# ---- input_port ----
==> input_port/class_map.png <==
Bar = 20 µm.
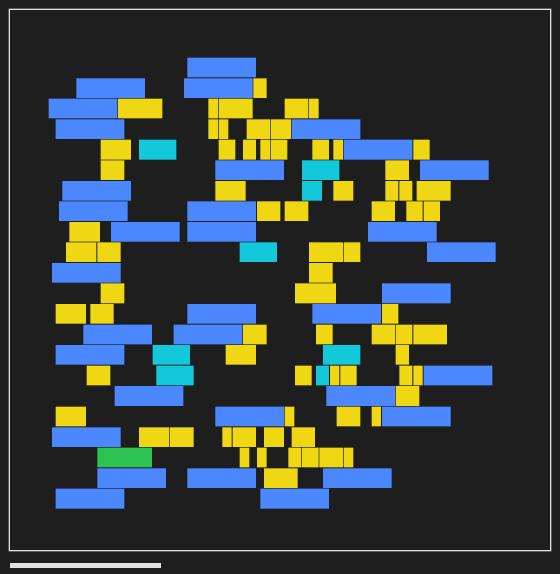

**src/rtl/input_port_pkg.sv**
```systemverilog
// input_port_pkg: shared CPU widths and debounce defaults for the input port.
package input_port_pkg;
   localparam int DATA_W = 4;
   localparam int DEBOUNCE_CYCLES_DEFAULT = 16;
   function automatic int cntWidth(input int cycles);
      return (cycles < 2) ? 1 : $clog2(cycles);
   endfunction
endpackage

```
**src/rtl/input_port_debounce_bit.sv**
```systemverilog
// debounce_bit: two-flop synchroniser plus counter-based debouncer for one switch bit.
module debounce_bit import input_port_pkg::*; #(
   parameter int DEBOUNCE_CYCLES = DEBOUNCE_CYCLES_DEFAULT
) (
   input  logic clk,
   input  logic clr_n,
   input  logic swIn,
   output logic stable,
   output logic busy
);
   localparam int CW = cntWidth(DEBOUNCE_CYCLES);
   localparam logic [CW-1:0] LAST = CW'(DEBOUNCE_CYCLES - 1);
   logic s1, s2, flip;
   logic [CW-1:0] cnt, nextCnt;
   always_comb begin
      flip = (s2 != stable) && (cnt == LAST);
      nextCnt = ((s2 == stable) || flip) ? '0 : cnt + 1'b1;
   end
   // busy looks at the next count so settling is registered in step with cnt
   assign busy = nextCnt != '0;
   always_ff @(posedge clk or negedge clr_n)
      if (!clr_n) begin
         s1 <= 1'b0;
         s2 <= 1'b0;
         cnt <= '0;
         stable <= 1'b0;
      end else begin
         s1 <= swIn;
         s2 <= s1;
         cnt <= nextCnt;
         stable <= flip ? s2 : stable;
      end
endmodule

```
**src/rtl/input_port.sv**
```systemverilog
// input_port: debounced switch port presenting changes to the input register with a load strobe.
module input_port import input_port_pkg::*; #(
   parameter int WIDTH = DATA_W,
   parameter int DEBOUNCE_CYCLES = DEBOUNCE_CYCLES_DEFAULT
) (
   input  logic             clk,
   input  logic             clr_n,
   input  logic [WIDTH-1:0] sw_in,
   input  logic             hold,
   output logic [WIDTH-1:0] data_out,
   output logic             load,
   output logic             settling
);
   logic [WIDTH-1:0] stableBits, busyBits;
   logic present;
   for (genvar i = 0; i < WIDTH; i++) begin : g_bit
      debounce_bit #(.DEBOUNCE_CYCLES(DEBOUNCE_CYCLES)) u_bit (
         .clk(clk), .clr_n(clr_n), .swIn(sw_in[i]),
         .stable(stableBits[i]), .busy(busyBits[i])
      );
   end
   assign present = !hold && (stableBits != data_out);
   always_ff @(posedge clk or negedge clr_n)
      if (!clr_n) begin
         data_out <= '0;
         load <= 1'b0;
         settling <= 1'b0;
      end else begin
         load <= present;
         data_out <= present ? stableBits : data_out;
         settling <= |busyBits;
      end
endmodule
```
**config.mk**
```make
export PLATFORM = sky130hd
export DESIGN_NAME = input_port
export DESIGN_NICKNAME = d
export VERILOG_FILES = /design/src/rtl/input_port_pkg.sv /design/src/rtl/input_port_debounce_bit.sv /design/src/rtl/input_port.sv
export SDC_FILE = /design/constraint.sdc
export NUM_CORES = 1
export LEC_CHECK = 0
export CAP_MARGIN = 20
export CORE_MARGIN = 5
export CORE_UTILIZATION = 37
export DETAILED_ROUTE_END_ITERATION = 8
export DONT_BUFFER_PORTS = 1
export GPL_TIMING_DRIVEN = 0
export PLACE_DENSITY_LB_ADDON = 0.05
export SLEW_MARGIN = 20
export SYNTH_ARGS = -nofsm -noshare
export SYNTH_HDL_FRONTEND = slang
export SYNTH_SLANG_ARGS = --single-unit
```
**constraint.sdc**
```tcl
create_clock -name clk -period 2.8 [get_ports clk]
set_input_delay 0.56 -clock clk [delete_from_list [all_inputs] [get_ports clk]]
set_output_delay 0.56 -clock clk [all_outputs]
set_load 0.01 [all_outputs]
```
# ---- nibble_assembler ----
### config.mk
export PLATFORM = sky130hd
export DESIGN_NAME = nibble_assembler
export DESIGN_NICKNAME = d
export VERILOG_FILES = /design/src/rtl/nibble_assembler.sv
export SDC_FILE = /design/constraint.sdc
export NUM_CORES = 1
export LEC_CHECK = 0
export CORE_ASPECT_RATIO = 1.1
export CORE_MARGIN = 2
export CORE_UTILIZATION = 54
export CTS_CLUSTER_SIZE = 25
export DETAILED_ROUTE_END_ITERATION = 12
export HOLD_SLACK_MARGIN = 0.12
export PLACE_DENSITY = 0.88
export SYNTH_ARGS = -nofsm -noshare
export SYNTH_HDL_FRONTEND = slang
export SYNTH_SLANG_ARGS = --single-unit
### constraint.sdc
create_clock -name i_clk -period 3 [get_ports i_clk]
set_clock_uncertainty 0.1 [all_clocks]
set_input_delay 0.9 -clock i_clk [delete_from_list [all_inputs] [get_ports i_clk]]
set_output_delay 0.9 -clock i_clk [all_outputs]
set_load 0.03 [all_outputs]
### src/rtl/nibble_assembler.sv
// nibble_assembler: LSB-first serial bit assembler with word FIFO, draining one-cycle
// latch strobes with a held output word and a programmable idle gap after each strobe.
module nibble_assembler #(
   parameter int WIDTH = 4,
   parameter int DEPTH = 4,
   parameter int GAP   = 1
) (
   input  logic                         i_clk,
   input  logic                         i_rst,
   input  logic                         i_bit_valid,
   input  logic                         i_bit,
   output logic                         o_bit_ready,
   input  logic                         i_flush,
   output logic                         o_en,
   output logic [WIDTH-1:0]             o_a,
   output logic [$clog2(DEPTH+1)-1:0]   o_count,
   output logic                         o_empty,
   output logic                         o_full
);
   localparam int CW = $clog2(DEPTH+1);
   localparam int AW = $clog2(DEPTH);
   localparam int BW = $clog2(WIDTH);
   localparam int GW = GAP > 1 ? $clog2(GAP) : 1;

   typedef enum logic [1:0] {S_IDLE, S_STROBE, S_GAP} state_t;

   state_t           r_state;
   logic [BW-1:0]    r_bc;
   logic [WIDTH-2:0] r_shift;
   logic [WIDTH-1:0] r_mem [DEPTH];
   logic [AW-1:0]    r_wp, r_rp;
   logic [CW-1:0]    r_count;
   logic [GW-1:0]    r_gc;
   logic             r_en;
   logic [WIDTH-1:0] r_a;
   logic             w_last, w_acc, w_push, w_pop;

   assign w_last      = r_bc == BW'(WIDTH-1);
   assign o_full      = r_count == CW'(DEPTH);
   assign o_empty     = r_count == '0;
   assign o_count     = r_count;
   assign o_en        = r_en;
   assign o_a         = r_a;
   // only the completing bit can stall; a flush cycle always swallows the bit
   assign o_bit_ready = !i_rst && (i_flush || !(w_last && o_full));
   assign w_acc       = i_bit_valid && o_bit_ready && !i_flush;
   assign w_push      = w_acc && w_last;
   assign w_pop       = r_state == S_IDLE && !o_empty && !i_flush;

   always_ff @(posedge i_clk) begin
      if (i_rst) begin
         r_state <= S_IDLE;
         r_bc    <= '0;
         r_shift <= '0;
         r_wp    <= '0;
         r_rp    <= '0;
         r_count <= '0;
         r_gc    <= '0;
         r_en    <= 1'b0;
         r_a     <= '0;
      end else begin
         if (i_flush) r_bc <= '0;
         else if (w_acc) r_bc <= w_last ? '0 : r_bc + BW'(1);
         if (w_acc && !w_last) r_shift[r_bc] <= i_bit;
         if (w_push) r_mem[r_wp] <= {i_bit, r_shift};
         r_wp    <= i_flush ? '0 : r_wp + AW'(w_push);
         r_rp    <= i_flush ? '0 : r_rp + AW'(w_pop);
         r_count <= i_flush ? '0 : r_count + CW'(w_push) - CW'(w_pop);
         case (r_state)
            S_IDLE: if (w_pop) begin
               r_a     <= r_mem[r_rp];
               r_en    <= 1'b1;
               r_state <= S_STROBE;
            end
            S_STROBE: begin
               r_en    <= 1'b0;
               r_gc    <= '0;
               r_state <= GAP == 0 ? S_IDLE : S_GAP;
            end
            default: begin
               r_gc    <= r_gc + GW'(1);
               r_state <= (i_flush || r_gc == GW'(GAP-1)) ? S_IDLE : S_GAP;
            end
         endcase
      end
   end

   always_ff @(posedge i_clk) begin
      if (!i_rst) begin
         assert (!(w_push && o_full));
         assert (!(w_pop && o_empty));
      end
   end
endmodule
# ---- spi_temp_poller ----
## src/rtl/spi_temp_pkg.sv

```systemverilog
// Shared types and helpers for the multi-channel SPI temperature poller.
package spi_temp_pkg;

  typedef enum logic [2:0] {
    IDLE,
    SETUP,
    SCK_HI,
    SCK_LO,
    HOLD,
    GAP
  } state_t;

  localparam int DEF_NUM_CH     = 4;
  localparam int DEF_FRAME_BITS = 16;
  localparam int DEF_DATA_BITS  = 8;
  localparam int DEF_SCK_DIV    = 2;
  localparam int DEF_GAP_CYC    = 4;

  // Counter width able to hold 0..n-1, never narrower than one bit.
  function automatic int min1_clog2(input int n);
    return (n > 1) ? $clog2(n) : 1;
  endfunction

  // Width of the channel index.
  function automatic int ch_w(input int n);
    return min1_clog2(n);
  endfunction

endpackage

```

## src/rtl/spi_sck_gen.sv

```systemverilog
// Half-period timer for the SPI clock: ticks on the last clk of every
// SCK_DIV-long FSM phase and registers the SCK level chosen by the FSM.
module spi_sck_gen import spi_temp_pkg::*; #(
  parameter int SCK_DIV = DEF_SCK_DIV
) (
  input  logic clk,
  input  logic rst,
  input  logic run,
  input  logic sck_d,
  output logic tick,
  output logic sck
);

  localparam int DIV_W = min1_clog2(SCK_DIV);

  logic [DIV_W-1:0] div_cnt;

  assign tick = run && (div_cnt == DIV_W'(SCK_DIV - 1));

  // Phase counter restarts on every tick so each timed state gets SCK_DIV clks.
  always_ff @(posedge clk or posedge rst) begin
    if (rst) begin
      div_cnt <= '0;
    end else if (!run || tick) begin
      div_cnt <= '0;
    end else begin
      div_cnt <= div_cnt + DIV_W'(1);
    end
  end

  // SCK follows the FSM's next-state decision so it changes with the state.
  always_ff @(posedge clk or posedge rst) begin
    if (rst) begin
      sck <= 1'b0;
    end else begin
      sck <= sck_d;
    end
  end

endmodule

```

## src/rtl/spi_temp_poller.sv

```systemverilog
// Round-robin SPI master polling NUM_CH temperature sensors on a shared
// SCK/SIO bus, keeping the latest reading and a hysteretic alarm per channel.
module spi_temp_poller import spi_temp_pkg::*; #(
  parameter int NUM_CH     = DEF_NUM_CH,
  parameter int FRAME_BITS = DEF_FRAME_BITS,
  parameter int DATA_BITS  = DEF_DATA_BITS,
  parameter int SCK_DIV    = DEF_SCK_DIV,
  parameter int GAP_CYC    = DEF_GAP_CYC
) (
  input  logic                          clk,
  input  logic                          rst,
  input  logic                          enable,
  input  logic                          sio_in,
  input  logic [DATA_BITS-1:0]          thr_hi,
  input  logic [DATA_BITS-1:0]          thr_lo,
  output logic                          sck,
  output logic [NUM_CH-1:0]             cs_n,
  output logic [NUM_CH*DATA_BITS-1:0]   temp_out,
  output logic                          temp_valid,
  output logic [ch_w(NUM_CH)-1:0]       temp_ch,
  output logic [NUM_CH-1:0]             alarm,
  output logic                          busy
);

  localparam int CH_W  = ch_w(NUM_CH);
  localparam int BIT_W = $clog2(FRAME_BITS + 1);
  localparam int GAP_W = min1_clog2(GAP_CYC);

  state_t                state_q, state_d;
  logic                  tick, run, sck_d, enter_hi, start, frame_done, gap_last;
  logic [BIT_W-1:0]      bit_cnt;
  logic [FRAME_BITS-1:0] shift;
  logic [GAP_W-1:0]      gap_cnt;
  logic [DATA_BITS-1:0]  reading;

  // Set above thr_hi, clear below thr_lo, otherwise hold; set wins on overlap.
  function automatic logic alarm_next(input logic cur,
                                      input logic [DATA_BITS-1:0] val,
                                      input logic [DATA_BITS-1:0] hi,
                                      input logic [DATA_BITS-1:0] lo);
    if (val > hi) return 1'b1;
    if (val < lo) return 1'b0;
    return cur;
  endfunction

  assign run        = (state_q == SETUP) || (state_q == SCK_HI) ||
                      (state_q == SCK_LO) || (state_q == HOLD);
  assign start      = (state_q == IDLE) && enable;
  assign frame_done = (state_q == HOLD) && tick;
  assign gap_last   = (gap_cnt == GAP_W'(GAP_CYC - 1));
  assign reading    = shift[FRAME_BITS-1 -: DATA_BITS];

  spi_sck_gen #(
    .SCK_DIV (SCK_DIV)
  ) u_sck_gen (
    .clk   (clk),
    .rst   (rst),
    .run   (run),
    .sck_d (sck_d),
    .tick  (tick),
    .sck   (sck)
  );

  // State register.
  always_ff @(posedge clk or posedge rst) begin
    if (rst) begin
      state_q <= IDLE;
    end else begin
      state_q <= state_d;
    end
  end

  // Next-state logic; SCK is high exactly while in SCK_HI, and bits are
  // captured on the edge that enters SCK_HI (the rising SCK edge).
  always_comb begin
    state_d  = state_q;
    sck_d    = 1'b0;
    enter_hi = 1'b0;
    case (state_q)
      IDLE:    if (enable) state_d = SETUP;
      SETUP:   if (tick) state_d = SCK_HI;
      SCK_HI:  if (tick) state_d = SCK_LO;
      SCK_LO:  if (tick) state_d = (bit_cnt == BIT_W'(FRAME_BITS)) ? HOLD : SCK_HI;
      HOLD:    if (tick) state_d = GAP;
      GAP:     if (gap_last) state_d = IDLE;
      default: state_d = IDLE;
    endcase
    sck_d    = (state_d == SCK_HI);
    enter_hi = sck_d && (state_q != SCK_HI);
  end

  // Chip select, busy, bit capture and channel sequencing.
  always_ff @(posedge clk or posedge rst) begin
    if (rst) begin
      cs_n    <= '1;
      busy    <= 1'b0;
      bit_cnt <= '0;
      shift   <= '0;
      gap_cnt <= '0;
      temp_ch <= '0;
    end else begin
      if (start) begin
        cs_n    <= ~(NUM_CH'(1) << temp_ch);
        busy    <= 1'b1;
        bit_cnt <= '0;
        shift   <= '0;
      end
      if (enter_hi) begin
        shift   <= (shift << 1) | FRAME_BITS'(sio_in);
        bit_cnt <= bit_cnt + BIT_W'(1);
      end
      if (frame_done) begin
        cs_n <= '1;
        busy <= 1'b0;
      end
      if (state_q == GAP) begin
        gap_cnt <= gap_last ? '0 : gap_cnt + GAP_W'(1);
        if (gap_last) begin
          temp_ch <= (temp_ch == CH_W'(NUM_CH - 1)) ? '0 : temp_ch + CH_W'(1);
        end
      end else begin
        gap_cnt <= '0;
      end
    end
  end

  // Reading write-back, valid pulse and alarm update for the finished channel.
  always_ff @(posedge clk or posedge rst) begin
    if (rst) begin
      temp_out   <= '0;
      temp_valid <= 1'b0;
      alarm      <= '0;
    end else begin
      temp_valid <= frame_done;
      for (int k = 0; k < NUM_CH; k++) begin
        if (frame_done && (temp_ch == CH_W'(k))) begin
          temp_out[k*DATA_BITS +: DATA_BITS] <= reading;
          alarm[k] <= alarm_next(alarm[k], reading, thr_hi, thr_lo);
        end
      end
    end
  end

endmodule
```

## config.mk

```make
export PLATFORM = sky130hd
export DESIGN_NAME = spi_temp_poller
export DESIGN_NICKNAME = d
export VERILOG_FILES = /design/src/rtl/spi_temp_pkg.sv /design/src/rtl/spi_sck_gen.sv /design/src/rtl/spi_temp_poller.sv
export SDC_FILE = /design/constraint.sdc
export NUM_CORES = 1
export LEC_CHECK = 0
export ABC_CLOCK_PERIOD_IN_PS = 3200
export CAP_MARGIN = 20
export CORE_UTILIZATION = 37
export DETAILED_ROUTE_END_ITERATION = 8
export GPL_TIMING_DRIVEN = 0
export PLACE_DENSITY_LB_ADDON = 0.12
export SLEW_MARGIN = 15
export SYNTH_ARGS = -nofsm -noshare
export SYNTH_HDL_FRONTEND = slang
export SYNTH_HIERARCHICAL = 1
export SYNTH_SLANG_ARGS = --single-unit
```

## constraint.sdc

```tcl
create_clock -name clk -period 3.2 [get_ports clk]
set_input_delay 0.64 -clock clk [delete_from_list [all_inputs] [get_ports clk]]
set_output_delay 0.64 -clock clk [all_outputs]
set_load 0.005 [all_outputs]
```

==> input_port/clock_wires.png <==
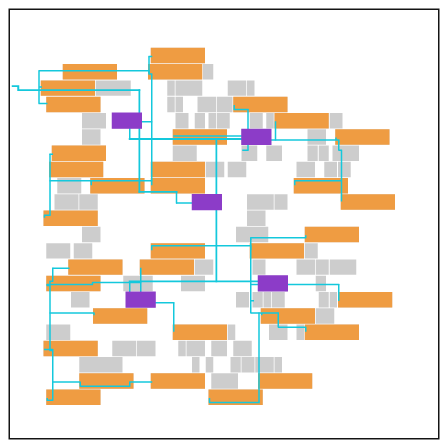
clock-net drivers: shown in purple, count 5. flip-flops: shown in orange, count 34. clock wires: shown in cyan, length 452 µm.
There are 6 routed clock nets.

==> input_port/m1.png <==
Supply wires on this layer in gray. Cells faint in the background.
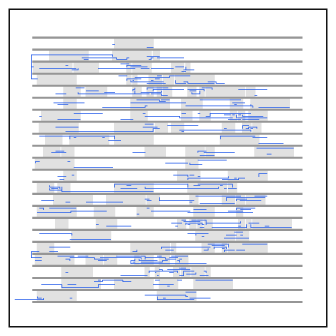
The layer carries 1060 µm of wire. The longest straight run is 20.7 µm. 110 nets have wire on it. The layer holds 48% of the routed length.

## Picture notes: input_port/class_map.png
registers: shown in blue, cells 34, share of their area 56%. remaining buffers and delay cells: shown in green, cells 1, share of their area 1.3%. clock drivers and dummy loads: shown in cyan, cells 8, share of their area 6.3%. remaining logic cells: shown in yellow, cells 72, share of their area 36%.

==> changes_impl.md, input_port <==
## Implementation

* Mapped Nets at around 120
* Area leader, netlist: dfrtp_1
* Area-dominant class: registers
* CP delay by family, top: simple AND/OR/NAND/NOR gates
* Vias per cell at 4.74
* Seq power at between 500 and 600 µW
* Most frequent logic cell in the layout: dfrtp_1
* HPWL Detailed at between 1.5 and 2 mm
* Clock power frac at 38.7%
* CP bufs+invs at 0
* CP cell instances: ha_1, nand2b_1, and3b_1, a2111oi_2, nand4b_1
* Clk ins delay skew pair at roughly 0.28 ns
* FFs & Latches at 34
* Setup TNS Final at 0 ns
* Port Buffers at 0
* Period utilization at 54.4%
* TritonCTS clock tree: done
* Registers, synthesis at 34
* Status: finished clean
* CTS H-tree lvls at 2
* Fmax at between 600 and 700 MHz
* Register with the highest flop count: g_bit.u_bit.cnt
* Primary FF master, synth: dfrtp_1
* CTS max path bufs at 2
* FILL cells at ~340
* Reg area at 851 µm²
* Drt first pass iters at 4
* Core Util at FP at 38.3%
* Comb area share at about 34%
* Inverter count at 2
* Vias in the first global route at 870
* Clk_buf instances at 6
* Row count at 22
* Clk_skew at roughly 0.0074 ns
* Seq share, synth at about 61%
* Post-Layout Cell Count at 163
* WL/cell at 13.5 µm
==> spi_temp_poller/class_map.png <==
Bar = 20 µm.
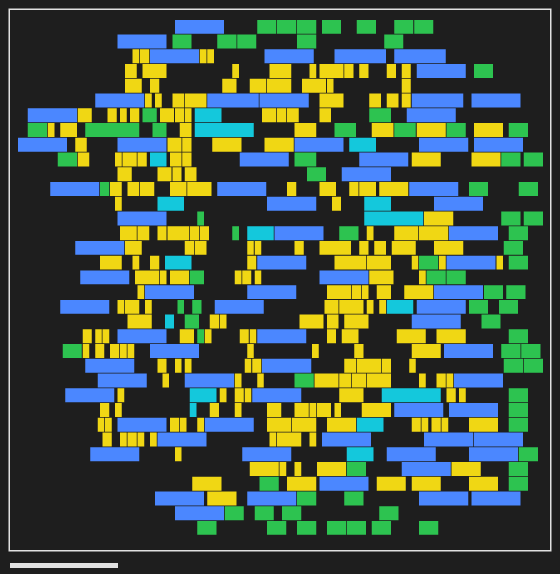
registers: shown in blue, cells 72, share of their area 41%. remaining buffers and delay cells: shown in green, cells 79, share of their area 17%. clock drivers and dummy loads: shown in cyan, cells 16, share of their area 5.5%. remaining logic cells: shown in yellow, cells 223, share of their area 37%.

==> changes_impl.md, spi_temp_poller <==
## Implementation

* Setup TNS Final at 0 ns
* Inverter count at 24
* Die Y at around 100 µm
* Mapped Nets at 351
* Largest power group: sequential cells
* Hold/Removal Path Class: reg2reg
* Count of plain and timing-repair buffers at 79
* Vias per cell at approximately 4.7
* Mux frac, synth at between 10% and 20%
* Area-dominant class: registers
* Max incr delay on CP at a little over 0.4 ns
* Period utilization at just over 70%
* Placement Cell Area at 4360 µm²
* GPL Wtd Cong at roughly 0.73
* CTS root buf: clkbuf_8
* Final Cell Area at between 4000 and 5000 µm²
* Port Buffers at approximately 64
* FFs & Latches at 72
* Clk_buf instances at 11
* Comb area at about 1500 µm²
* Final setup fails at 0
* Seq pwr share at between 40% and 50%
* Met1 wire length at ~3.7 mm
* Static leakage at about 2.2 nW
* Endpoint class of the critical path: register
* CTS Hold Bufs at 0
* CTS max path bufs at 2
* M3 GR Usage at a little under 3%
* CP delay by family, top: simple AND/OR/NAND/NOR gates
* CTS H-tree lvls at 3
* Status: finished clean
* Horiz. Die Dim at around 100 µm
* Worst path required time at ~3.4 ns
* Tool warning count at 30
* DRC at 0
* Adder share at a little under 8%
* Worst-path clk slew at 0.08 ns
* Routed Antenna Nets at 0
* Initial DRC count at approximately 50
* Top cells by area, synth: dfrtp_1, mux2_4, ha_1
* Max FFs per register at 32
==> nibble_assembler/sizing.png <==
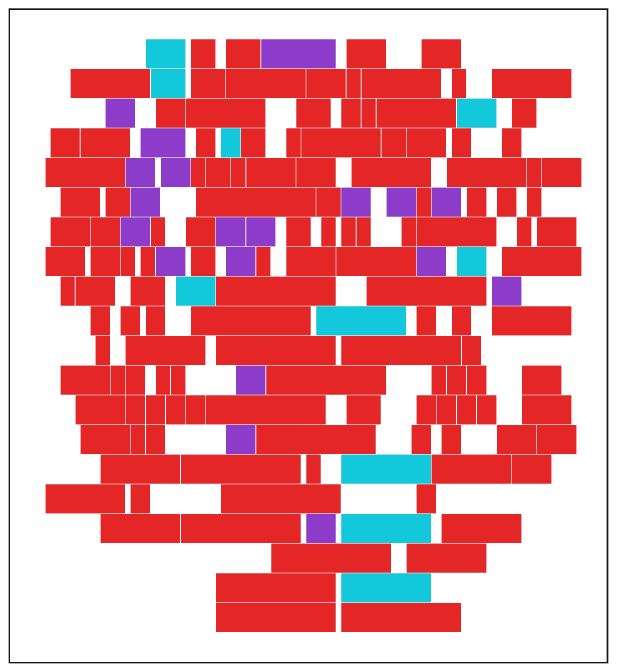
x1 and smaller: shown in red, cells 132, share 82%. x3 and x4: shown in purple, cells 19, share 12%. x2: shown in cyan, cells 10, share 6.2%.

==> nibble_assembler/clock_wires.png <==
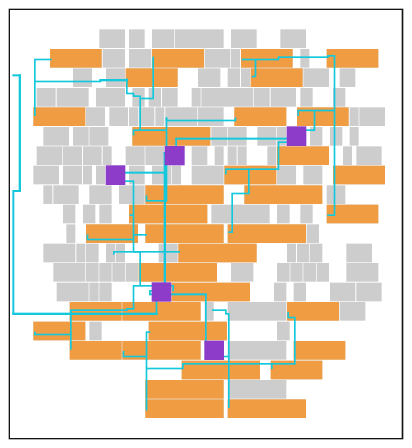
flip-flops: shown in orange, count 36. clock-net drivers: shown in purple, count 5. clock wires: shown in cyan, length 400 µm.
There are 6 routed clock nets.

==> changes_impl.md, nibble_assembler <==
## Implementation

* CTS H-tree lvls at 2
* Endpoint class of the critical path: primary output
* Comb pwr share at 4.2%
* Resize count post-CTS at 0
* Hold Path Origin: o_en
* Worst path required time at around 2.0 ns
* Asr flop ratio synth at 0%
* Vias per cell at about 5.6
* Nets@finish at around 170
* Mux frac, synth at approximately 6.6%
* Final setup fails at 0
* Core Util at FP at between 50% and 60%
* Postcts setup bufs at 0
* CP bufs+invs at 4
* M1 GR Usage at a little over a fifth
* Critical path depth in cells at 5
* Multi-input gates at approximately 80
* Cell Type Count at 32
* Post-Layout Cell Count at 194
* Status: finished clean
* Adder share at slightly above 6%

# ---- stopwatch_core ----
==> stopwatch_core/clock_nets.png <==
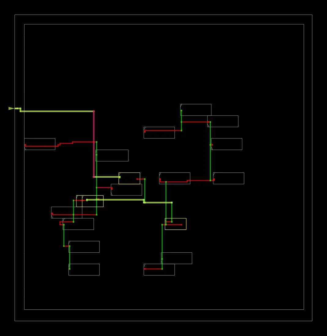

--- config.mk ---
export PLATFORM = sky130hd
export DESIGN_NAME = stopwatch_core
export DESIGN_NICKNAME = d
export VERILOG_FILES = /design/src/rtl/stopwatch_pkg.sv /design/src/rtl/stopwatch_mod_counter.sv /design/src/rtl/stopwatch_core.sv
export SDC_FILE = /design/constraint.sdc
export NUM_CORES = 1
export LEC_CHECK = 0
export CAP_MARGIN = 20
export CORE_AREA = 2 2 69 71
export CTS_CLUSTER_SIZE = 30
export DETAILED_ROUTE_END_ITERATION = 7
export DIE_AREA = 0 0 71 73
export GPL_TIMING_DRIVEN = 0
export PLACE_DENSITY_LB_ADDON = 0.2
export SLEW_MARGIN = 30
export SYNTH_ARGS = -nofsm -noshare
export SYNTH_HDL_FRONTEND = slang
export SYNTH_SLANG_ARGS = --single-unit
--- constraint.sdc ---
create_clock -name clk -period 3 [get_ports clk]
set_input_delay 0.45 -clock clk [delete_from_list [all_inputs] [get_ports clk]]
set_output_delay 0.45 -clock clk [all_outputs]
set_load 0.02 [all_outputs]
--- src/rtl/stopwatch_pkg.sv ---
// Shared definitions for the stopwatch: mode encoding, counter width and
// default field limits, plus the binary-to-BCD split used by the core.
package stopwatch_pkg;

    localparam int CNT_W       = 6;
    localparam int MAX_MIN_DEF = 59;
    localparam int MAX_SEC_DEF = 59;

    typedef enum logic [1:0] {
        RUN     = 2'd0,
        PAUSE   = 2'd1,
        ADJ_MIN = 2'd2,
        ADJ_SEC = 2'd3
    } sw_state_e;

    // Returns {tens, ones} as two BCD nibbles for a 0..63 binary value.
    function automatic logic [7:0] to_bcd(input logic [CNT_W-1:0] v);
        logic [CNT_W-1:0] tens_v;
        logic [CNT_W-1:0] ones_v;
        tens_v = v / 6'd10;
        ones_v = v % 6'd10;
        return {tens_v[3:0], ones_v[3:0]};
    endfunction

endpackage

--- src/rtl/stopwatch_mod_counter.sv ---
// Modulo-(MAX+1) enable counter used for both the seconds and minutes fields.
// wrap flags the enabled cycle on which the field rolls back to zero.
module mod_counter
    import stopwatch_pkg::*;
#(
    parameter int MAX = MAX_SEC_DEF
) (
    input  logic             clk,
    input  logic             rst,
    input  logic             en,
    output logic [CNT_W-1:0] value,
    output logic             wrap
);

    localparam logic [CNT_W-1:0] MAX_V = CNT_W'(MAX);

    logic [CNT_W-1:0] value_r;

    // Roll-over flag: only meaningful on an enabled cycle at the top value.
    always_comb begin
        wrap = en & (value_r == MAX_V);
    end

    // Field register; reset wins over any enable in the same cycle.
    always_ff @(posedge clk) begin
        if (rst) begin
            value_r <= {CNT_W{1'b0}};
        end else if (en) begin
            if (wrap) begin
                value_r <= {CNT_W{1'b0}};
            end else begin
                value_r <= value_r + 6'd1;
            end
        end else begin
            value_r <= value_r;
        end
    end

    assign value = value_r;

endmodule

--- src/rtl/stopwatch_core.sv ---
// Stopwatch MM:SS core: mode FSM driven by debounced levels, two modulo
// counters, blink phase, and BCD/blank outputs for the display driver.
module stopwatch_core
    import stopwatch_pkg::*;
#(
    parameter int MAX_MIN = MAX_MIN_DEF,
    parameter int MAX_SEC = MAX_SEC_DEF
) (
    input  logic       clk,
    input  logic       rst,
    input  logic       tick_1hz,
    input  logic       tick_2hz,
    input  logic       tick_blink,
    input  logic       validPueBtn,
    input  logic       validSel,
    input  logic       validAdj,
    output logic [3:0] min_tens,
    output logic [3:0] min_ones,
    output logic [3:0] sec_tens,
    output logic [3:0] sec_ones,
    output logic       blank_min,
    output logic       blank_sec,
    output logic [1:0] mode
);

    sw_state_e        state_r;
    sw_state_e        next_state_s;
    logic             blink_phase_r;
    logic             sec_en_s;
    logic             min_en_s;
    logic             sec_wrap_s;
    logic             min_wrap_unused_s;
    logic [CNT_W-1:0] sec_val_s;
    logic [CNT_W-1:0] min_val_s;
    logic [7:0]       min_bcd_s;
    logic [7:0]       sec_bcd_s;

    // Mode register.
    always_ff @(posedge clk) begin
        if (rst) begin
            state_r <= RUN;
        end else begin
            state_r <= next_state_s;
        end
    end

    // Next mode from the debounced levels; adjust outranks pause.
    always_comb begin
        next_state_s = RUN;
        if (validAdj) begin
            if (validSel) begin
                next_state_s = ADJ_SEC;
            end else begin
                next_state_s = ADJ_MIN;
            end
        end else if (validPueBtn) begin
            next_state_s = PAUSE;
        end else begin
            next_state_s = RUN;
        end
    end

    // Per-field increment enables, chosen by the registered mode only.
    always_comb begin
        sec_en_s = 1'b0;
        min_en_s = 1'b0;
        case (state_r)
            RUN: begin
                sec_en_s = tick_1hz;
                min_en_s = sec_wrap_s;
            end
            PAUSE: begin
                sec_en_s = 1'b0;
                min_en_s = 1'b0;
            end
            ADJ_MIN: begin
                sec_en_s = 1'b0;
                min_en_s = tick_2hz;
            end
            ADJ_SEC: begin
                sec_en_s = tick_2hz;
                min_en_s = 1'b0;
            end
            default: begin
                sec_en_s = 1'b0;
                min_en_s = 1'b0;
            end
        endcase
    end

    mod_counter #(.MAX(MAX_SEC)) u_sec (
        .clk   (clk),
        .rst   (rst),
        .en    (sec_en_s),
        .value (sec_val_s),
        .wrap  (sec_wrap_s)
    );

    mod_counter #(.MAX(MAX_MIN)) u_min (
        .clk   (clk),
        .rst   (rst),
        .en    (min_en_s),
        .value (min_val_s),
        .wrap  (min_wrap_unused_s)
    );

    // Blink phase runs in every mode so entering adjust picks up the live phase.
    always_ff @(posedge clk) begin
        if (rst) begin
            blink_phase_r <= 1'b0;
        end else if (tick_blink) begin
            blink_phase_r <= ~blink_phase_r;
        end else begin
            blink_phase_r <= blink_phase_r;
        end
    end

    // Display outputs decoded straight from registers, no added latency.
    always_comb begin
        min_bcd_s = to_bcd(min_val_s);
        sec_bcd_s = to_bcd(sec_val_s);
        min_tens  = min_bcd_s[7:4];
        min_ones  = min_bcd_s[3:0];
        sec_tens  = sec_bcd_s[7:4];
        sec_ones  = sec_bcd_s[3:0];
        blank_min = (state_r == ADJ_MIN) & blink_phase_r;
        blank_sec = (state_r == ADJ_SEC) & blink_phase_r;
        mode      = state_r;
    end

endmodule

# ---- dmem_arbiter ----
<file path="config.mk">
export PLATFORM = sky130hd
export DESIGN_NAME = dmem_arbiter
export DESIGN_NICKNAME = d
export VERILOG_FILES = /design/src/rtl/dmem_arbiter_pkg.sv /design/src/rtl/dmem_arbiter_arb_pick.sv /design/src/rtl/dmem_arbiter.sv
export SDC_FILE = /design/constraint.sdc
export NUM_CORES = 1
export LEC_CHECK = 0
export ABC_AREA = 1
export CORE_ASPECT_RATIO = 0.9
export CORE_MARGIN = 5
export CORE_UTILIZATION = 18
export DETAILED_ROUTE_END_ITERATION = 8
export PLACE_DENSITY = 0.78
export SLEW_MARGIN = 10
export SYNTH_ARGS = -nofsm -noshare
export SYNTH_HDL_FRONTEND = slang
export SYNTH_SLANG_ARGS = --single-unit
</file>
<file path="constraint.sdc">
create_clock -name clk -period 1.7 [get_ports clk]
set_clock_uncertainty 0.15 [all_clocks]
set_input_delay 0.17 -clock clk [delete_from_list [all_inputs] [get_ports clk]]
set_output_delay 0.17 -clock clk [all_outputs]
set_load 0.02 [all_outputs]
</file>
<file path="src/rtl/dmem_arbiter_pkg.sv">
// Shared types and widths for the data memory port arbiter.
// Data and address widths of the memory port are fixed here.
package dmem_arbiter_pkg;

    localparam int unsigned DATA_W     = 32;
    localparam int unsigned DM_ADDRESS = 9;
    localparam int unsigned F3_W       = 3;

    typedef enum logic [1:0] {
        IDLE,
        BUSY_CORE,
        BUSY_EXT
    } arb_state_e;

    typedef struct packed {
        logic                  rd;
        logic                  wr;
        logic [DM_ADDRESS-1:0] addr;
        logic [DATA_W-1:0]     wdata;
        logic [F3_W-1:0]       funct3;
    } mem_req_t;

    // Ext master always moves whole words.
    localparam logic [F3_W-1:0] EXT_FUNCT3 = 3'b010;

endpackage

</file>
<file path="src/rtl/dmem_arbiter_arb_pick.sv">
// Grant choice between the MEM stage and the external master.
// Core wins unless ext has waited long enough to force its turn.
module arb_pick
    import dmem_arbiter_pkg::*;
(
    input  logic i_core_req,
    input  logic i_ext_req,
    input  logic i_starve_sat,
    output logic o_grant_core,
    output logic o_grant_ext
);

    logic w_ext_wins;

    assign w_ext_wins   = i_ext_req & (~i_core_req | i_starve_sat);
    assign o_grant_ext  = w_ext_wins;
    assign o_grant_core = i_core_req & ~w_ext_wins;

endmodule

</file>
<file path="src/rtl/dmem_arbiter.sv">
// Shares the data memory port between the pipeline MEM stage and an external master,
// sequencing multi-cycle accesses and stalling the pipeline while the port is busy.
module dmem_arbiter
    import dmem_arbiter_pkg::*;
#(
    parameter int unsigned MEM_LAT    = 1,
    parameter int unsigned STARVE_MAX = 4
) (
    input  logic                  clk,
    input  logic                  reset,
    input  logic                  core_rd,
    input  logic                  core_wr,
    input  logic [DM_ADDRESS-1:0] core_addr,
    input  logic [DATA_W-1:0]     core_wdata,
    input  logic [F3_W-1:0]       core_funct3,
    output logic [DATA_W-1:0]     core_rdata,
    output logic                  core_stall,
    input  logic                  ext_req,
    input  logic                  ext_we,
    input  logic [DM_ADDRESS-1:0] ext_addr,
    input  logic [DATA_W-1:0]     ext_wdata,
    output logic                  ext_done,
    output logic [DATA_W-1:0]     ext_rdata,
    output logic                  mem_rd,
    output logic                  mem_wr,
    output logic [DM_ADDRESS-1:0] mem_addr,
    output logic [DATA_W-1:0]     mem_wdata,
    output logic [F3_W-1:0]       mem_funct3,
    input  logic [DATA_W-1:0]     mem_rdata
);

    localparam int unsigned CNT_W    = (MEM_LAT > 1) ? $clog2(MEM_LAT) : 1;
    localparam int unsigned STARVE_W = (STARVE_MAX > 0) ? $clog2(STARVE_MAX + 1) : 1;

    arb_state_e          r_state;
    arb_state_e          w_state_nxt;
    logic [CNT_W-1:0]    r_cnt;
    logic [CNT_W-1:0]    w_cnt_nxt;
    logic [STARVE_W-1:0] r_starve;
    logic [STARVE_W-1:0] w_starve_nxt;
    mem_req_t            r_req;
    mem_req_t            w_req_nxt;
    mem_req_t            w_core_fields;
    mem_req_t            w_ext_fields;
    mem_req_t            w_mem;

    logic w_core_req;
    logic w_starve_sat;
    logic w_pick_core;
    logic w_pick_ext;
    logic w_grant_ext;
    logic w_core_done;
    logic w_ext_done;
    logic w_live;

    assign w_core_req   = core_rd | core_wr;
    assign w_starve_sat = (r_starve == STARVE_W'(STARVE_MAX));
    assign w_live       = ~reset;

    // Request payloads as they would be presented to the memory.
    always_comb begin
        w_core_fields.rd     = core_rd;
        w_core_fields.wr     = core_wr;
        w_core_fields.addr   = core_addr;
        w_core_fields.wdata  = core_wdata;
        w_core_fields.funct3 = core_funct3;
        w_ext_fields.rd      = ~ext_we;
        w_ext_fields.wr      = ext_we;
        w_ext_fields.addr    = ext_addr;
        w_ext_fields.wdata   = ext_wdata;
        w_ext_fields.funct3  = EXT_FUNCT3;
    end

    arb_pick u_pick (
        .i_core_req   (w_core_req),
        .i_ext_req    (ext_req),
        .i_starve_sat (w_starve_sat),
        .o_grant_core (w_pick_core),
        .o_grant_ext  (w_pick_ext)
    );

    // Next state, port drive and completion flags.
    always_comb begin
        w_state_nxt = r_state;
        w_cnt_nxt   = r_cnt;
        w_req_nxt   = r_req;
        w_mem       = '0;
        w_grant_ext = 1'b0;
        w_core_done = 1'b0;
        w_ext_done  = 1'b0;
        case (r_state)
            IDLE: begin
                if (w_pick_ext) begin
                    w_mem       = w_ext_fields;
                    w_req_nxt   = w_ext_fields;
                    w_grant_ext = 1'b1;
                    if (MEM_LAT <= 1) begin
                        w_ext_done = 1'b1;
                    end else begin
                        w_state_nxt = BUSY_EXT;
                        w_cnt_nxt   = CNT_W'(MEM_LAT - 1);
                    end
                end else if (w_pick_core) begin
                    w_mem     = w_core_fields;
                    w_req_nxt = w_core_fields;
                    if (MEM_LAT <= 1) begin
                        w_core_done = 1'b1;
                    end else begin
                        w_state_nxt = BUSY_CORE;
                        w_cnt_nxt   = CNT_W'(MEM_LAT - 1);
                    end
                end
            end
            BUSY_CORE: begin
                w_mem     = r_req;
                w_cnt_nxt = r_cnt - CNT_W'(1);
                if (r_cnt == CNT_W'(1)) begin
                    w_core_done = 1'b1;
                    w_state_nxt = IDLE;
                end
            end
            BUSY_EXT: begin
                w_mem     = r_req;
                w_cnt_nxt = r_cnt - CNT_W'(1);
                if (r_cnt == CNT_W'(1)) begin
                    w_ext_done  = 1'b1;
                    w_state_nxt = IDLE;
                end
            end
            default: begin
                w_state_nxt = IDLE;
                w_cnt_nxt   = '0;
            end
        endcase
    end

    // Ext waiting time; not counted while ext itself owns the port.
    always_comb begin
        w_starve_nxt = r_starve;
        if (w_grant_ext) begin
            w_starve_nxt = '0;
        end else if (ext_req && (r_state != BUSY_EXT) && !w_starve_sat) begin
            w_starve_nxt = r_starve + STARVE_W'(1);
        end
    end

    always_ff @(posedge clk or posedge reset) begin
        if (reset) begin
            r_state  <= IDLE;
            r_cnt    <= '0;
            r_starve <= '0;
            r_req    <= '0;
        end else begin
            r_state  <= w_state_nxt;
            r_cnt    <= w_cnt_nxt;
            r_starve <= w_starve_nxt;
            r_req    <= w_req_nxt;
        end
    end

    // Reset forces every output low at once, even mid-access.
    assign mem_rd     = w_live & w_mem.rd;
    assign mem_wr     = w_live & w_mem.wr;
    assign mem_addr   = w_live ? w_mem.addr : '0;
    assign mem_wdata  = w_live ? w_mem.wdata : '0;
    assign mem_funct3 = w_live ? w_mem.funct3 : '0;
    assign core_stall = w_live & w_core_req & ~w_core_done;
    assign core_rdata = (w_live & w_core_done) ? mem_rdata : '0;
    assign ext_done   = w_live & w_ext_done;
    assign ext_rdata  = (w_live & w_ext_done) ? mem_rdata : '0;

endmodule

</file>
# ---- mmio_router ----
File: config.mk
export PLATFORM = sky130hd
export DESIGN_NAME = mmio_router
export DESIGN_NICKNAME = d
export VERILOG_FILES = /design/src/rtl/mmio_router.sv
export SDC_FILE = /design/constraint.sdc
export NUM_CORES = 1
export LEC_CHECK = 0
export ABC_AREA = 1
export CORE_AREA = 2 2 239 241
export CTS_CLUSTER_SIZE = 30
export DETAILED_ROUTE_END_ITERATION = 7
export DIE_AREA = 0 0 241 243
export GPL_ROUTABILITY_DRIVEN = 1
export PLACE_DENSITY_LB_ADDON = 0.3
export SLEW_MARGIN = 10
export SYNTH_ARGS = -nofsm -noshare
export SYNTH_HDL_FRONTEND = slang
export SYNTH_SLANG_ARGS = --single-unit
File: constraint.sdc
create_clock -name clk -period 1.4 [get_ports clk]
set_input_delay 0.21 -clock clk [delete_from_list [all_inputs] [get_ports clk]]
set_output_delay 0.21 -clock clk [all_outputs]
set_load 0.05 [all_outputs]
File: src/rtl/mmio_router.sv
// Address decoder from the core data Membus to RAM and ACLINT, one transaction in flight.
// Slave responses are forwarded combinationally; unmapped accesses fault one cycle after accept.
module mmio_router #(
  parameter int unsigned ADDR_WIDTH = 64,
  parameter int unsigned DATA_WIDTH = 64,
  parameter logic [ADDR_WIDTH-1:0] RAM_BASE    = 'h8000_0000,
  parameter logic [ADDR_WIDTH-1:0] RAM_SIZE    = 'h0800_0000,
  parameter logic [ADDR_WIDTH-1:0] ACLINT_BASE = 'h0200_0000,
  parameter logic [ADDR_WIDTH-1:0] ACLINT_SIZE = 'h0001_0000
) (
  input  logic                    clk,
  input  logic                    rst,

  input  logic                    req_valid,
  output logic                    req_ready,
  input  logic [ADDR_WIDTH-1:0]   req_addr,
  input  logic                    req_wen,
  input  logic [DATA_WIDTH-1:0]   req_wdata,
  input  logic [DATA_WIDTH/8-1:0] req_wmask,
  output logic                    req_rvalid,
  output logic [DATA_WIDTH-1:0]   req_rdata,
  output logic                    req_fault,

  output logic                    ram_valid,
  input  logic                    ram_ready,
  output logic [ADDR_WIDTH-1:0]   ram_addr,
  output logic                    ram_wen,
  output logic [DATA_WIDTH-1:0]   ram_wdata,
  output logic [DATA_WIDTH/8-1:0] ram_wmask,
  input  logic                    ram_rvalid,
  input  logic [DATA_WIDTH-1:0]   ram_rdata,

  output logic                    aclint_valid,
  input  logic                    aclint_ready,
  output logic [ADDR_WIDTH-1:0]   aclint_addr,
  output logic                    aclint_wen,
  output logic [DATA_WIDTH-1:0]   aclint_wdata,
  output logic [DATA_WIDTH/8-1:0] aclint_wmask,
  input  logic                    aclint_rvalid,
  input  logic [DATA_WIDTH-1:0]   aclint_rdata
);

  typedef enum logic [1:0] {
    IDLE,
    WAIT_RAM,
    WAIT_ACLINT,
    WAIT_ERR
  } state_t;

  state_t state_q, state_d;

  // Region ends carry one extra bit so a region touching 2^AW does not wrap to zero.
  localparam logic [ADDR_WIDTH:0] RAM_END    = {1'b0, RAM_BASE} + {1'b0, RAM_SIZE};
  localparam logic [ADDR_WIDTH:0] ACLINT_END = {1'b0, ACLINT_BASE} + {1'b0, ACLINT_SIZE};

  logic hit_ram;
  logic hit_aclint;

  assign hit_ram    = (req_addr >= RAM_BASE) && ({1'b0, req_addr} < RAM_END);
  assign hit_aclint = (req_addr >= ACLINT_BASE) && ({1'b0, req_addr} < ACLINT_END);

  assign ram_addr     = req_addr;
  assign ram_wen      = req_wen;
  assign ram_wdata    = req_wdata;
  assign ram_wmask    = req_wmask;
  assign aclint_addr  = req_addr;
  assign aclint_wen   = req_wen;
  assign aclint_wdata = req_wdata;
  assign aclint_wmask = req_wmask;

  always_ff @(posedge clk) begin
    if (!rst) begin
      state_q <= IDLE;
    end else begin
      state_q <= state_d;
    end
  end

  always_comb begin
    state_d      = state_q;
    ram_valid    = 1'b0;
    aclint_valid = 1'b0;
    req_ready    = 1'b0;
    req_rvalid   = 1'b0;
    req_rdata    = '0;
    req_fault    = 1'b0;

    unique case (state_q)
      IDLE: begin
        ram_valid    = req_valid & hit_ram;
        aclint_valid = req_valid & hit_aclint;
        if (hit_ram) begin
          req_ready = ram_ready;
        end else if (hit_aclint) begin
          req_ready = aclint_ready;
        end else begin
          req_ready = 1'b1;
        end
        if (req_valid && req_ready) begin
          if (hit_ram) begin
            state_d = WAIT_RAM;
          end else if (hit_aclint) begin
            state_d = WAIT_ACLINT;
          end else begin
            state_d = WAIT_ERR;
          end
        end
      end
      WAIT_RAM: begin
        if (ram_rvalid) begin
          req_rvalid = 1'b1;
          req_rdata  = ram_rdata;
          state_d    = IDLE;
        end
      end
      WAIT_ACLINT: begin
        if (aclint_rvalid) begin
          req_rvalid = 1'b1;
          req_rdata  = aclint_rdata;
          state_d    = IDLE;
        end
      end
      WAIT_ERR: begin
        req_rvalid = 1'b1;
        req_fault  = 1'b1;
        state_d    = IDLE;
      end
      default: begin
        state_d = IDLE;
      end
    endcase
  end

endmodule

# ---- tnn_neuron_stdp ----
===== src/rtl/tnn_neuron_stdp.sv =====
// Temporal spiking neuron: ramp-no-leak integration over one gamma cycle, first-crossing spike time, optional STDP weight update.
// Latency: start at c -> steps at c+1..c+2^TBITS, UPDATE at c+1+2^TBITS, out_valid/new weights at c+2+2^TBITS.
// Backpressure: none; start and w_load arriving while busy are dropped.
module tnn_neuron_stdp #(
    parameter int NUM_INPUTS = 8,
    parameter int WBITS      = 3,
    parameter int TBITS      = 3,
    parameter int THRESHOLD  = 8,
    parameter int W_INIT     = 4,
    localparam int PBITS     = $clog2(NUM_INPUTS * (2**WBITS - 1) + 1),
    localparam int IBITS     = (NUM_INPUTS > 1) ? $clog2(NUM_INPUTS) : 1
) (
    input  logic                        clk,
    input  logic                        rst,
    input  logic                        start,
    input  logic                        learn,
    input  logic [NUM_INPUTS-1:0]       spike_in,
    input  logic                        w_load,
    input  logic [IBITS-1:0]            w_idx,
    input  logic [WBITS-1:0]            w_data,
    output logic [NUM_INPUTS*WBITS-1:0] weights_out,
    output logic                        busy,
    output logic                        spike_out,
    output logic                        out_valid,
    output logic                        fired,
    output logic [TBITS-1:0]            spike_time
);

    typedef enum logic [1:0] {IDLE, RUN, UPDATE} state_t;

    state_t                               state_q, state_d;
    logic [TBITS-1:0]                     k_q, k_d;
    logic [PBITS-1:0]                     p_q, p_d;
    logic [NUM_INPUTS-1:0]                arr_q, arr_d;
    logic [NUM_INPUTS-1:0][WBITS-1:0]     r_q, r_d;
    logic [NUM_INPUTS-1:0][TBITS-1:0]     t_q, t_d;
    logic [NUM_INPUTS-1:0][WBITS-1:0]     w_q, w_d;
    logic                                 fr_run_q, fr_run_d;
    logic [TBITS-1:0]                     t_out_q, t_out_d;
    logic                                 learn_q, learn_d;
    logic                                 spike_out_q, spike_out_d;
    logic                                 out_valid_q, out_valid_d;
    logic                                 fired_q, fired_d;
    logic [TBITS-1:0]                     spike_time_q, spike_time_d;
    logic [PBITS-1:0]                     p_sum;

    // Next-state, integration, firing detection and STDP update.
    always_comb begin
        state_d      = state_q;
        k_d          = k_q;
        p_d          = p_q;
        arr_d        = arr_q;
        r_d          = r_q;
        t_d          = t_q;
        w_d          = w_q;
        fr_run_d     = fr_run_q;
        t_out_d      = t_out_q;
        learn_d      = learn_q;
        spike_out_d  = 1'b0;
        out_valid_d  = 1'b0;
        fired_d      = fired_q;
        spike_time_d = spike_time_q;
        p_sum        = p_q;
        case (state_q)
            IDLE: begin
                // A write alongside start lands before the first step reads it.
                if (w_load) begin
                    w_d[w_idx] = w_data;
                end
                if (start) begin
                    state_d  = RUN;
                    k_d      = '0;
                    p_d      = '0;
                    arr_d    = '0;
                    r_d      = '0;
                    t_d      = '0;
                    fr_run_d = 1'b0;
                    t_out_d  = '0;
                    learn_d  = learn;
                end
            end
            RUN: begin
                for (int i = 0; i < NUM_INPUTS; i++) begin
                    if (spike_in[i] && !arr_q[i]) begin
                        arr_d[i] = 1'b1;
                        t_d[i]   = k_q;
                    end
                    // Each arrived input ramps by one per step until it has given w_i in total.
                    if ((arr_q[i] || spike_in[i]) && (r_q[i] < w_q[i])) begin
                        r_d[i] = r_q[i] + WBITS'(1);
                        p_sum  = p_sum + PBITS'(1);
                    end
                end
                p_d = p_sum;
                if ((32'(p_sum) >= 32'(THRESHOLD)) && !fr_run_q) begin
                    fr_run_d    = 1'b1;
                    t_out_d     = k_q;
                    spike_out_d = 1'b1;
                end
                k_d = k_q + TBITS'(1);
                if (k_q == '1) begin
                    state_d = UPDATE;
                end
            end
            UPDATE: begin
                if (learn_q) begin
                    for (int i = 0; i < NUM_INPUTS; i++) begin
                        if (arr_q[i] && fr_run_q && (t_q[i] <= t_out_q)) begin
                            if (w_q[i] != '1) w_d[i] = w_q[i] + WBITS'(1);
                        end else if (arr_q[i] || fr_run_q) begin
                            if (w_q[i] != '0) w_d[i] = w_q[i] - WBITS'(1);
                        end
                    end
                end
                out_valid_d  = 1'b1;
                fired_d      = fr_run_q;
                spike_time_d = fr_run_q ? t_out_q : '0;
                state_d      = IDLE;
            end
            default: state_d = IDLE;
        endcase
    end

    // State registers with synchronous reset; reset aborts any cycle in flight.
    always_ff @(posedge clk) begin
        if (rst) begin
            state_q      <= IDLE;
            k_q          <= '0;
            p_q          <= '0;
            arr_q        <= '0;
            r_q          <= '0;
            t_q          <= '0;
            w_q          <= {NUM_INPUTS{WBITS'(W_INIT)}};
            fr_run_q     <= 1'b0;
            t_out_q      <= '0;
            learn_q      <= 1'b0;
            spike_out_q  <= 1'b0;
            out_valid_q  <= 1'b0;
            fired_q      <= 1'b0;
            spike_time_q <= '0;
        end else begin
            state_q      <= state_d;
            k_q          <= k_d;
            p_q          <= p_d;
            arr_q        <= arr_d;
            r_q          <= r_d;
            t_q          <= t_d;
            w_q          <= w_d;
            fr_run_q     <= fr_run_d;
            t_out_q      <= t_out_d;
            learn_q      <= learn_d;
            spike_out_q  <= spike_out_d;
            out_valid_q  <= out_valid_d;
            fired_q      <= fired_d;
            spike_time_q <= spike_time_d;
        end
    end

    assign weights_out = w_q;
    assign busy        = (state_q != IDLE);
    assign spike_out   = spike_out_q;
    assign out_valid   = out_valid_q;
    assign fired       = fired_q;
    assign spike_time  = spike_time_q;

endmodule


===== config.mk =====
export PLATFORM = sky130hd
export DESIGN_NAME = tnn_neuron_stdp
export DESIGN_NICKNAME = d
export VERILOG_FILES = /design/src/rtl/tnn_neuron_stdp.sv
export SDC_FILE = /design/constraint.sdc
export NUM_CORES = 1
export LEC_CHECK = 0
export CORE_MARGIN = 10
export CORE_UTILIZATION = 50
export CTS_CLUSTER_SIZE = 12
export DETAILED_ROUTE_END_ITERATION = 8
export GPL_TIMING_DRIVEN = 0
export MAX_ROUTING_LAYER = met4
export PLACE_DENSITY = 0.69
export SYNTH_ARGS = -nofsm -noshare
export SYNTH_HDL_FRONTEND = slang
export SYNTH_SLANG_ARGS = --single-unit

===== constraint.sdc =====
create_clock -name clk -period 9.4 [get_ports clk]
set_clock_uncertainty 0.1 [all_clocks]
set_input_delay 1.88 -clock clk [delete_from_list [all_inputs] [get_ports clk]]
set_output_delay 1.88 -clock clk [all_outputs]
set_load 0.01 [all_outputs]

==> dmem_arbiter/clock_wires.png <==
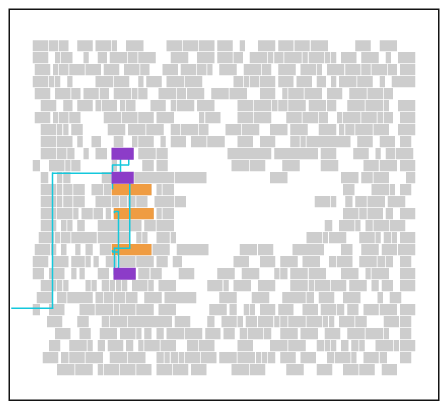
clock wires: shown in cyan, length 122 µm. clock-net drivers: shown in purple, count 3. flip-flops: shown in orange, count 3.
There are 4 routed clock nets.

==> dmem_arbiter/clock_nets.png <==
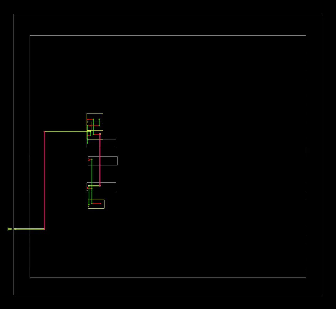
Clk. pwr: 208 µW
total clock sinks: 3
clk_buf instances: 4
clk ins delay skew pair: 0.22 ns
FFs & Latches: 3

==> changes_impl.md, dmem_arbiter <==
## Implementation

* Status: finished, violations left
* Failing checks: negative setup slack
* Final setup fails at roughly 110
* Synth top cell by count: nand2_1
* Setup WS post-layout at -0.441 ns
* Worst path required time at roughly 1.4 ns
* Max Transition Viols Final at 0
* Maxcap violations at 0
* Max incr delay on CP at 0.38 ns
* Synthesis Warnings at 0
* Worst-path maximum fanout at 6
* Syn Inst Count at 276
* Tap Cells at 90
* CTS max path bufs at 2
* Drt first pass iters at 4
* Postcts setup bufs at 3
* Critical Path Source: r_starve[0]
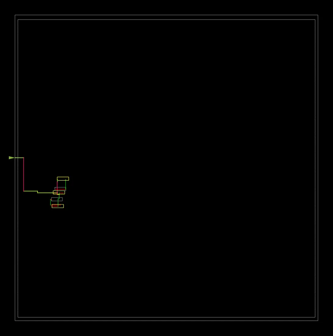
(mmio_router/clock_nets.png)
clk_skew: 0.000617 ns
clk_buf instances: 3
FFs & Latches: 2
total clock sinks: 2
Num CTS Buffers: 3

==> changes_impl.md, mmio_router <==
## Implementation

* Full die area at 58600 µm²
* Nets@finish at between 1000 and 1500
* Horiz. Die Dim at around 240 µm
* WL/cell at between 15 and 20 µm
* Inverter count at 17
* Post-Layout Cell Count at roughly 1500
* Port Buffers at 347
* Avg Inst Size Synth at roughly 5.9 µm²
* Status: finished, violations left
* FILL cells at 6245
* Setup WS post-layout at -0.538 ns
* Buffering overhead at between 60 and 70%
* Slowest-stage cell, CP: dfxtp_4
* Worst-path clk slew at about 0.03 ns
* Final setup fails at about 71
* Switching power of the nets at 6.19 mW
* Worst EP arrival at around 1.7 ns
* Mapped Nets at roughly 850
* Failing checks: negative setup slack
* Most used cell, CP: buf_12
* Comb area share at 24.4%
* Clock-cell share at 0.740%
* Clock power frac at under 10%
* Hold/Removal Path Class: in2out
* Core footprint at between 50000 and 60000 µm²
* Comb area at ~2500 µm²
* Maxcap violations at 0
* Row count at ~87
* Max incr delay on CP at roughly 0.38 ns
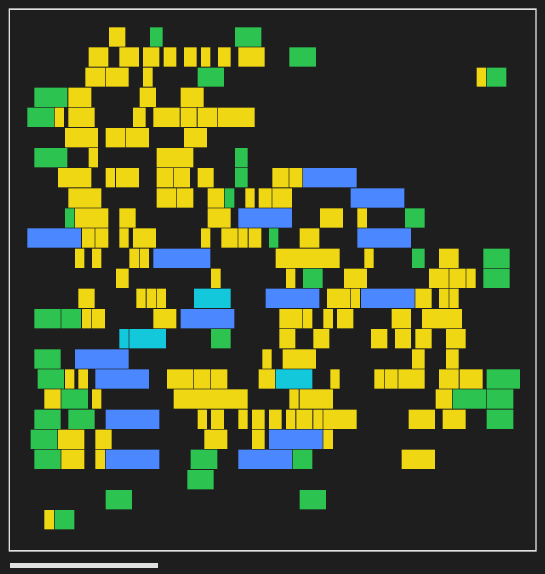
(stopwatch_core/class_map.png)
Bar = 20 µm.
clock drivers and dummy loads: shown in cyan, cells 4, share of their area 2.8%. remaining logic cells: shown in yellow, cells 138, share of their area 58%. registers: shown in blue, cells 15, share of their area 19%. remaining buffers and delay cells: shown in green, cells 38, share of their area 21%.

About stopwatch_core/clock_nets.png:
clk_buf instances: 4
Num CTS Buffers: 3
total clock sinks: 15
FFs & Latches: 15

==> changes_impl.md, stopwatch_core <==
## Implementation

* Mux frac, synth at about 3.9%
* Syn Std Cell Area at approximately 1300 µm²
* HPWL Detailed at 2.01 mm
* GRT Max-Usage Layer: met2
* Setup TNS Final at 0 ns
* Initial DRC count at 34
* Syn Inst Count at 167
* Area leader, netlist: dfxtp_1
* Port Buffers at 25
* Nets@finish at 212
* Final setup fails at 0
* Vias in the first global route at ~1000
* Status: finished clean
* Die Y at about 73 µm
* Cell Type Count at 44
* Total power draw at ~440 µW
* DRC at 0
* Max Transition Viols Final at 0
* Most numerous logic cells after layout: clkdlybuf4s50_1, nor2_1, nand2_1, dfxtp_1
* Inst Count DP at ~250
* Switching power of the nets at 110 µW
* Routed wl met2 at ~1.2 mm
* Post-place setup slack at -0.317 ns
* Row count at 25
* Worst Setup Start Kind: register
* Area-dominant class: multi-input combinational cells
* CTS root buf: clkbuf_8
* First-pass GRT wire length at approximately 4.6 mm
* Total wire length at 2.73 mm
* Hold Vio Cnt, Final at 0
* Static leakage at approximately 0.73 nW
==> tnn_neuron_stdp/sizing.png <==
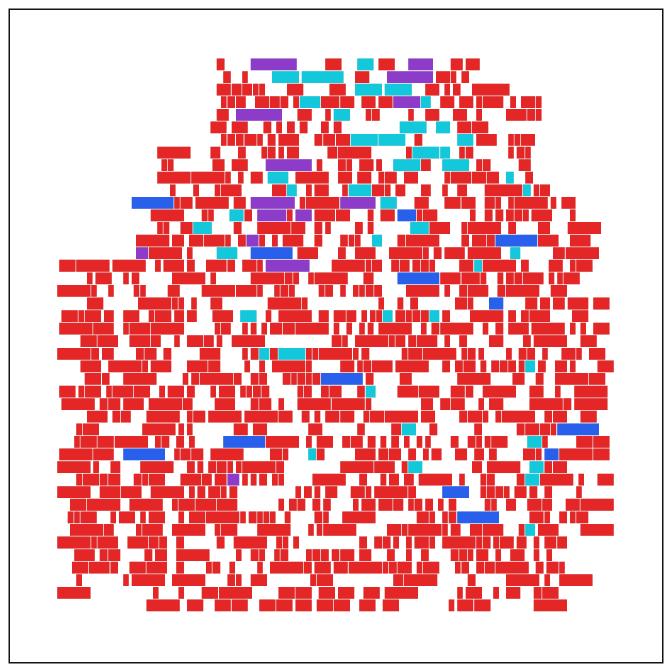
x1 and smaller: shown in red, cells 883, share 93%. x2: shown in cyan, cells 44, share 4.6%. x6 and larger: shown in blue, cells 13, share 1.4%. x3 and x4: shown in purple, cells 14, share 1.5%.

==> changes_impl.md, tnn_neuron_stdp <==
## Implementation

* Hold Vio Cnt, Final at 0
* Cell Type Count at ~80
* First-pass GRT wire length at between 30 and 40 mm
* Clk ins delay skew pair at around 0.37 ns
* GRT Max-Usage Layer: met2
* Final setup fails at 0
* CP bufs+invs at 4
* Final Cell Area at around 8300 µm²
* Clk. pwr at roughly 380 µW
* FILL cells at ~1400
* Buffering overhead at approximately 7.5%
* Ant. Diodes at 0
* Pwr dens at around 190 nW/µm²
* Core footprint at 14400 µm²
* M1 GR Usage at 28.4%
* CTS root buf: clkbuf_16
* Status: finished clean
* Post-place setup slack at around 1.1 ns
* Syn Inst Count at a little under 900
* Hold slack at about 0.36 ns
* GRT met2 Usage at about 33%
* Reg2reg start: weights_out[2]
* Worst setup endpoint: spike_out
* Avg Inst Size Synth at around 8.2 µm²
* Met3 WL at 1.39 mm
* Syn Std Cell Area at 7320 µm²

# ---- scan_encoder ----
==> scan_encoder/clock_wires.png <==
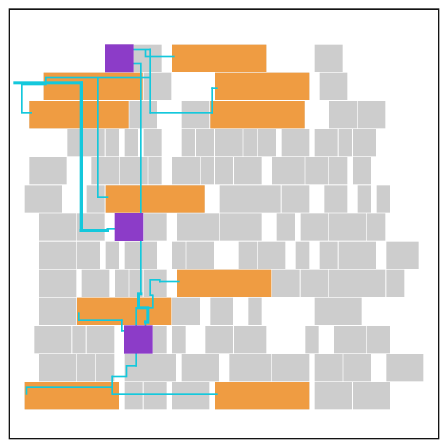

===== src/rtl/scan_enc_pkg.sv =====
// Shared types and helpers for the scan encoder: FSM state encoding and
// the index-width rule used by the top and the priority finder.
package scan_enc_pkg;

    typedef enum logic {
        IDLE = 1'b0,
        SCAN = 1'b1
    } state_t;

    // Index width is never narrower than one bit, even for N=2.
    function automatic int idx_width(input int n);
        return (n <= 2) ? 1 : $clog2(n);
    endfunction

endpackage


===== src/rtl/find_first_set.sv =====
// Combinational priority finder: locates the lowest or highest set bit of a
// vector and flags whether that bit is the only one set.
module find_first_set
    import scan_enc_pkg::*;
#(
    parameter  int N         = 8,
    parameter  bit MSB_FIRST = 1'b0,
    localparam int W         = idx_width(N)
) (
    input  logic [N-1:0] vec,
    output logic [W-1:0] idx,
    output logic         found,
    output logic         single
);

    logic [N-1:0] w_vm1;

    always_comb begin
        idx = '0;
        if (MSB_FIRST) begin
            for (int i = 0; i < N; i++)
                if (vec[i]) idx = W'(i);
        end else begin
            for (int i = N - 1; i >= 0; i--)
                if (vec[i]) idx = W'(i);
        end
    end

    // A vector has exactly one bit set when clearing its lowest set bit leaves zero.
    assign w_vm1  = vec - N'(1);
    assign found  = |vec;
    assign single = found && ((vec & w_vm1) == '0);

endmodule


===== src/rtl/scan_encoder.sv =====
// Accepts an N-bit request vector and emits the index of every set bit, one
// beat per cycle, in ascending or descending order; an all-zero vector
// produces a single error beat.
module scan_encoder
    import scan_enc_pkg::*;
#(
    parameter  int N         = 8,
    parameter  bit MSB_FIRST = 1'b0,
    localparam int W         = idx_width(N)
) (
    input  logic         clk,
    input  logic         rst_n,
    input  logic         en,
    input  logic         in_valid,
    input  logic [N-1:0] in_vec,
    output logic         in_ready,
    output logic         out_valid,
    input  logic         out_ready,
    output logic [W-1:0] out_idx,
    output logic         out_last,
    output logic         out_err,
    output logic         busy
);

    state_t       r_state, w_state_nxt;
    logic [N-1:0] r_pend,  w_pend_nxt;
    logic         r_zero,  w_zero_nxt;

    logic [W-1:0] w_idx;
    logic         w_found;
    logic         w_single;
    logic         w_scan;
    logic         w_last;
    logic [N-1:0] w_clr;

    find_first_set #(
        .N         (N),
        .MSB_FIRST (MSB_FIRST)
    ) u_ffs (
        .vec    (r_pend),
        .idx    (w_idx),
        .found  (w_found),
        .single (w_single)
    );

    assign w_scan = (r_state == SCAN);
    // A zero vector is held as an empty pending register plus r_zero.
    assign w_last = w_scan && (w_single || r_zero);
    assign w_clr  = N'(1) << w_idx;

    assign in_ready  = en && (r_state == IDLE);
    assign out_valid = w_scan;
    assign out_idx   = (w_scan && w_found) ? w_idx : '0;
    assign out_last  = w_last;
    assign out_err   = w_scan && r_zero;
    assign busy      = w_scan;

    always_comb begin
        w_state_nxt = r_state;
        w_pend_nxt  = r_pend;
        w_zero_nxt  = r_zero;
        case (r_state)
            IDLE: begin
                if (in_valid && en) begin
                    w_state_nxt = SCAN;
                    w_pend_nxt  = in_vec;
                    w_zero_nxt  = (in_vec == '0);
                end
            end
            SCAN: begin
                if (out_ready) begin
                    w_pend_nxt = r_pend & ~w_clr;
                    if (w_last) begin
                        w_state_nxt = IDLE;
                        w_pend_nxt  = '0;
                        w_zero_nxt  = 1'b0;
                    end
                end
            end
            default: begin
                w_state_nxt = IDLE;
                w_pend_nxt  = '0;
                w_zero_nxt  = 1'b0;
            end
        endcase
    end

    always_ff @(posedge clk or negedge rst_n) begin
        if (!rst_n) begin
            r_state <= IDLE;
            r_pend  <= '0;
            r_zero  <= 1'b0;
        end else begin
            r_state <= w_state_nxt;
            r_pend  <= w_pend_nxt;
            r_zero  <= w_zero_nxt;
        end
    end

endmodule


===== config.mk =====
export PLATFORM = sky130hd
export DESIGN_NAME = scan_encoder
export DESIGN_NICKNAME = d
export VERILOG_FILES = /design/src/rtl/scan_enc_pkg.sv /design/src/rtl/find_first_set.sv /design/src/rtl/scan_encoder.sv
export SDC_FILE = /design/constraint.sdc
export NUM_CORES = 1
export LEC_CHECK = 0
export CAP_MARGIN = 20
export CORE_UTILIZATION = 45
export CTS_CLUSTER_SIZE = 20
export DETAILED_ROUTE_END_ITERATION = 8
export GPL_ROUTABILITY_DRIVEN = 0
export PLACE_DENSITY = 0.8
export SLEW_MARGIN = 20
export SYNTH_ARGS = -nofsm -noshare
export SYNTH_HDL_FRONTEND = slang
export SYNTH_SLANG_ARGS = --single-unit

===== constraint.sdc =====
create_clock -name clk -period 2.7 [get_ports clk]
set_clock_uncertainty 0.2 [all_clocks]
set_input_delay 0.54 -clock clk [delete_from_list [all_inputs] [get_ports clk]]
set_output_delay 0.54 -clock clk [all_outputs]
set_load 0.03 [all_outputs]

# ---- mem_arbiter_flat ----
$ cat src/rtl/mem_arbiter_if.sv
// Signal bundle between the IF/MEM pipeline stages, the shared bus and mem_arbiter.
// The master modport is the arbiter's view; slave is the surrounding environment's view.
interface mem_arbiter_if;
  logic        if_req_i;
  logic [31:0] if_addr_i;
  logic [31:0] if_data_o;
  logic        if_ack_o;
  logic        mem_req_i;
  logic        mem_we_i;
  logic [3:0]  mem_sel_i;
  logic [31:0] mem_addr_i;
  logic [31:0] mem_wdata_i;
  logic [31:0] mem_rdata_o;
  logic        mem_ack_o;
  logic        flush_i;
  logic        bus_cyc_o;
  logic        bus_stb_o;
  logic        bus_we_o;
  logic [3:0]  bus_sel_o;
  logic [31:0] bus_addr_o;
  logic [31:0] bus_wdata_o;
  logic [31:0] bus_rdata_i;
  logic        bus_ack_i;
  logic        stallreq_if_o;
  logic        stallreq_mem_o;
  logic        err_o;

  modport master (
    input  if_req_i, if_addr_i, mem_req_i, mem_we_i, mem_sel_i, mem_addr_i, mem_wdata_i,
    input  flush_i, bus_rdata_i, bus_ack_i,
    output if_data_o, if_ack_o, mem_rdata_o, mem_ack_o, bus_cyc_o, bus_stb_o, bus_we_o,
    output bus_sel_o, bus_addr_o, bus_wdata_o, stallreq_if_o, stallreq_mem_o, err_o
  );

  modport slave (
    output if_req_i, if_addr_i, mem_req_i, mem_we_i, mem_sel_i, mem_addr_i, mem_wdata_i,
    output flush_i, bus_rdata_i, bus_ack_i,
    input  if_data_o, if_ack_o, mem_rdata_o, mem_ack_o, bus_cyc_o, bus_stb_o, bus_we_o,
    input  bus_sel_o, bus_addr_o, bus_wdata_o, stallreq_if_o, stallreq_mem_o, err_o
  );
endinterface

$ cat src/rtl/mem_arbiter.sv
// Shares one Wishbone-style bus between instruction fetch and the MEM stage: round-robin
// tie-break, fetch discard after a pipeline flush, and abort of accesses that never ack.
module mem_arbiter #(
  parameter int unsigned TIMEOUT = 255
) (
  input logic           clk,
  input logic           rst,
  mem_arbiter_if.master arb
);

  localparam logic [1:0] StIdle   = 2'd0;
  localparam logic [1:0] StIfAcc  = 2'd1;
  localparam logic [1:0] StMemAcc = 2'd2;
  localparam logic [7:0] TimeoutCnt = 8'(TIMEOUT);

  logic [1:0]  state_q, state_d;
  logic [7:0]  cnt_q, cnt_d;
  logic        last_mem_q, last_mem_d;
  logic        discard_q, discard_d;
  logic        cyc_q, cyc_d;
  logic        we_q, we_d;
  logic [3:0]  sel_q, sel_d;
  logic [31:0] addr_q, addr_d;
  logic [31:0] wdata_q, wdata_d;
  logic [31:0] if_data_q, if_data_d;
  logic [31:0] mem_rdata_q, mem_rdata_d;
  logic        if_ack_q, if_ack_d;
  logic        mem_ack_q, mem_ack_d;
  logic        err_q, err_d;

  logic        mem_elig, if_elig, grant_mem;
  logic        timed_out, done, drop_fetch;
  logic [31:0] rsp_data;

  // A requester is masked in its own ack cycle so a held request is not re-granted.
  assign mem_elig  = arb.mem_req_i & ~mem_ack_q;
  assign if_elig   = arb.if_req_i & ~if_ack_q & ~arb.flush_i;
  assign grant_mem = mem_elig & (~if_elig | ~last_mem_q);

  // Ack in the cycle the counter reaches the limit still counts as success.
  assign timed_out = ~arb.bus_ack_i & (cnt_q == TimeoutCnt);
  assign done      = arb.bus_ack_i | timed_out;
  assign rsp_data  = arb.bus_ack_i ? arb.bus_rdata_i : 32'h0;
  // A flush arriving in the completing cycle cancels the fetch as well.
  assign drop_fetch = discard_q | arb.flush_i;

  always_comb begin
    state_d     = state_q;
    cnt_d       = cnt_q;
    last_mem_d  = last_mem_q;
    discard_d   = discard_q;
    cyc_d       = cyc_q;
    we_d        = we_q;
    sel_d       = sel_q;
    addr_d      = addr_q;
    wdata_d     = wdata_q;
    if_data_d   = if_data_q;
    mem_rdata_d = mem_rdata_q;
    if_ack_d    = 1'b0;
    mem_ack_d   = 1'b0;
    err_d       = 1'b0;

    case (state_q)
      StIdle: begin
        if (grant_mem) begin
          state_d    = StMemAcc;
          cyc_d      = 1'b1;
          we_d       = arb.mem_we_i;
          sel_d      = arb.mem_sel_i;
          addr_d     = arb.mem_addr_i;
          wdata_d    = arb.mem_wdata_i;
          cnt_d      = 8'd0;
          last_mem_d = 1'b1;
        end else if (if_elig) begin
          state_d    = StIfAcc;
          cyc_d      = 1'b1;
          we_d       = 1'b0;
          sel_d      = 4'hF;
          addr_d     = arb.if_addr_i;
          wdata_d    = 32'h0;
          cnt_d      = 8'd0;
          last_mem_d = 1'b0;
        end
      end
      StIfAcc, StMemAcc: begin
        if (done) begin
          state_d   = StIdle;
          cyc_d     = 1'b0;
          err_d     = timed_out;
          discard_d = 1'b0;
          if (state_q == StIfAcc) begin
            if (!drop_fetch) begin
              if_ack_d  = 1'b1;
              if_data_d = rsp_data;
            end
          end else begin
            mem_ack_d = 1'b1;
            if (!we_q || timed_out) mem_rdata_d = rsp_data;
          end
        end else begin
          cnt_d = cnt_q + 8'd1;
          if (state_q == StIfAcc && arb.flush_i) discard_d = 1'b1;
        end
      end
      default: state_d = StIdle;
    endcase
  end

  always_ff @(posedge clk) begin
    if (rst) begin
      state_q     <= StIdle;
      cnt_q       <= 8'd0;
      last_mem_q  <= 1'b0;
      discard_q   <= 1'b0;
      cyc_q       <= 1'b0;
      we_q        <= 1'b0;
      sel_q       <= 4'h0;
      addr_q      <= 32'h0;
      wdata_q     <= 32'h0;
      if_data_q   <= 32'h0;
      mem_rdata_q <= 32'h0;
      if_ack_q    <= 1'b0;
      mem_ack_q   <= 1'b0;
      err_q       <= 1'b0;
    end else begin
      state_q     <= state_d;
      cnt_q       <= cnt_d;
      last_mem_q  <= last_mem_d;
      discard_q   <= discard_d;
      cyc_q       <= cyc_d;
      we_q        <= we_d;
      sel_q       <= sel_d;
      addr_q      <= addr_d;
      wdata_q     <= wdata_d;
      if_data_q   <= if_data_d;
      mem_rdata_q <= mem_rdata_d;
      if_ack_q    <= if_ack_d;
      mem_ack_q   <= mem_ack_d;
      err_q       <= err_d;
    end
  end

  assign arb.bus_cyc_o      = cyc_q;
  assign arb.bus_stb_o      = cyc_q;
  assign arb.bus_we_o       = we_q;
  assign arb.bus_sel_o      = sel_q;
  assign arb.bus_addr_o     = addr_q;
  assign arb.bus_wdata_o    = wdata_q;
  assign arb.if_data_o      = if_data_q;
  assign arb.if_ack_o       = if_ack_q;
  assign arb.mem_rdata_o    = mem_rdata_q;
  assign arb.mem_ack_o      = mem_ack_q;
  assign arb.err_o          = err_q;
  assign arb.stallreq_if_o  = arb.if_req_i & ~if_ack_q;
  assign arb.stallreq_mem_o = arb.mem_req_i & ~mem_ack_q;

endmodule

$ cat src/flat_wrapper.sv
// flat-port wrapper written by rule: the top's interface ports become plain ports
module mem_arbiter_flat 
#(
  parameter int unsigned TIMEOUT = 255
)
  (clk, rst, arb_if_req_i, arb_if_addr_i, arb_mem_req_i, arb_mem_we_i, arb_mem_sel_i, arb_mem_addr_i, arb_mem_wdata_i, arb_flush_i, arb_bus_rdata_i, arb_bus_ack_i, arb_if_data_o, arb_if_ack_o, arb_mem_rdata_o, arb_mem_ack_o, arb_bus_cyc_o, arb_bus_stb_o, arb_bus_we_o, arb_bus_sel_o, arb_bus_addr_o, arb_bus_wdata_o, arb_stallreq_if_o, arb_stallreq_mem_o, arb_err_o);
  mem_arbiter_if arb_i ();
  input logic clk;
  input logic rst;
  input wire logic [$bits(arb_i.if_req_i)-1:0] arb_if_req_i;
  input wire logic [$bits(arb_i.if_addr_i)-1:0] arb_if_addr_i;
  input wire logic [$bits(arb_i.mem_req_i)-1:0] arb_mem_req_i;
  input wire logic [$bits(arb_i.mem_we_i)-1:0] arb_mem_we_i;
  input wire logic [$bits(arb_i.mem_sel_i)-1:0] arb_mem_sel_i;
  input wire logic [$bits(arb_i.mem_addr_i)-1:0] arb_mem_addr_i;
  input wire logic [$bits(arb_i.mem_wdata_i)-1:0] arb_mem_wdata_i;
  input wire logic [$bits(arb_i.flush_i)-1:0] arb_flush_i;
  input wire logic [$bits(arb_i.bus_rdata_i)-1:0] arb_bus_rdata_i;
  input wire logic [$bits(arb_i.bus_ack_i)-1:0] arb_bus_ack_i;
  output wire logic [$bits(arb_i.if_data_o)-1:0] arb_if_data_o;
  output wire logic [$bits(arb_i.if_ack_o)-1:0] arb_if_ack_o;
  output wire logic [$bits(arb_i.mem_rdata_o)-1:0] arb_mem_rdata_o;
  output wire logic [$bits(arb_i.mem_ack_o)-1:0] arb_mem_ack_o;
  output wire logic [$bits(arb_i.bus_cyc_o)-1:0] arb_bus_cyc_o;
  output wire logic [$bits(arb_i.bus_stb_o)-1:0] arb_bus_stb_o;
  output wire logic [$bits(arb_i.bus_we_o)-1:0] arb_bus_we_o;
  output wire logic [$bits(arb_i.bus_sel_o)-1:0] arb_bus_sel_o;
  output wire logic [$bits(arb_i.bus_addr_o)-1:0] arb_bus_addr_o;
  output wire logic [$bits(arb_i.bus_wdata_o)-1:0] arb_bus_wdata_o;
  output wire logic [$bits(arb_i.stallreq_if_o)-1:0] arb_stallreq_if_o;
  output wire logic [$bits(arb_i.stallreq_mem_o)-1:0] arb_stallreq_mem_o;
  output wire logic [$bits(arb_i.err_o)-1:0] arb_err_o;
  assign arb_i.if_req_i = arb_if_req_i;
  assign arb_i.if_addr_i = arb_if_addr_i;
  assign arb_i.mem_req_i = arb_mem_req_i;
  assign arb_i.mem_we_i = arb_mem_we_i;
  assign arb_i.mem_sel_i = arb_mem_sel_i;
  assign arb_i.mem_addr_i = arb_mem_addr_i;
  assign arb_i.mem_wdata_i = arb_mem_wdata_i;
  assign arb_i.flush_i = arb_flush_i;
  assign arb_i.bus_rdata_i = arb_bus_rdata_i;
  assign arb_i.bus_ack_i = arb_bus_ack_i;
  assign arb_if_data_o = arb_i.if_data_o;
  assign arb_if_ack_o = arb_i.if_ack_o;
  assign arb_mem_rdata_o = arb_i.mem_rdata_o;
  assign arb_mem_ack_o = arb_i.mem_ack_o;
  assign arb_bus_cyc_o = arb_i.bus_cyc_o;
  assign arb_bus_stb_o = arb_i.bus_stb_o;
  assign arb_bus_we_o = arb_i.bus_we_o;
  assign arb_bus_sel_o = arb_i.bus_sel_o;
  assign arb_bus_addr_o = arb_i.bus_addr_o;
  assign arb_bus_wdata_o = arb_i.bus_wdata_o;
  assign arb_stallreq_if_o = arb_i.stallreq_if_o;
  assign arb_stallreq_mem_o = arb_i.stallreq_mem_o;
  assign arb_err_o = arb_i.err_o;
  mem_arbiter #(.TIMEOUT(TIMEOUT)) u_core (.clk(clk), .rst(rst), .arb(arb_i));
endmodule
$ cat config.mk
export PLATFORM = sky130hd
export DESIGN_NAME = mem_arbiter_flat
export DESIGN_NICKNAME = d
export VERILOG_FILES = /design/src/rtl/mem_arbiter_if.sv /design/src/rtl/mem_arbiter.sv /design/src/flat_wrapper.sv
export SDC_FILE = /design/constraint.sdc
export NUM_CORES = 1
export LEC_CHECK = 0
export CORE_ASPECT_RATIO = 0.75
export CORE_MARGIN = 2
export CORE_UTILIZATION = 40
export CTS_BUF_LIST = sky130_fd_sc_hd__clkbuf_4 sky130_fd_sc_hd__clkbuf_8 sky130_fd_sc_hd__clkbuf_16
export DETAILED_ROUTE_END_ITERATION = 10
export GPL_TIMING_DRIVEN = 0
export PLACE_DENSITY = 0.8
export SLEW_MARGIN = 30
export SYNTH_ARGS = -nofsm -noshare
export SYNTH_HDL_FRONTEND = slang
export SYNTH_SLANG_ARGS = --single-unit
$ cat constraint.sdc
create_clock -name clk -period 3.7 [get_ports clk]
set_input_delay 0.37 -clock clk [delete_from_list [all_inputs] [get_ports clk]]
set_output_delay 0.37 -clock clk [all_outputs]
set_load 0.01 [all_outputs]
# ---- psum_pad_ctrl ----
$ cat src/rtl/psum_pad_ctrl_pkg.sv
// Shared constants for the partial-sum pad controller: parameter defaults,
// accumulate_mode encodings and drain FSM state encodings.
package psum_pad_ctrl_pkg;

    localparam int DATA_WIDTH_DEF      = 16;
    localparam int OUT_DATA_WIDTH_DEF  = 36;
    localparam int OFPAD_WIDTH_DEF     = 4;
    localparam int MAX_SHIFT_WIDTH_DEF = 4;
    localparam int PSUM_AW_DEF         = 4;
    localparam int PSUM_DEPTH_DEF      = 16;

    localparam logic [1:0] ACC_MODE = 2'b10;
    localparam logic [1:0] MAC_MODE = 2'b01;

    typedef enum logic [1:0] {
        DRN_IDLE  = 2'd0,
        DRN_DRAIN = 2'd1,
        DRN_DONE  = 2'd2
    } drain_state_e;

endpackage

$ cat src/rtl/psum_sat.sv
// Signed saturation of a wide accumulator value to a narrow signed word.
// Purely combinational.
module psum_sat
    import psum_pad_ctrl_pkg::*;
#(
    parameter int IN_W  = OUT_DATA_WIDTH_DEF,
    parameter int OUT_W = DATA_WIDTH_DEF
) (
    input  logic signed [IN_W-1:0]  din_i,
    output logic        [OUT_W-1:0] dout_o
);

    // The value fits iff every bit from the output sign bit upwards agrees.
    logic [IN_W-OUT_W:0] top_bits;
    assign top_bits = din_i[IN_W-1:OUT_W-1];

    always_comb begin
        dout_o = din_i[OUT_W-1:0];
        if (!((&top_bits) || !(|top_bits))) begin
            if (din_i[IN_W-1]) dout_o = {1'b1, {(OUT_W-1){1'b0}}};
            else               dout_o = {1'b0, {(OUT_W-1){1'b1}}};
        end
    end

endmodule

$ cat src/rtl/psum_pad_ctrl.sv
// Partial-sum scratch pad: addressed writes of saturated MAC results, adder
// operand mux, and a valid/ready drain port (pad writes stall the drain).
module psum_pad_ctrl
    import psum_pad_ctrl_pkg::*;
#(
    parameter int DATA_WIDTH      = DATA_WIDTH_DEF,
    parameter int OUT_DATA_WIDTH  = OUT_DATA_WIDTH_DEF,
    parameter int OFPAD_WIDTH     = OFPAD_WIDTH_DEF,
    parameter int MAX_SHIFT_WIDTH = MAX_SHIFT_WIDTH_DEF,
    parameter int PSUM_AW         = PSUM_AW_DEF,
    parameter int PSUM_DEPTH      = PSUM_DEPTH_DEF
) (
    input  logic                             clk,
    input  logic                             rst_n,
    input  logic                             mode,
    input  logic [1:0]                       accumulate_mode,
    input  logic                             psum_initial_flag,
    input  logic                             psum_store_flag,
    input  logic                             mac_finish_flag,
    input  logic [OFPAD_WIDTH-1:0]           cnt_b,
    input  logic [MAX_SHIFT_WIDTH-1:0]       cnt_shift,
    input  logic [OFPAD_WIDTH-1:0]           para_filter_num,
    input  logic signed [OUT_DATA_WIDTH-1:0] accum_out,
    input  logic [DATA_WIDTH-1:0]            input_psum,
    output logic [DATA_WIDTH-1:0]            internal_psum,
    output logic [DATA_WIDTH-1:0]            external_psum,
    input  logic                             drain_start,
    input  logic [PSUM_AW:0]                 drain_num,
    output logic [DATA_WIDTH-1:0]            psum_out,
    output logic                             psum_out_valid,
    input  logic                             psum_out_ready,
    output logic                             drain_busy,
    output logic                             drain_done,
    output logic                             addr_err
);

    // Addresses are kept wide so out-of-range shift offsets are caught, not aliased.
    localparam int CW = PSUM_AW + 4;

    logic [CW-1:0]         c_d, c_q, c_delay_q, wr_addr_full;
    logic [DATA_WIDTH-1:0] pad_q [PSUM_DEPTH];
    logic [DATA_WIDTH-1:0] sat_dat, pad_at_c;
    logic                  wr_req, wr_in_range, wr_en, addr_err_q;
    logic [PSUM_AW-1:0]    rptr_d, rptr_q;
    logic [PSUM_AW:0]      cnt_d, cnt_q;
    logic                  beat;
    drain_state_e          state_d, state_q;

    psum_sat #(.IN_W(OUT_DATA_WIDTH), .OUT_W(DATA_WIDTH)) u_sat (
        .din_i  (accum_out),
        .dout_o (sat_dat)
    );

    always_comb begin
        c_d = CW'(cnt_b);
        if (mode) c_d = CW'(cnt_b) + CW'(cnt_shift) * CW'(para_filter_num);
    end

    assign wr_req       = mode ? (mac_finish_flag | psum_store_flag) : psum_store_flag;
    assign wr_addr_full = mode ? c_q : c_delay_q;
    assign wr_in_range  = wr_addr_full < CW'(PSUM_DEPTH);
    assign wr_en        = wr_req & wr_in_range;
    assign pad_at_c     = (c_q < CW'(PSUM_DEPTH)) ? pad_q[c_q[PSUM_AW-1:0]] : '0;

    always_ff @(posedge clk or negedge rst_n) begin
        if (!rst_n) begin
            c_q        <= '0;
            c_delay_q  <= '0;
            addr_err_q <= 1'b0;
            for (int i = 0; i < PSUM_DEPTH; i++) pad_q[i] <= '0;
        end else begin
            c_q        <= c_d;
            c_delay_q  <= c_q;
            addr_err_q <= addr_err_q | (wr_req & ~wr_in_range);
            if (wr_en) pad_q[wr_addr_full[PSUM_AW-1:0]] <= sat_dat;
        end
    end

    assign addr_err = addr_err_q;

    always_comb begin
        internal_psum = '0;
        external_psum = '0;
        case (accumulate_mode)
            ACC_MODE: begin
                internal_psum = pad_at_c;
                external_psum = input_psum;
            end
            MAC_MODE: internal_psum = psum_initial_flag ? pad_at_c : accum_out[DATA_WIDTH-1:0];
            default: ;
        endcase
    end

    always_ff @(posedge clk or negedge rst_n) begin
        if (!rst_n) state_q <= DRN_IDLE;
        else        state_q <= state_d;
    end

    always_comb begin
        state_d = state_q;
        case (state_q)
            DRN_IDLE:  if (drain_start) state_d = (drain_num != '0) ? DRN_DRAIN : DRN_DONE;
            DRN_DRAIN: if (beat && cnt_q == (PSUM_AW+1)'(1)) state_d = DRN_DONE;
            DRN_DONE:  state_d = DRN_IDLE;
            default:   state_d = DRN_IDLE;
        endcase
    end

    always_comb begin
        psum_out_valid = (state_q == DRN_DRAIN) & ~wr_en;
        psum_out       = (state_q == DRN_DRAIN) ? pad_q[rptr_q] : '0;
        drain_busy     = (state_q != DRN_IDLE);
        drain_done     = (state_q == DRN_DONE);
    end

    assign beat = psum_out_valid & psum_out_ready;

    always_comb begin
        rptr_d = rptr_q;
        cnt_d  = cnt_q;
        if (state_q == DRN_IDLE && drain_start && drain_num != '0) begin
            rptr_d = '0;
            cnt_d  = drain_num;
        end else if (beat) begin
            rptr_d = rptr_q + 1'b1;
            cnt_d  = cnt_q - 1'b1;
        end
    end

    always_ff @(posedge clk or negedge rst_n) begin
        if (!rst_n) begin
            rptr_q <= '0;
            cnt_q  <= '0;
        end else begin
            rptr_q <= rptr_d;
            cnt_q  <= cnt_d;
        end
    end

endmodule

$ cat config.mk
export PLATFORM = sky130hd
export DESIGN_NAME = psum_pad_ctrl
export DESIGN_NICKNAME = d
export VERILOG_FILES = /design/src/rtl/psum_pad_ctrl_pkg.sv /design/src/rtl/psum_sat.sv /design/src/rtl/psum_pad_ctrl.sv
export SDC_FILE = /design/constraint.sdc
export NUM_CORES = 1
export LEC_CHECK = 0
export CAP_MARGIN = 30
export CORE_UTILIZATION = 55
export DETAILED_ROUTE_END_ITERATION = 6
export GPL_ROUTABILITY_DRIVEN = 0
export PLACE_DENSITY = 0.74
export SLEW_MARGIN = 20
export SYNTH_ARGS = -nofsm -noshare
export SYNTH_HDL_FRONTEND = slang
export SYNTH_HIERARCHICAL = 1
export SYNTH_SLANG_ARGS = --single-unit
$ cat constraint.sdc
create_clock -name clk -period 3.4 [get_ports clk]
set_input_delay 0.51 -clock clk [delete_from_list [all_inputs] [get_ports clk]]
set_output_delay 0.51 -clock clk [all_outputs]
set_load 0.05 [all_outputs]
# ---- uart_rom_loader_flat ----
==> config.mk <==
export PLATFORM = sky130hd
export DESIGN_NAME = uart_rom_loader_flat
export DESIGN_NICKNAME = d
export VERILOG_FILES = /design/src/rtl/uart_rom_loader_if.sv /design/src/rtl/uart_rom_loader.sv /design/src/flat_wrapper.sv
export SDC_FILE = /design/constraint.sdc
export NUM_CORES = 1
export LEC_CHECK = 0
export CAP_MARGIN = 20
export CORE_MARGIN = 2
export CORE_UTILIZATION = 29
export DETAILED_ROUTE_END_ITERATION = 7
export PLACE_DENSITY = 0.48
export SETUP_SLACK_MARGIN = 0.1
export SLEW_MARGIN = 5
export SYNTH_ARGS = -nofsm -noshare
export SYNTH_HDL_FRONTEND = slang
export SYNTH_SLANG_ARGS = --single-unit
export TNS_END_PERCENT = 10
==> constraint.sdc <==
create_clock -name clk_i -period 2 [get_ports clk_i]
set_input_delay 0.2 -clock clk_i [delete_from_list [all_inputs] [get_ports clk_i]]
set_output_delay 0.2 -clock clk_i [all_outputs]
set_load 0.01 [all_outputs]
==> src/rtl/uart_rom_loader_if.sv <==
// Byte-stream input and memory-write output bundle of the UART ROM loader.
// The master side feeds received bytes in; the slave side is the loader itself.
interface uart_rom_loader_if;
  logic [7:0]  rx_data_i;
  logic        rx_valid_i;
  logic        mem_we_o;
  logic [11:0] mem_addr_o;
  logic [7:0]  mem_data_o;
  logic        busy_o;
  logic        done_o;
  logic        err_o;

  modport master (
    output rx_data_i, rx_valid_i,
    input  mem_we_o, mem_addr_o, mem_data_o, busy_o, done_o, err_o
  );

  modport slave (
    input  rx_data_i, rx_valid_i,
    output mem_we_o, mem_addr_o, mem_data_o, busy_o, done_o, err_o
  );
endinterface

==> src/rtl/uart_rom_loader.sv <==
// UART ROM loader: parses MAGIC, LEN_HI, LEN_LO, payload, CSUM from the rx byte
// stream and writes the payload into CHIP-8 memory starting at LOAD_BASE.
// busy_o keeps the CHIP-8 core in reset while a frame is being received.
module uart_rom_loader #(
  parameter logic [7:0]  MAGIC       = 8'hA5,
  parameter logic [11:0] LOAD_BASE   = 12'h200,
  parameter int          MAX_LEN     = 3584,
  parameter int          TIMEOUT_CYC = 1000000
) (
  input  logic                clk_i,
  input  logic                rstn_i,
  uart_rom_loader_if.slave    bus
);

  localparam int TW = $clog2(TIMEOUT_CYC);

  typedef enum logic [2:0] {
    S_IDLE,
    S_LEN_HI,
    S_LEN_LO,
    S_DATA,
    S_CSUM,
    S_DONE,
    S_ERR
  } state_t;

  state_t      state_q, state_d;
  logic [7:0]  len_hi_q, len_hi_d;
  logic [11:0] addr_q, addr_d;
  logic [7:0]  sum_q, sum_d;
  logic [15:0] remaining_q, remaining_d;
  logic [TW-1:0] timer_q, timer_d;
  logic        mem_we_q, mem_we_d;
  logic [11:0] mem_addr_q, mem_addr_d;
  logic [7:0]  mem_data_q, mem_data_d;
  logic        busy_q, busy_d;
  logic        done_q, done_d;
  logic        err_q, err_d;

  logic [15:0] len_w;
  logic        active;
  logic        fin_ok;
  logic        fin_bad;

  assign len_w  = {len_hi_q, bus.rx_data_i};
  assign active = (state_q == S_LEN_HI) || (state_q == S_LEN_LO) ||
                  (state_q == S_DATA)   || (state_q == S_CSUM);

  // Next-state and next-output computation; every output is registered below.
  always_comb begin
    state_d     = state_q;
    len_hi_d    = len_hi_q;
    addr_d      = addr_q;
    sum_d       = sum_q;
    remaining_d = remaining_q;
    timer_d     = timer_q;
    mem_we_d    = 1'b0;
    mem_addr_d  = mem_addr_q;
    mem_data_d  = mem_data_q;
    busy_d      = busy_q;
    done_d      = 1'b0;
    err_d       = 1'b0;
    fin_ok      = 1'b0;
    fin_bad     = 1'b0;

    case (state_q)
      S_IDLE: begin
        if (bus.rx_valid_i && (bus.rx_data_i == MAGIC)) begin
          state_d  = S_LEN_HI;
          busy_d   = 1'b1;
          len_hi_d = 8'h00;
          timer_d  = '0;
        end
      end
      S_LEN_HI: begin
        if (bus.rx_valid_i) begin
          len_hi_d = bus.rx_data_i;
          state_d  = S_LEN_LO;
        end
      end
      S_LEN_LO: begin
        if (bus.rx_valid_i) begin
          // A bounded, non-zero length guarantees the last write lands at or below 0xFFF.
          if ((len_w == 16'd0) || (len_w > 16'(MAX_LEN))) begin
            fin_bad = 1'b1;
          end else begin
            state_d     = S_DATA;
            addr_d      = LOAD_BASE;
            sum_d       = 8'h00;
            remaining_d = len_w;
          end
        end
      end
      S_DATA: begin
        if (bus.rx_valid_i) begin
          mem_we_d    = 1'b1;
          mem_addr_d  = addr_q;
          mem_data_d  = bus.rx_data_i;
          addr_d      = addr_q + 12'd1;
          sum_d       = sum_q + bus.rx_data_i;
          remaining_d = remaining_q - 16'd1;
          if (remaining_q == 16'd1) begin
            state_d = S_CSUM;
          end
        end
      end
      S_CSUM: begin
        // The checksum byte is compared only, never written to memory.
        if (bus.rx_valid_i) begin
          if (bus.rx_data_i == sum_q) begin
            fin_ok = 1'b1;
          end else begin
            fin_bad = 1'b1;
          end
        end
      end
      S_DONE: begin
        // Any byte arriving in this cycle is dropped, not MAGIC-checked.
        state_d = S_IDLE;
      end
      S_ERR: begin
        state_d = S_IDLE;
      end
      default: begin
        state_d = S_IDLE;
        busy_d  = 1'b0;
      end
    endcase

    // Inter-byte watchdog; a byte arriving on the expiry cycle wins over the timeout.
    if (active) begin
      if (bus.rx_valid_i) begin
        timer_d = '0;
      end else if (timer_q == TW'(TIMEOUT_CYC - 1)) begin
        fin_bad = 1'b1;
      end else begin
        timer_d = timer_q + 1'b1;
      end
    end

    if (fin_ok) begin
      state_d = S_DONE;
      done_d  = 1'b1;
      busy_d  = 1'b0;
      timer_d = '0;
    end else if (fin_bad) begin
      state_d = S_ERR;
      err_d   = 1'b1;
      busy_d  = 1'b0;
      timer_d = '0;
    end
  end

  // State and registered outputs; async reset abandons any frame silently.
  always_ff @(posedge clk_i or negedge rstn_i) begin
    if (!rstn_i) begin
      state_q     <= S_IDLE;
      len_hi_q    <= 8'h00;
      addr_q      <= 12'h000;
      sum_q       <= 8'h00;
      remaining_q <= 16'h0000;
      timer_q     <= '0;
      mem_we_q    <= 1'b0;
      mem_addr_q  <= 12'h000;
      mem_data_q  <= 8'h00;
      busy_q      <= 1'b0;
      done_q      <= 1'b0;
      err_q       <= 1'b0;
    end else begin
      state_q     <= state_d;
      len_hi_q    <= len_hi_d;
      addr_q      <= addr_d;
      sum_q       <= sum_d;
      remaining_q <= remaining_d;
      timer_q     <= timer_d;
      mem_we_q    <= mem_we_d;
      mem_addr_q  <= mem_addr_d;
      mem_data_q  <= mem_data_d;
      busy_q      <= busy_d;
      done_q      <= done_d;
      err_q       <= err_d;
    end
  end

  assign bus.mem_we_o   = mem_we_q;
  assign bus.mem_addr_o = mem_addr_q;
  assign bus.mem_data_o = mem_data_q;
  assign bus.busy_o     = busy_q;
  assign bus.done_o     = done_q;
  assign bus.err_o      = err_q;

endmodule

==> src/flat_wrapper.sv <==
// flat-port wrapper written by rule: the top's interface ports become plain ports
module uart_rom_loader_flat 
#(
  parameter logic [7:0]  MAGIC       = 8'hA5,
  parameter logic [11:0] LOAD_BASE   = 12'h200,
  parameter int          MAX_LEN     = 3584,
  parameter int          TIMEOUT_CYC = 1000000
)
  (clk_i, rstn_i, bus_rx_data_i, bus_rx_valid_i, bus_mem_we_o, bus_mem_addr_o, bus_mem_data_o, bus_busy_o, bus_done_o, bus_err_o);
  uart_rom_loader_if bus_i ();
  input  logic clk_i;
  input  logic rstn_i;
  input wire logic [$bits(bus_i.rx_data_i)-1:0] bus_rx_data_i;
  input wire logic [$bits(bus_i.rx_valid_i)-1:0] bus_rx_valid_i;
  output wire logic [$bits(bus_i.mem_we_o)-1:0] bus_mem_we_o;
  output wire logic [$bits(bus_i.mem_addr_o)-1:0] bus_mem_addr_o;
  output wire logic [$bits(bus_i.mem_data_o)-1:0] bus_mem_data_o;
  output wire logic [$bits(bus_i.busy_o)-1:0] bus_busy_o;
  output wire logic [$bits(bus_i.done_o)-1:0] bus_done_o;
  output wire logic [$bits(bus_i.err_o)-1:0] bus_err_o;
  assign bus_i.rx_data_i = bus_rx_data_i;
  assign bus_i.rx_valid_i = bus_rx_valid_i;
  assign bus_mem_we_o = bus_i.mem_we_o;
  assign bus_mem_addr_o = bus_i.mem_addr_o;
  assign bus_mem_data_o = bus_i.mem_data_o;
  assign bus_busy_o = bus_i.busy_o;
  assign bus_done_o = bus_i.done_o;
  assign bus_err_o = bus_i.err_o;
  uart_rom_loader #(.MAGIC(MAGIC), .LOAD_BASE(LOAD_BASE), .MAX_LEN(MAX_LEN), .TIMEOUT_CYC(TIMEOUT_CYC)) u_core (.clk_i(clk_i), .rstn_i(rstn_i), .bus(bus_i));
endmodule
==> scan_encoder/sizing.png <==
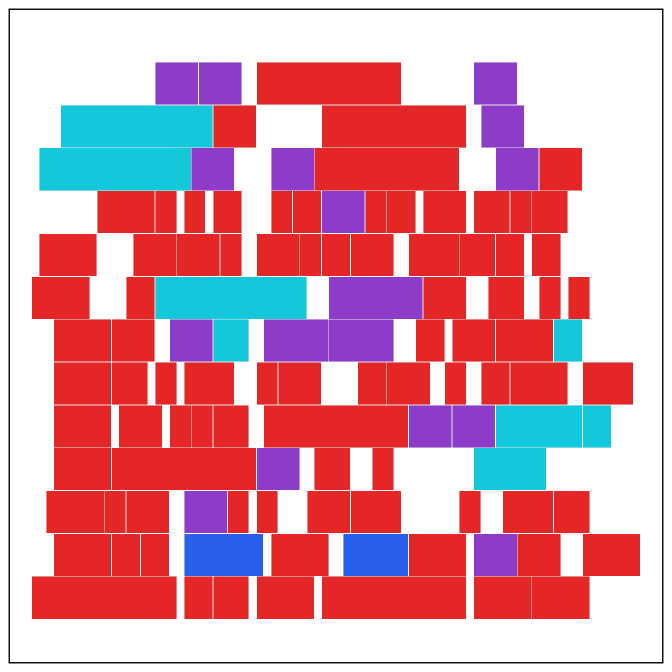
x2: shown in cyan, cells 8, share 7.1%. x3 and x4: shown in purple, cells 17, share 15%. x6 and larger: shown in blue, cells 2, share 1.8%. x1 and smaller: shown in red, cells 86, share 76%.

Notes on scan_encoder/clock_wires.png above:
clock-net drivers: shown in purple, count 3. clock wires: shown in cyan, length 153 µm. flip-flops: shown in orange, count 10.
There are 4 routed clock nets.

==> changes_impl.md, scan_encoder <==
## Implementation

* Status: finished, violations left
* Failing checks: negative setup slack
* Primary FF master, synth: dfrtp_1
* Comb pwr share at a little over two thirds
* Worst path required time at just under 2 ns
* Postcts setup bufs at 5
* Tool warning count at 28
* Switching power of the nets at about 640 µW
* Adder share at 0%
* Reg2reg end: r_pend[7]
* Worst-path maximum fanout at 2
* Cell Type Count at 36
* Vias in the first global route at around 700
* Inverter count at 5
* CTS max path bufs at 2
* Endpoint class of the critical path: primary output
* Post-layout util at 74.1%
* Unrepaired setup endpoints after global routing: true
* HPWL Detailed at ~1.3 mm
* Top cells by area, synth: dfrtp_1, a22oi_1, nand2_1
* R2R Setup Slk at around 0.6 ns
* Placement Cell Area at between 900 and 1000 µm²
* Worst-path clk slew at ~0.07 ns
* Synthesis area per yosys at 698 µm²
* Setup WS post-layout at -0.0468 ns
* Die Y at roughly 41 µm
* Count of plain and timing-repair buffers at 31
* M1 GR Usage at between 30% and 40%
* Port Buffers at 20
* Full die area at between 1500 and 2000 µm²
* Worst slew margin at between 60% and 70%
* Total wire length at about 2.0 mm
* Area-dominant class: multi-input combinational cells
* Horiz. Die Dim at 41.4 µm
* Hold slack at ~0.39 ns
* Worst setup endpoint: out_last
* FILL cells at approximately 110
* Register with the highest flop count: r_pend
* Final setup fails at 1
* TritonCTS clock tree: done
* Synth-to-layout area growth at 45.0%
* Gr usage total at between 20% and 30%
* Fmax at about 360 MHz
* Asr flop ratio synth at 100%
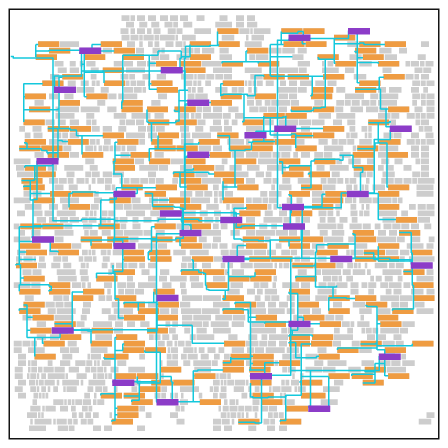
(psum_pad_ctrl/clock_wires.png)
flip-flops: shown in orange, count 284. clock wires: shown in cyan, length 3660 µm. clock-net drivers: shown in purple, count 31.
Position of the flops: widely spread.

==> psum_pad_ctrl/class_map.png <==
Bar = 50 µm.
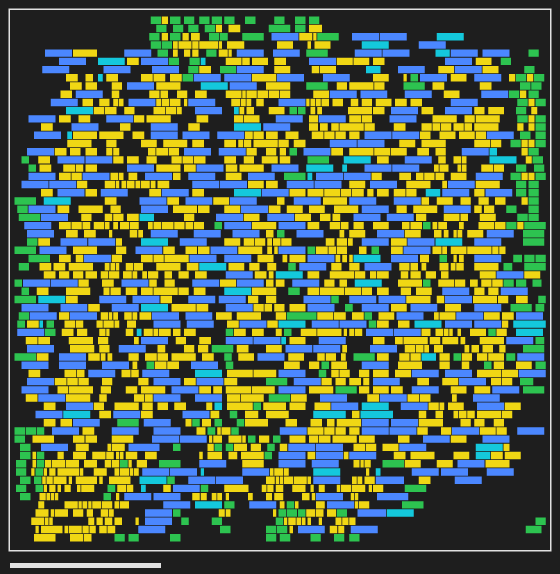
clock drivers and dummy loads: shown in cyan, cells 54, share of their area 5.1%. remaining buffers and delay cells: shown in green, cells 204, share of their area 11%. remaining logic cells: shown in yellow, cells 914, share of their area 48%. registers: shown in blue, cells 284, share of their area 36%.

==> changes_impl.md, psum_pad_ctrl <==
## Implementation

* Status: finished clean
* Hold/Removal Path Class: reg2reg
* Inst Count DP at ~1800
* Num CTS Buffers at 31
* Static leakage at 9.35 nW
* CP delay by family, top: simple AND/OR/NAND/NOR gates
* EDFF count, synth at 0
* Clk_buf instances at 39
* Horiz. Die Dim at 179 µm
* Comb area at about 9400 µm²
* M1 GR Usage at 40.7%
* Clk_skew at roughly 0.014 ns
* Mapped Nets at between 1000 and 1500
* Max incr delay on CP at roughly 0.55 ns
* Mux frac, synth at 37.2%
* Post-place setup slack at -0.374 ns
* Full die area at between 30000 and 40000 µm²
* Slowest-stage cell, CP: or4_1
* Worst slew margin at between 20% and 30%
* Hold Vio Cnt, Final at 0
* Seq/total area at a little over a third
* Period utilization at 97.6%
* XORs/XNORs by Area at less than 1%
* Postcts setup bufs at 3
* Reg2reg end: pad_q[88]
* Most frequent logic cell in the layout: dfrtp_1
* Most numerous logic cells after layout: dfrtp_1, mux2i_1, mux2_2, mux2_4, clkdlybuf4s50_1
* Worst Hold Depth at 0
* Synthesis Warnings at 6
* FF-to-FF path depth at 4
* Endpoint class of the critical path: primary output
* Total wire length at around 48 mm
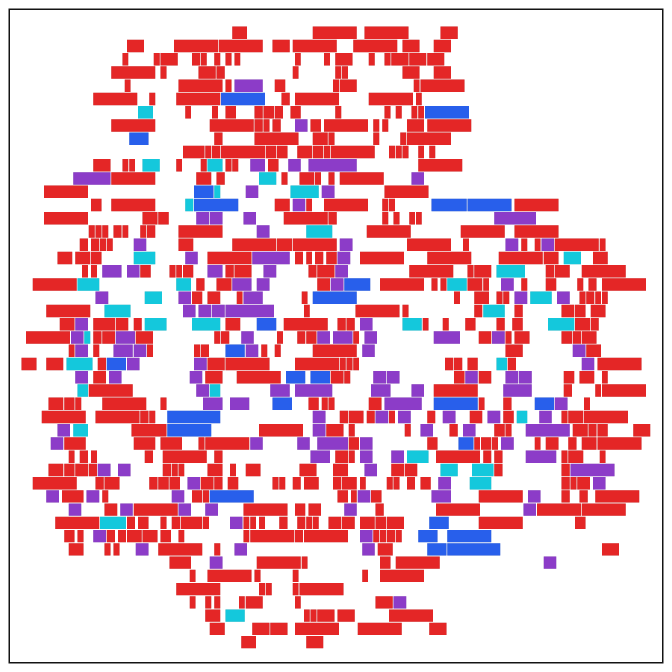
(uart_rom_loader_flat/sizing.png)
x1 and smaller: shown in red, cells 499, share 73%. x6 and larger: shown in blue, cells 26, share 3.8%. x3 and x4: shown in purple, cells 126, share 18%. x2: shown in cyan, cells 35, share 5.1%.

==> uart_rom_loader_flat/class_map.png <==
Bar = 50 µm.
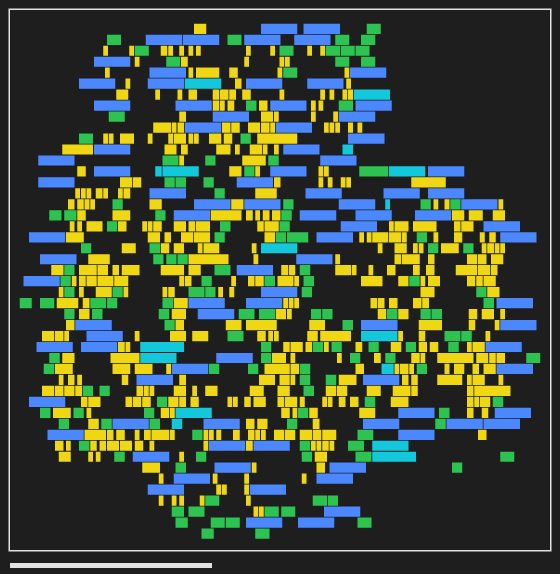
clock drivers and dummy loads: shown in cyan, cells 16, share of their area 4.8%. remaining logic cells: shown in yellow, cells 435, share of their area 43%. remaining buffers and delay cells: shown in green, cells 144, share of their area 18%. registers: shown in blue, cells 91, share of their area 34%.

==> changes_impl.md, uart_rom_loader_flat <==
## Implementation

* Status: finished, violations left
* Failing checks: negative setup slack
* Nets@finish at 704
* CP delay by family, top: simple AND/OR/NAND/NOR gates
* Hold Path Sink: u_core.bus.mem_data_o[6]
* Met1 wire length at about 6.6 mm
* Total clock sinks at 91
* Worst Hold Depth at 4
* Fmax at around 490 MHz
* Worst Setup Start Kind: register
* Setup WS post-layout at -0.0235 ns
* Most numerous logic cells after layout: nand2_1, buf_4, dfrtp_1, nor2_1
* FFs & Latches at around 91
* Post-Layout Cell Count at 906
* Max Transition Viols Final at 0
* Initial antenna violation count at 0
* Worst setup endpoint: u_core.remaining_q[11]
* Final setup fails at 2
* Seq/total area at about a third
* CTS H-tree lvls at 3
* R2R Setup Slk at -0.02 ns
* Setup TNS Final at -0.0316 ns
* Worst-Margin Slew at around 0.6 ns
* Synthesis Warnings at 0
* Worst EP arrival at about 2.3 ns
* Slowest-stage cell, CP: or4_4
* Clock power frac at between 20% and 30%
* Vias in the first global route at roughly 4800
==> mem_arbiter_flat/sizing.png <==
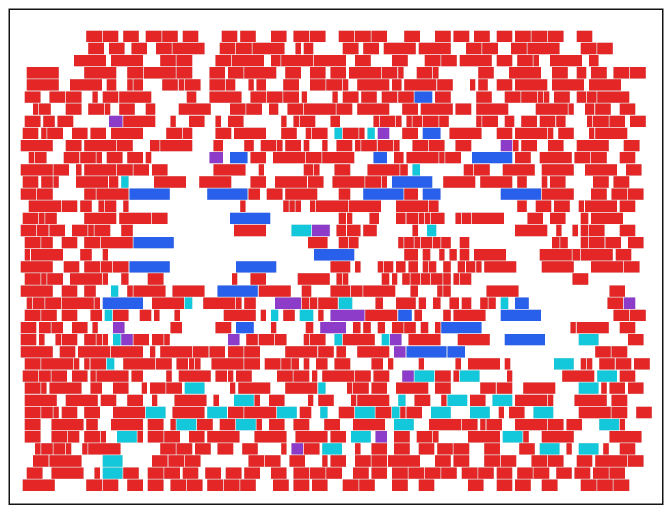
x3 and x4: shown in purple, cells 17, share 1.9%. x2: shown in cyan, cells 50, share 5.5%. x1 and smaller: shown in red, cells 814, share 90%. x6 and larger: shown in blue, cells 26, share 2.9%.

==> changes_impl.md, mem_arbiter_flat <==
## Implementation

* Seq/total area at 30.9%
* Initial DRC count at about 320
* Clk_skew at around 0.012 ns
* R2R Setup Slk at about 1.6 ns
* Ys cells at 598
* Static leakage at around 3.7 nW
* Status: finished clean
* Postcts setup bufs at 0
* Ant. Diodes at 0
* Reg2reg start: u_core.state_q[1]
* Grt total ovfl at 0
* Most used cell, CP: clkbuf_1
* Resize count post-CTS at 0
* Period utilization at between 50% and 60%
* Endpoint class of the critical path: register
* Full die area at roughly 16000 µm²
* Largest net degree at the start of global routing at 17
* Area leader, netlist: dfxtp_1
* Largest power group: sequential cells
* Routed Antenna Nets at 0
* Unrepaired setup endpoints after global routing: false
* Seq share, synth at 49.2%
* TritonCTS clock tree: done
* CTS root buf: clkbuf_16
* Top cells by area, synth: dfxtp_1, mux2i_1, a211oi_2
* Fmax at around 460 MHz
* Worst Setup Start Kind: input pin

==> gallery <==
M1 wires.
Supply wires on this layer in gray. Cells faint in the background.
Plate I
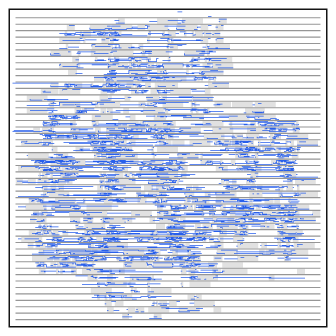
Plate II
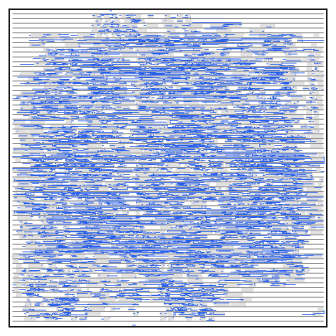
Plate III
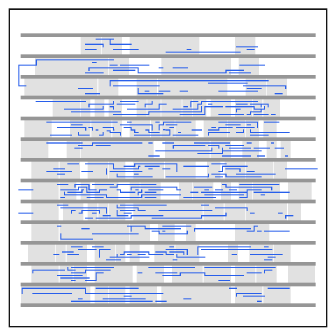
Plate IV
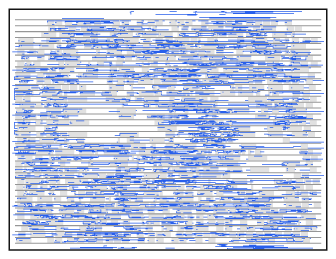
Plate IV -> mem_arbiter_flat
Plate III -> scan_encoder
Plate II -> psum_pad_ctrl
Plate I -> uart_rom_loader_flat

Key to Plate III:
The wires run mostly horizontal. The layer holds 42% of the routed length. The longest straight run is 20.7 µm. The layer carries 837 µm of wire. 111 nets have wire on it.


# ---- jtag_tap_reset_sequencer ----
==> jtag_tap_reset_sequencer/clock_nets.png <==
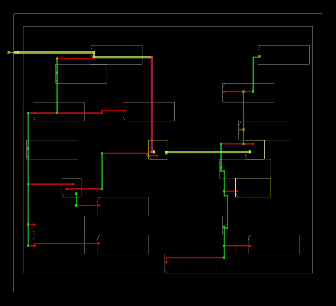
**src/rtl/jtag_conv_pkg.sv**
```systemverilog
// ============================================================================
//  Module      : jtag_conv_pkg
//  Description : Shared types and helpers for the JTAG TAP reset sequencer:
//                sequencer state encoding, minimum Test-Logic-Reset edge
//                count and a counter-width helper.
//  Revision    : 1.0 - initial release
// ============================================================================
`default_nettype none

package jtag_conv_pkg;

   typedef enum logic [1:0] {
      IDLE      = 2'd0,
      TLR_DRIVE = 2'd1,
      RTI_DRIVE = 2'd2,
      FINISH    = 2'd3
   } seq_state_t;

   // Five TMS=1 rising edges reach Test-Logic-Reset from any TAP state.
   localparam int JTAG_MIN_TLR_EDGES = 5;

   // Bits needed to hold values 0..max_val (never less than one bit).
   function automatic int cnt_width(input int max_val);
      return (max_val < 2) ? 1 : $clog2(max_val + 1);
   endfunction

endpackage

`default_nettype wire

```
**src/rtl/jtag_tck_divider.sv**
```systemverilog
// ============================================================================
//  Module      : jtag_tck_divider
//  Description : Generates the sequencer's TCK by dividing clk_i. The divider
//                counts 0..TCK_DIV-1; at terminal count it wraps and tck
//                toggles. rise_o / fall_o flag the clk_i cycle whose edge
//                performs the 0->1 / 1->0 toggle.
//  Ports       : clk_i  - system clock
//                rst_i  - synchronous active-high reset
//                en_i   - advance the divider
//                clr_i  - synchronous clear (divider=0, tck=0), wins over en_i
//                tck_o  - registered divided clock
//                rise_o - tck toggles 0->1 at the coming clk_i edge
//                fall_o - tck toggles 1->0 at the coming clk_i edge
//  Revision    : 1.0 - initial release
// ============================================================================
`default_nettype none

module jtag_tck_divider
   import jtag_conv_pkg::*;
#(
   parameter int TCK_DIV = 12
) (
   input  logic clk_i,
   input  logic rst_i,
   input  logic en_i,
   input  logic clr_i,
   output logic tck_o,
   output logic rise_o,
   output logic fall_o
);

   localparam int               DIV_W    = cnt_width(TCK_DIV - 1);
   localparam logic [DIV_W-1:0] DIV_LAST = DIV_W'(TCK_DIV - 1);

   logic [DIV_W-1:0] div_q, div_d;
   logic             tck_q, tck_d;
   logic             term_w;

   assign term_w = en_i && !clr_i && (div_q == DIV_LAST);

   always_comb begin
      div_d = div_q;
      tck_d = tck_q;
      if (clr_i) begin
         div_d = '0;
         tck_d = 1'b0;
      end else if (en_i) begin
         if (term_w) begin
            div_d = '0;
            tck_d = ~tck_q;
         end else begin
            div_d = div_q + 1'b1;
         end
      end
   end

   always_ff @(posedge clk_i) begin
      if (rst_i) begin
         div_q <= '0;
         tck_q <= 1'b0;
      end else begin
         div_q <= div_d;
         tck_q <= tck_d;
      end
   end

   assign tck_o  = tck_q;
   assign rise_o = term_w && !tck_q;
   assign fall_o = term_w &&  tck_q;

endmodule

`default_nettype wire

```
**src/rtl/jtag_tap_reset_sequencer.sv**
```systemverilog
// ============================================================================
//  Module      : jtag_tap_reset_sequencer
//  Description : On a falling edge of the watchdog's RESET_REQ_N, takes over
//                the JTAG pins and clocks TMS=1 for TMS_HIGH_CYCLES TCK
//                rising edges (Test-Logic-Reset), then TMS=0 for RTI_CYCLES
//                edges (Run-Test/Idle). Otherwise the host bit engine's
//                TCK/TMS/TDI pass straight through.
//  Ports       : CLK, RST          - clock, synchronous active-high reset
//                RESET_REQ_N       - asynchronous active-low reset request
//                HOST_TCK/TMS/TDI  - host-side JTAG signals
//                TCK_OUT/TMS_OUT/TDI_OUT - JTAG pins
//                BUSY              - sequencer owns the pins
//                DONE              - one-CLK pulse at sequence completion
//                TRST_N            - only with JTAG_TAP_RESET_TRST_EN defined;
//                                    low throughout TLR_DRIVE
//  Options     : `define JTAG_TAP_RESET_TRST_EN adds the TRST_N output.
//  Revision    : 1.0 - initial release
// ============================================================================
`default_nettype none

module jtag_tap_reset_sequencer
   import jtag_conv_pkg::*;
#(
   parameter int TCK_DIV         = 12,
   parameter int TMS_HIGH_CYCLES = 8,
   parameter int RTI_CYCLES      = 1
) (
   input  logic CLK,
   input  logic RST,
   input  logic RESET_REQ_N,
   input  logic HOST_TCK,
   input  logic HOST_TMS,
   input  logic HOST_TDI,
   output logic TCK_OUT,
   output logic TMS_OUT,
   output logic TDI_OUT,
   output logic BUSY,
`ifdef JTAG_TAP_RESET_TRST_EN
   output logic TRST_N,
`endif
   output logic DONE
);

   // ------------------------------------------------------------------
   // Parameter legality
   // ------------------------------------------------------------------
   generate
      if (TCK_DIV < 1) begin : g_bad_tck_div
         $error("TCK_DIV must be >= 1");
      end
      if (TMS_HIGH_CYCLES < JTAG_MIN_TLR_EDGES) begin : g_bad_tms_high
         $error("TMS_HIGH_CYCLES must be >= JTAG_MIN_TLR_EDGES");
      end
      if (RTI_CYCLES < 1) begin : g_bad_rti
         $error("RTI_CYCLES must be >= 1");
      end
   endgenerate

   localparam int EDGE_MAX = (TMS_HIGH_CYCLES > RTI_CYCLES) ? TMS_HIGH_CYCLES : RTI_CYCLES;
   localparam int EDGE_W   = cnt_width(EDGE_MAX);
   localparam logic [EDGE_W-1:0] TLR_EDGES = EDGE_W'(TMS_HIGH_CYCLES);
   localparam logic [EDGE_W-1:0] RTI_EDGES = EDGE_W'(RTI_CYCLES);

   seq_state_t        state_q, state_d;
   logic              sync1_q, sync2_q, prev_q;
   logic              pending_q, pending_d;
   logic              tms_q, tms_d;
   logic [EDGE_W-1:0] edge_q, edge_d;
   logic              start_w, drive_w, tlr_done_w, rti_done_w;
   logic              tck_w, rise_w, fall_w;

   // Request synchronizer; start is a synchronized 1->0 transition, so a
   // request held low only ever triggers once.
   always_ff @(posedge CLK) begin
      if (RST) begin
         sync1_q <= 1'b1;
         sync2_q <= 1'b1;
         prev_q  <= 1'b1;
      end else begin
         sync1_q <= RESET_REQ_N;
         sync2_q <= sync1_q;
         prev_q  <= sync2_q;
      end
   end

   assign start_w = prev_q && !sync2_q;

   // TCK runs only in the driving states; held cleared (tck low) elsewhere,
   // which guarantees the pins are handed back with TCK low.
   assign drive_w = (state_q == TLR_DRIVE) || (state_q == RTI_DRIVE);

   jtag_tck_divider #(
      .TCK_DIV (TCK_DIV)
   ) u_tck_div (
      .clk_i  (CLK),
      .rst_i  (RST),
      .en_i   (drive_w),
      .clr_i  (!drive_w),
      .tck_o  (tck_w),
      .rise_o (rise_w),
      .fall_o (fall_w)
   );

   // Phase transitions happen only on falling toggles so TMS is stable
   // around every TCK rising edge.
   assign tlr_done_w = fall_w && (edge_q >= TLR_EDGES);
   assign rti_done_w = fall_w && (edge_q >= RTI_EDGES);

   // ------------------------------------------------------------------
   // FSM: state register
   // ------------------------------------------------------------------
   always_ff @(posedge CLK) begin
      if (RST) begin
         state_q <= IDLE;
      end else begin
         state_q <= state_d;
      end
   end

   // ------------------------------------------------------------------
   // FSM: next state
   // ------------------------------------------------------------------
   always_comb begin
      state_d = state_q;
      case (state_q)
         IDLE:      if (start_w || pending_q) state_d = TLR_DRIVE;
         TLR_DRIVE: if (tlr_done_w)           state_d = RTI_DRIVE;
         RTI_DRIVE: if (rti_done_w)           state_d = FINISH;
         FINISH:                              state_d = IDLE;
         default:                             state_d = IDLE;
      endcase
   end

   // ------------------------------------------------------------------
   // Datapath next values: pending flag, tms, edge counter
   // ------------------------------------------------------------------
   always_comb begin
      pending_d = pending_q;
      tms_d     = tms_q;
      edge_d    = edge_q;
      case (state_q)
         IDLE: begin
            // A fresh start or a queued one is consumed here.
            pending_d = 1'b0;
            tms_d     = 1'b1;
            edge_d    = '0;
         end
         TLR_DRIVE: begin
            if (start_w) pending_d = 1'b1;
            if (tlr_done_w) begin
               tms_d  = 1'b0;
               edge_d = '0;
            end else begin
               tms_d = 1'b1;
               if (rise_w) edge_d = edge_q + 1'b1;
            end
         end
         RTI_DRIVE: begin
            if (start_w) pending_d = 1'b1;
            tms_d = 1'b0;
            if (rise_w) edge_d = edge_q + 1'b1;
         end
         FINISH: begin
            if (start_w) pending_d = 1'b1;
            tms_d  = 1'b1;
            edge_d = '0;
         end
         default: begin
            pending_d = 1'b0;
            tms_d     = 1'b1;
            edge_d    = '0;
         end
      endcase
   end

   always_ff @(posedge CLK) begin
      if (RST) begin
         pending_q <= 1'b0;
         tms_q     <= 1'b1;
         edge_q    <= '0;
      end else begin
         pending_q <= pending_d;
         tms_q     <= tms_d;
         edge_q    <= edge_d;
      end
   end

   // ------------------------------------------------------------------
   // FSM: outputs and pin mux
   // ------------------------------------------------------------------
   always_comb begin
      BUSY = (state_q != IDLE);
      DONE = (state_q == FINISH);
      if (state_q == IDLE) begin
         TCK_OUT = HOST_TCK;
         TMS_OUT = HOST_TMS;
         TDI_OUT = HOST_TDI;
      end else begin
         TCK_OUT = tck_w;
         TMS_OUT = tms_q;
         TDI_OUT = 1'b1;
      end
   end

`ifdef JTAG_TAP_RESET_TRST_EN
   assign TRST_N = (state_q != TLR_DRIVE);
`endif

endmodule

`default_nettype wire

```
**config.mk**
```make
export PLATFORM = sky130hd
export DESIGN_NAME = jtag_tap_reset_sequencer
export DESIGN_NICKNAME = d
export VERILOG_FILES = /design/src/rtl/jtag_conv_pkg.sv /design/src/rtl/jtag_tck_divider.sv /design/src/rtl/jtag_tap_reset_sequencer.sv
export SDC_FILE = /design/constraint.sdc
export NUM_CORES = 1
export LEC_CHECK = 0
export ABC_CLOCK_PERIOD_IN_PS = 3530
export CAP_MARGIN = 40
export CORE_ASPECT_RATIO = 0.9
export CORE_UTILIZATION = 50
export DETAILED_ROUTE_END_ITERATION = 8
export GPL_ROUTABILITY_DRIVEN = 0
export PLACE_DENSITY = 0.74
export SLEW_MARGIN = 10
export SYNTH_ARGS = -nofsm -noshare
export SYNTH_HDL_FRONTEND = slang
export SYNTH_SLANG_ARGS = --single-unit
export TNS_END_PERCENT = 30
```
**constraint.sdc**
```tcl
create_clock -name CLK -period 3.53 [get_ports CLK]
set_input_delay 0.706 -clock CLK [delete_from_list [all_inputs] [get_ports CLK]]
set_output_delay 0.706 -clock CLK [all_outputs]
set_load 0.05 [all_outputs]
```
==> changes_impl.md <==
## Implementation

* CTS max path bufs at 2
* Tool warning count at 32
* Ant. Diodes at 0
* Inverter count at 8
* Post-Layout Cell Count at around 110
* Worst-path clk slew at about 0.090 ns
* Status: finished clean
* M3 GR Usage at between 6 and 7%
* HPWL Detailed at between 1 and 1.5 mm
* Dominant comb cell: simple AND/OR/NAND/NOR gates
* Placement Cell Area at around 920 µm²
* WL/cell at around 12 µm
* Met3 WL at 50 µm
* CP cell instances: inv_1, ha_1, mux2_2, clkdlybuf4s50_1
* XORs/XNORs by Area at 6.58%
* FF-to-FF path depth at 6
* Cell Type Count at 25
* Synth top cell by count: dfxtp_1
* Mapped Nets at 98
* GRT Max-Usage Layer: met2
* Comb pwr share at a little under half
* Nets@finish at between 100 and 150
* Total power draw at between 600 and 700 µW
* AO/OA Area Share at between 8 and 9%
* R2R Setup Slk at 1.46 ns
* Endpoint class of the critical path: primary output
* Setup WS post-layout at approximately 0.66 ns
## Picture notes: jtag_tap_reset_sequencer/clock_nets.png
Num CTS Buffers: 3
clk_skew: 0.00195 ns
Clk. pwr: 118 µW



==> screenshots <==
Cells by drive strength.
shot_01.png
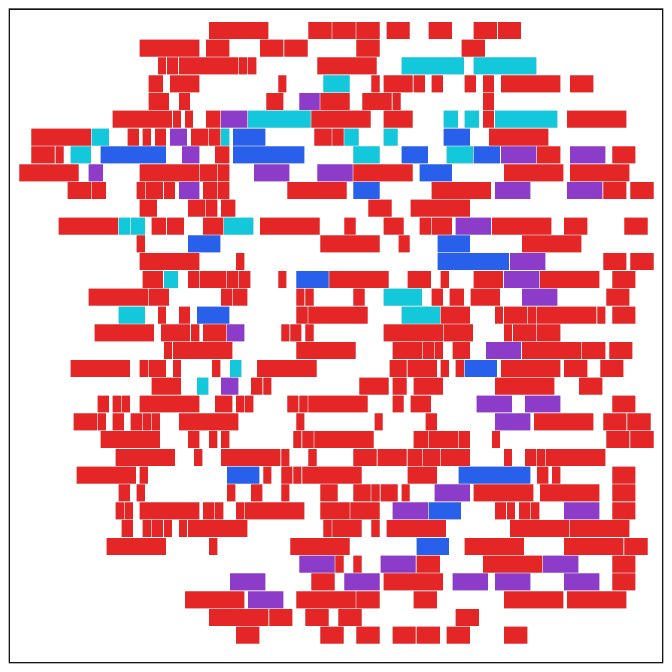
shot_02.png
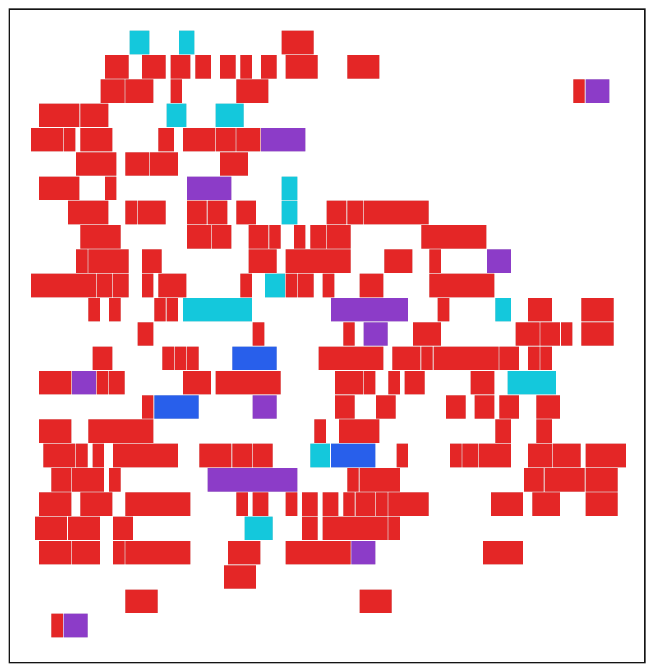
shot_03.png
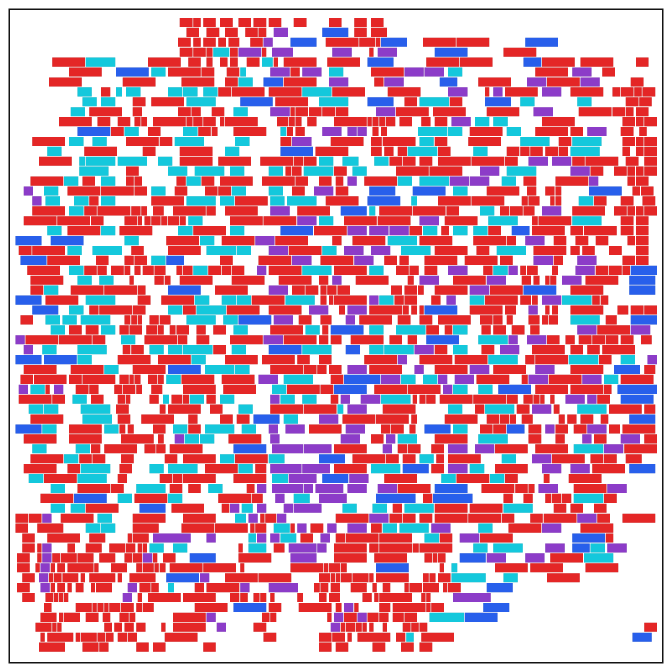
shot_04.png
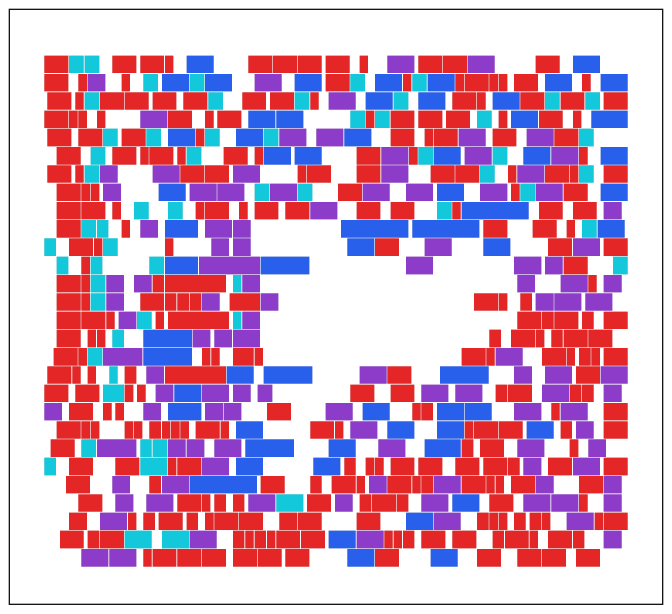
shot_05.png
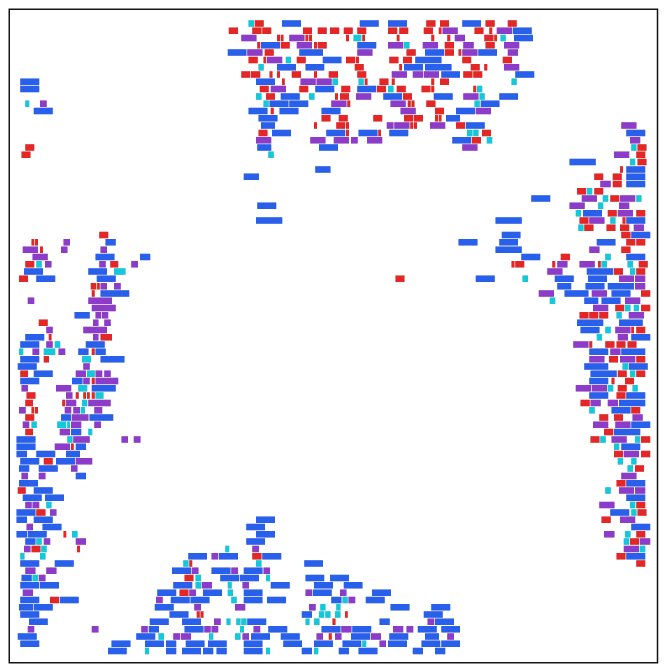
shot_06.png
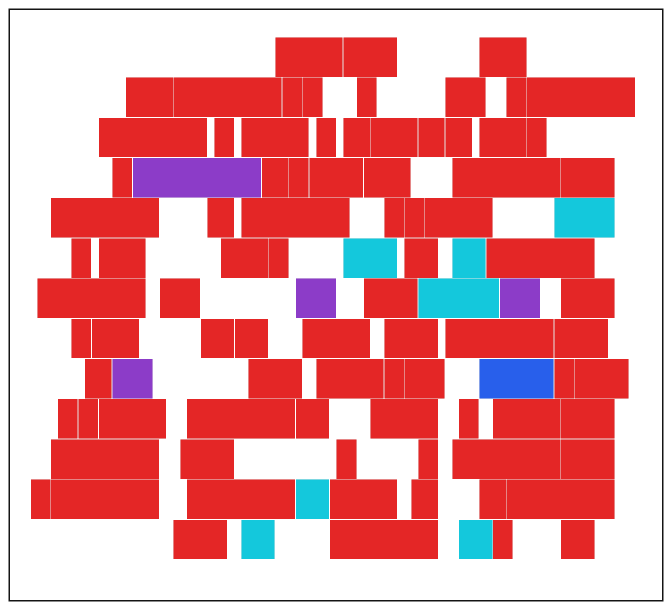
- stopwatch_core = shot_02.png
- spi_temp_poller = shot_01.png
- psum_pad_ctrl = shot_03.png
- dmem_arbiter = shot_04.png
- jtag_tap_reset_sequencer = shot_06.png
- mmio_router = shot_05.png
- most cells: shot_03.png
- fewest cells: shot_06.png


## Gallery

Clock routing.
panel A
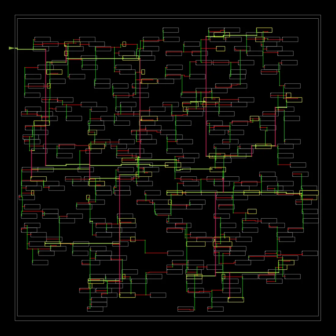
panel B
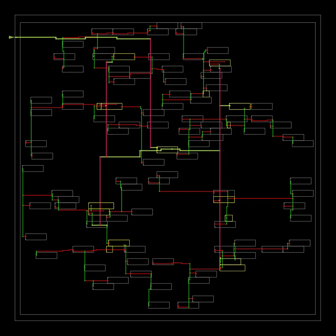
panel C
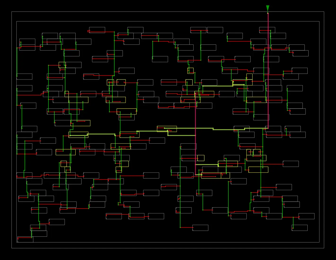
panel D
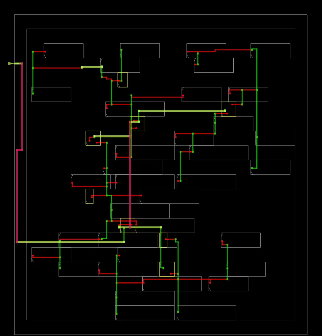
panel E
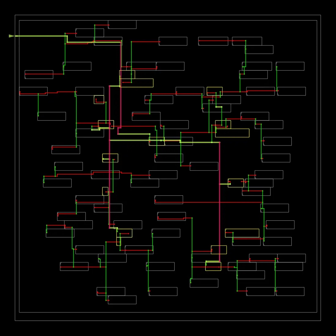
panel F
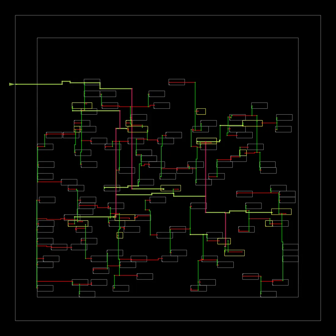
| from | picture |
|---|---|
| tnn_neuron_stdp | panel F |
| mem_arbiter_flat | panel C |
| nibble_assembler | panel D |
| psum_pad_ctrl | panel A |
| spi_temp_poller | panel E |
| uart_rom_loader_flat | panel B |
- most sequential cells: panel A
- most clock buffers: panel A

No activity file was given, so power comes from the tool's default toggle rates.
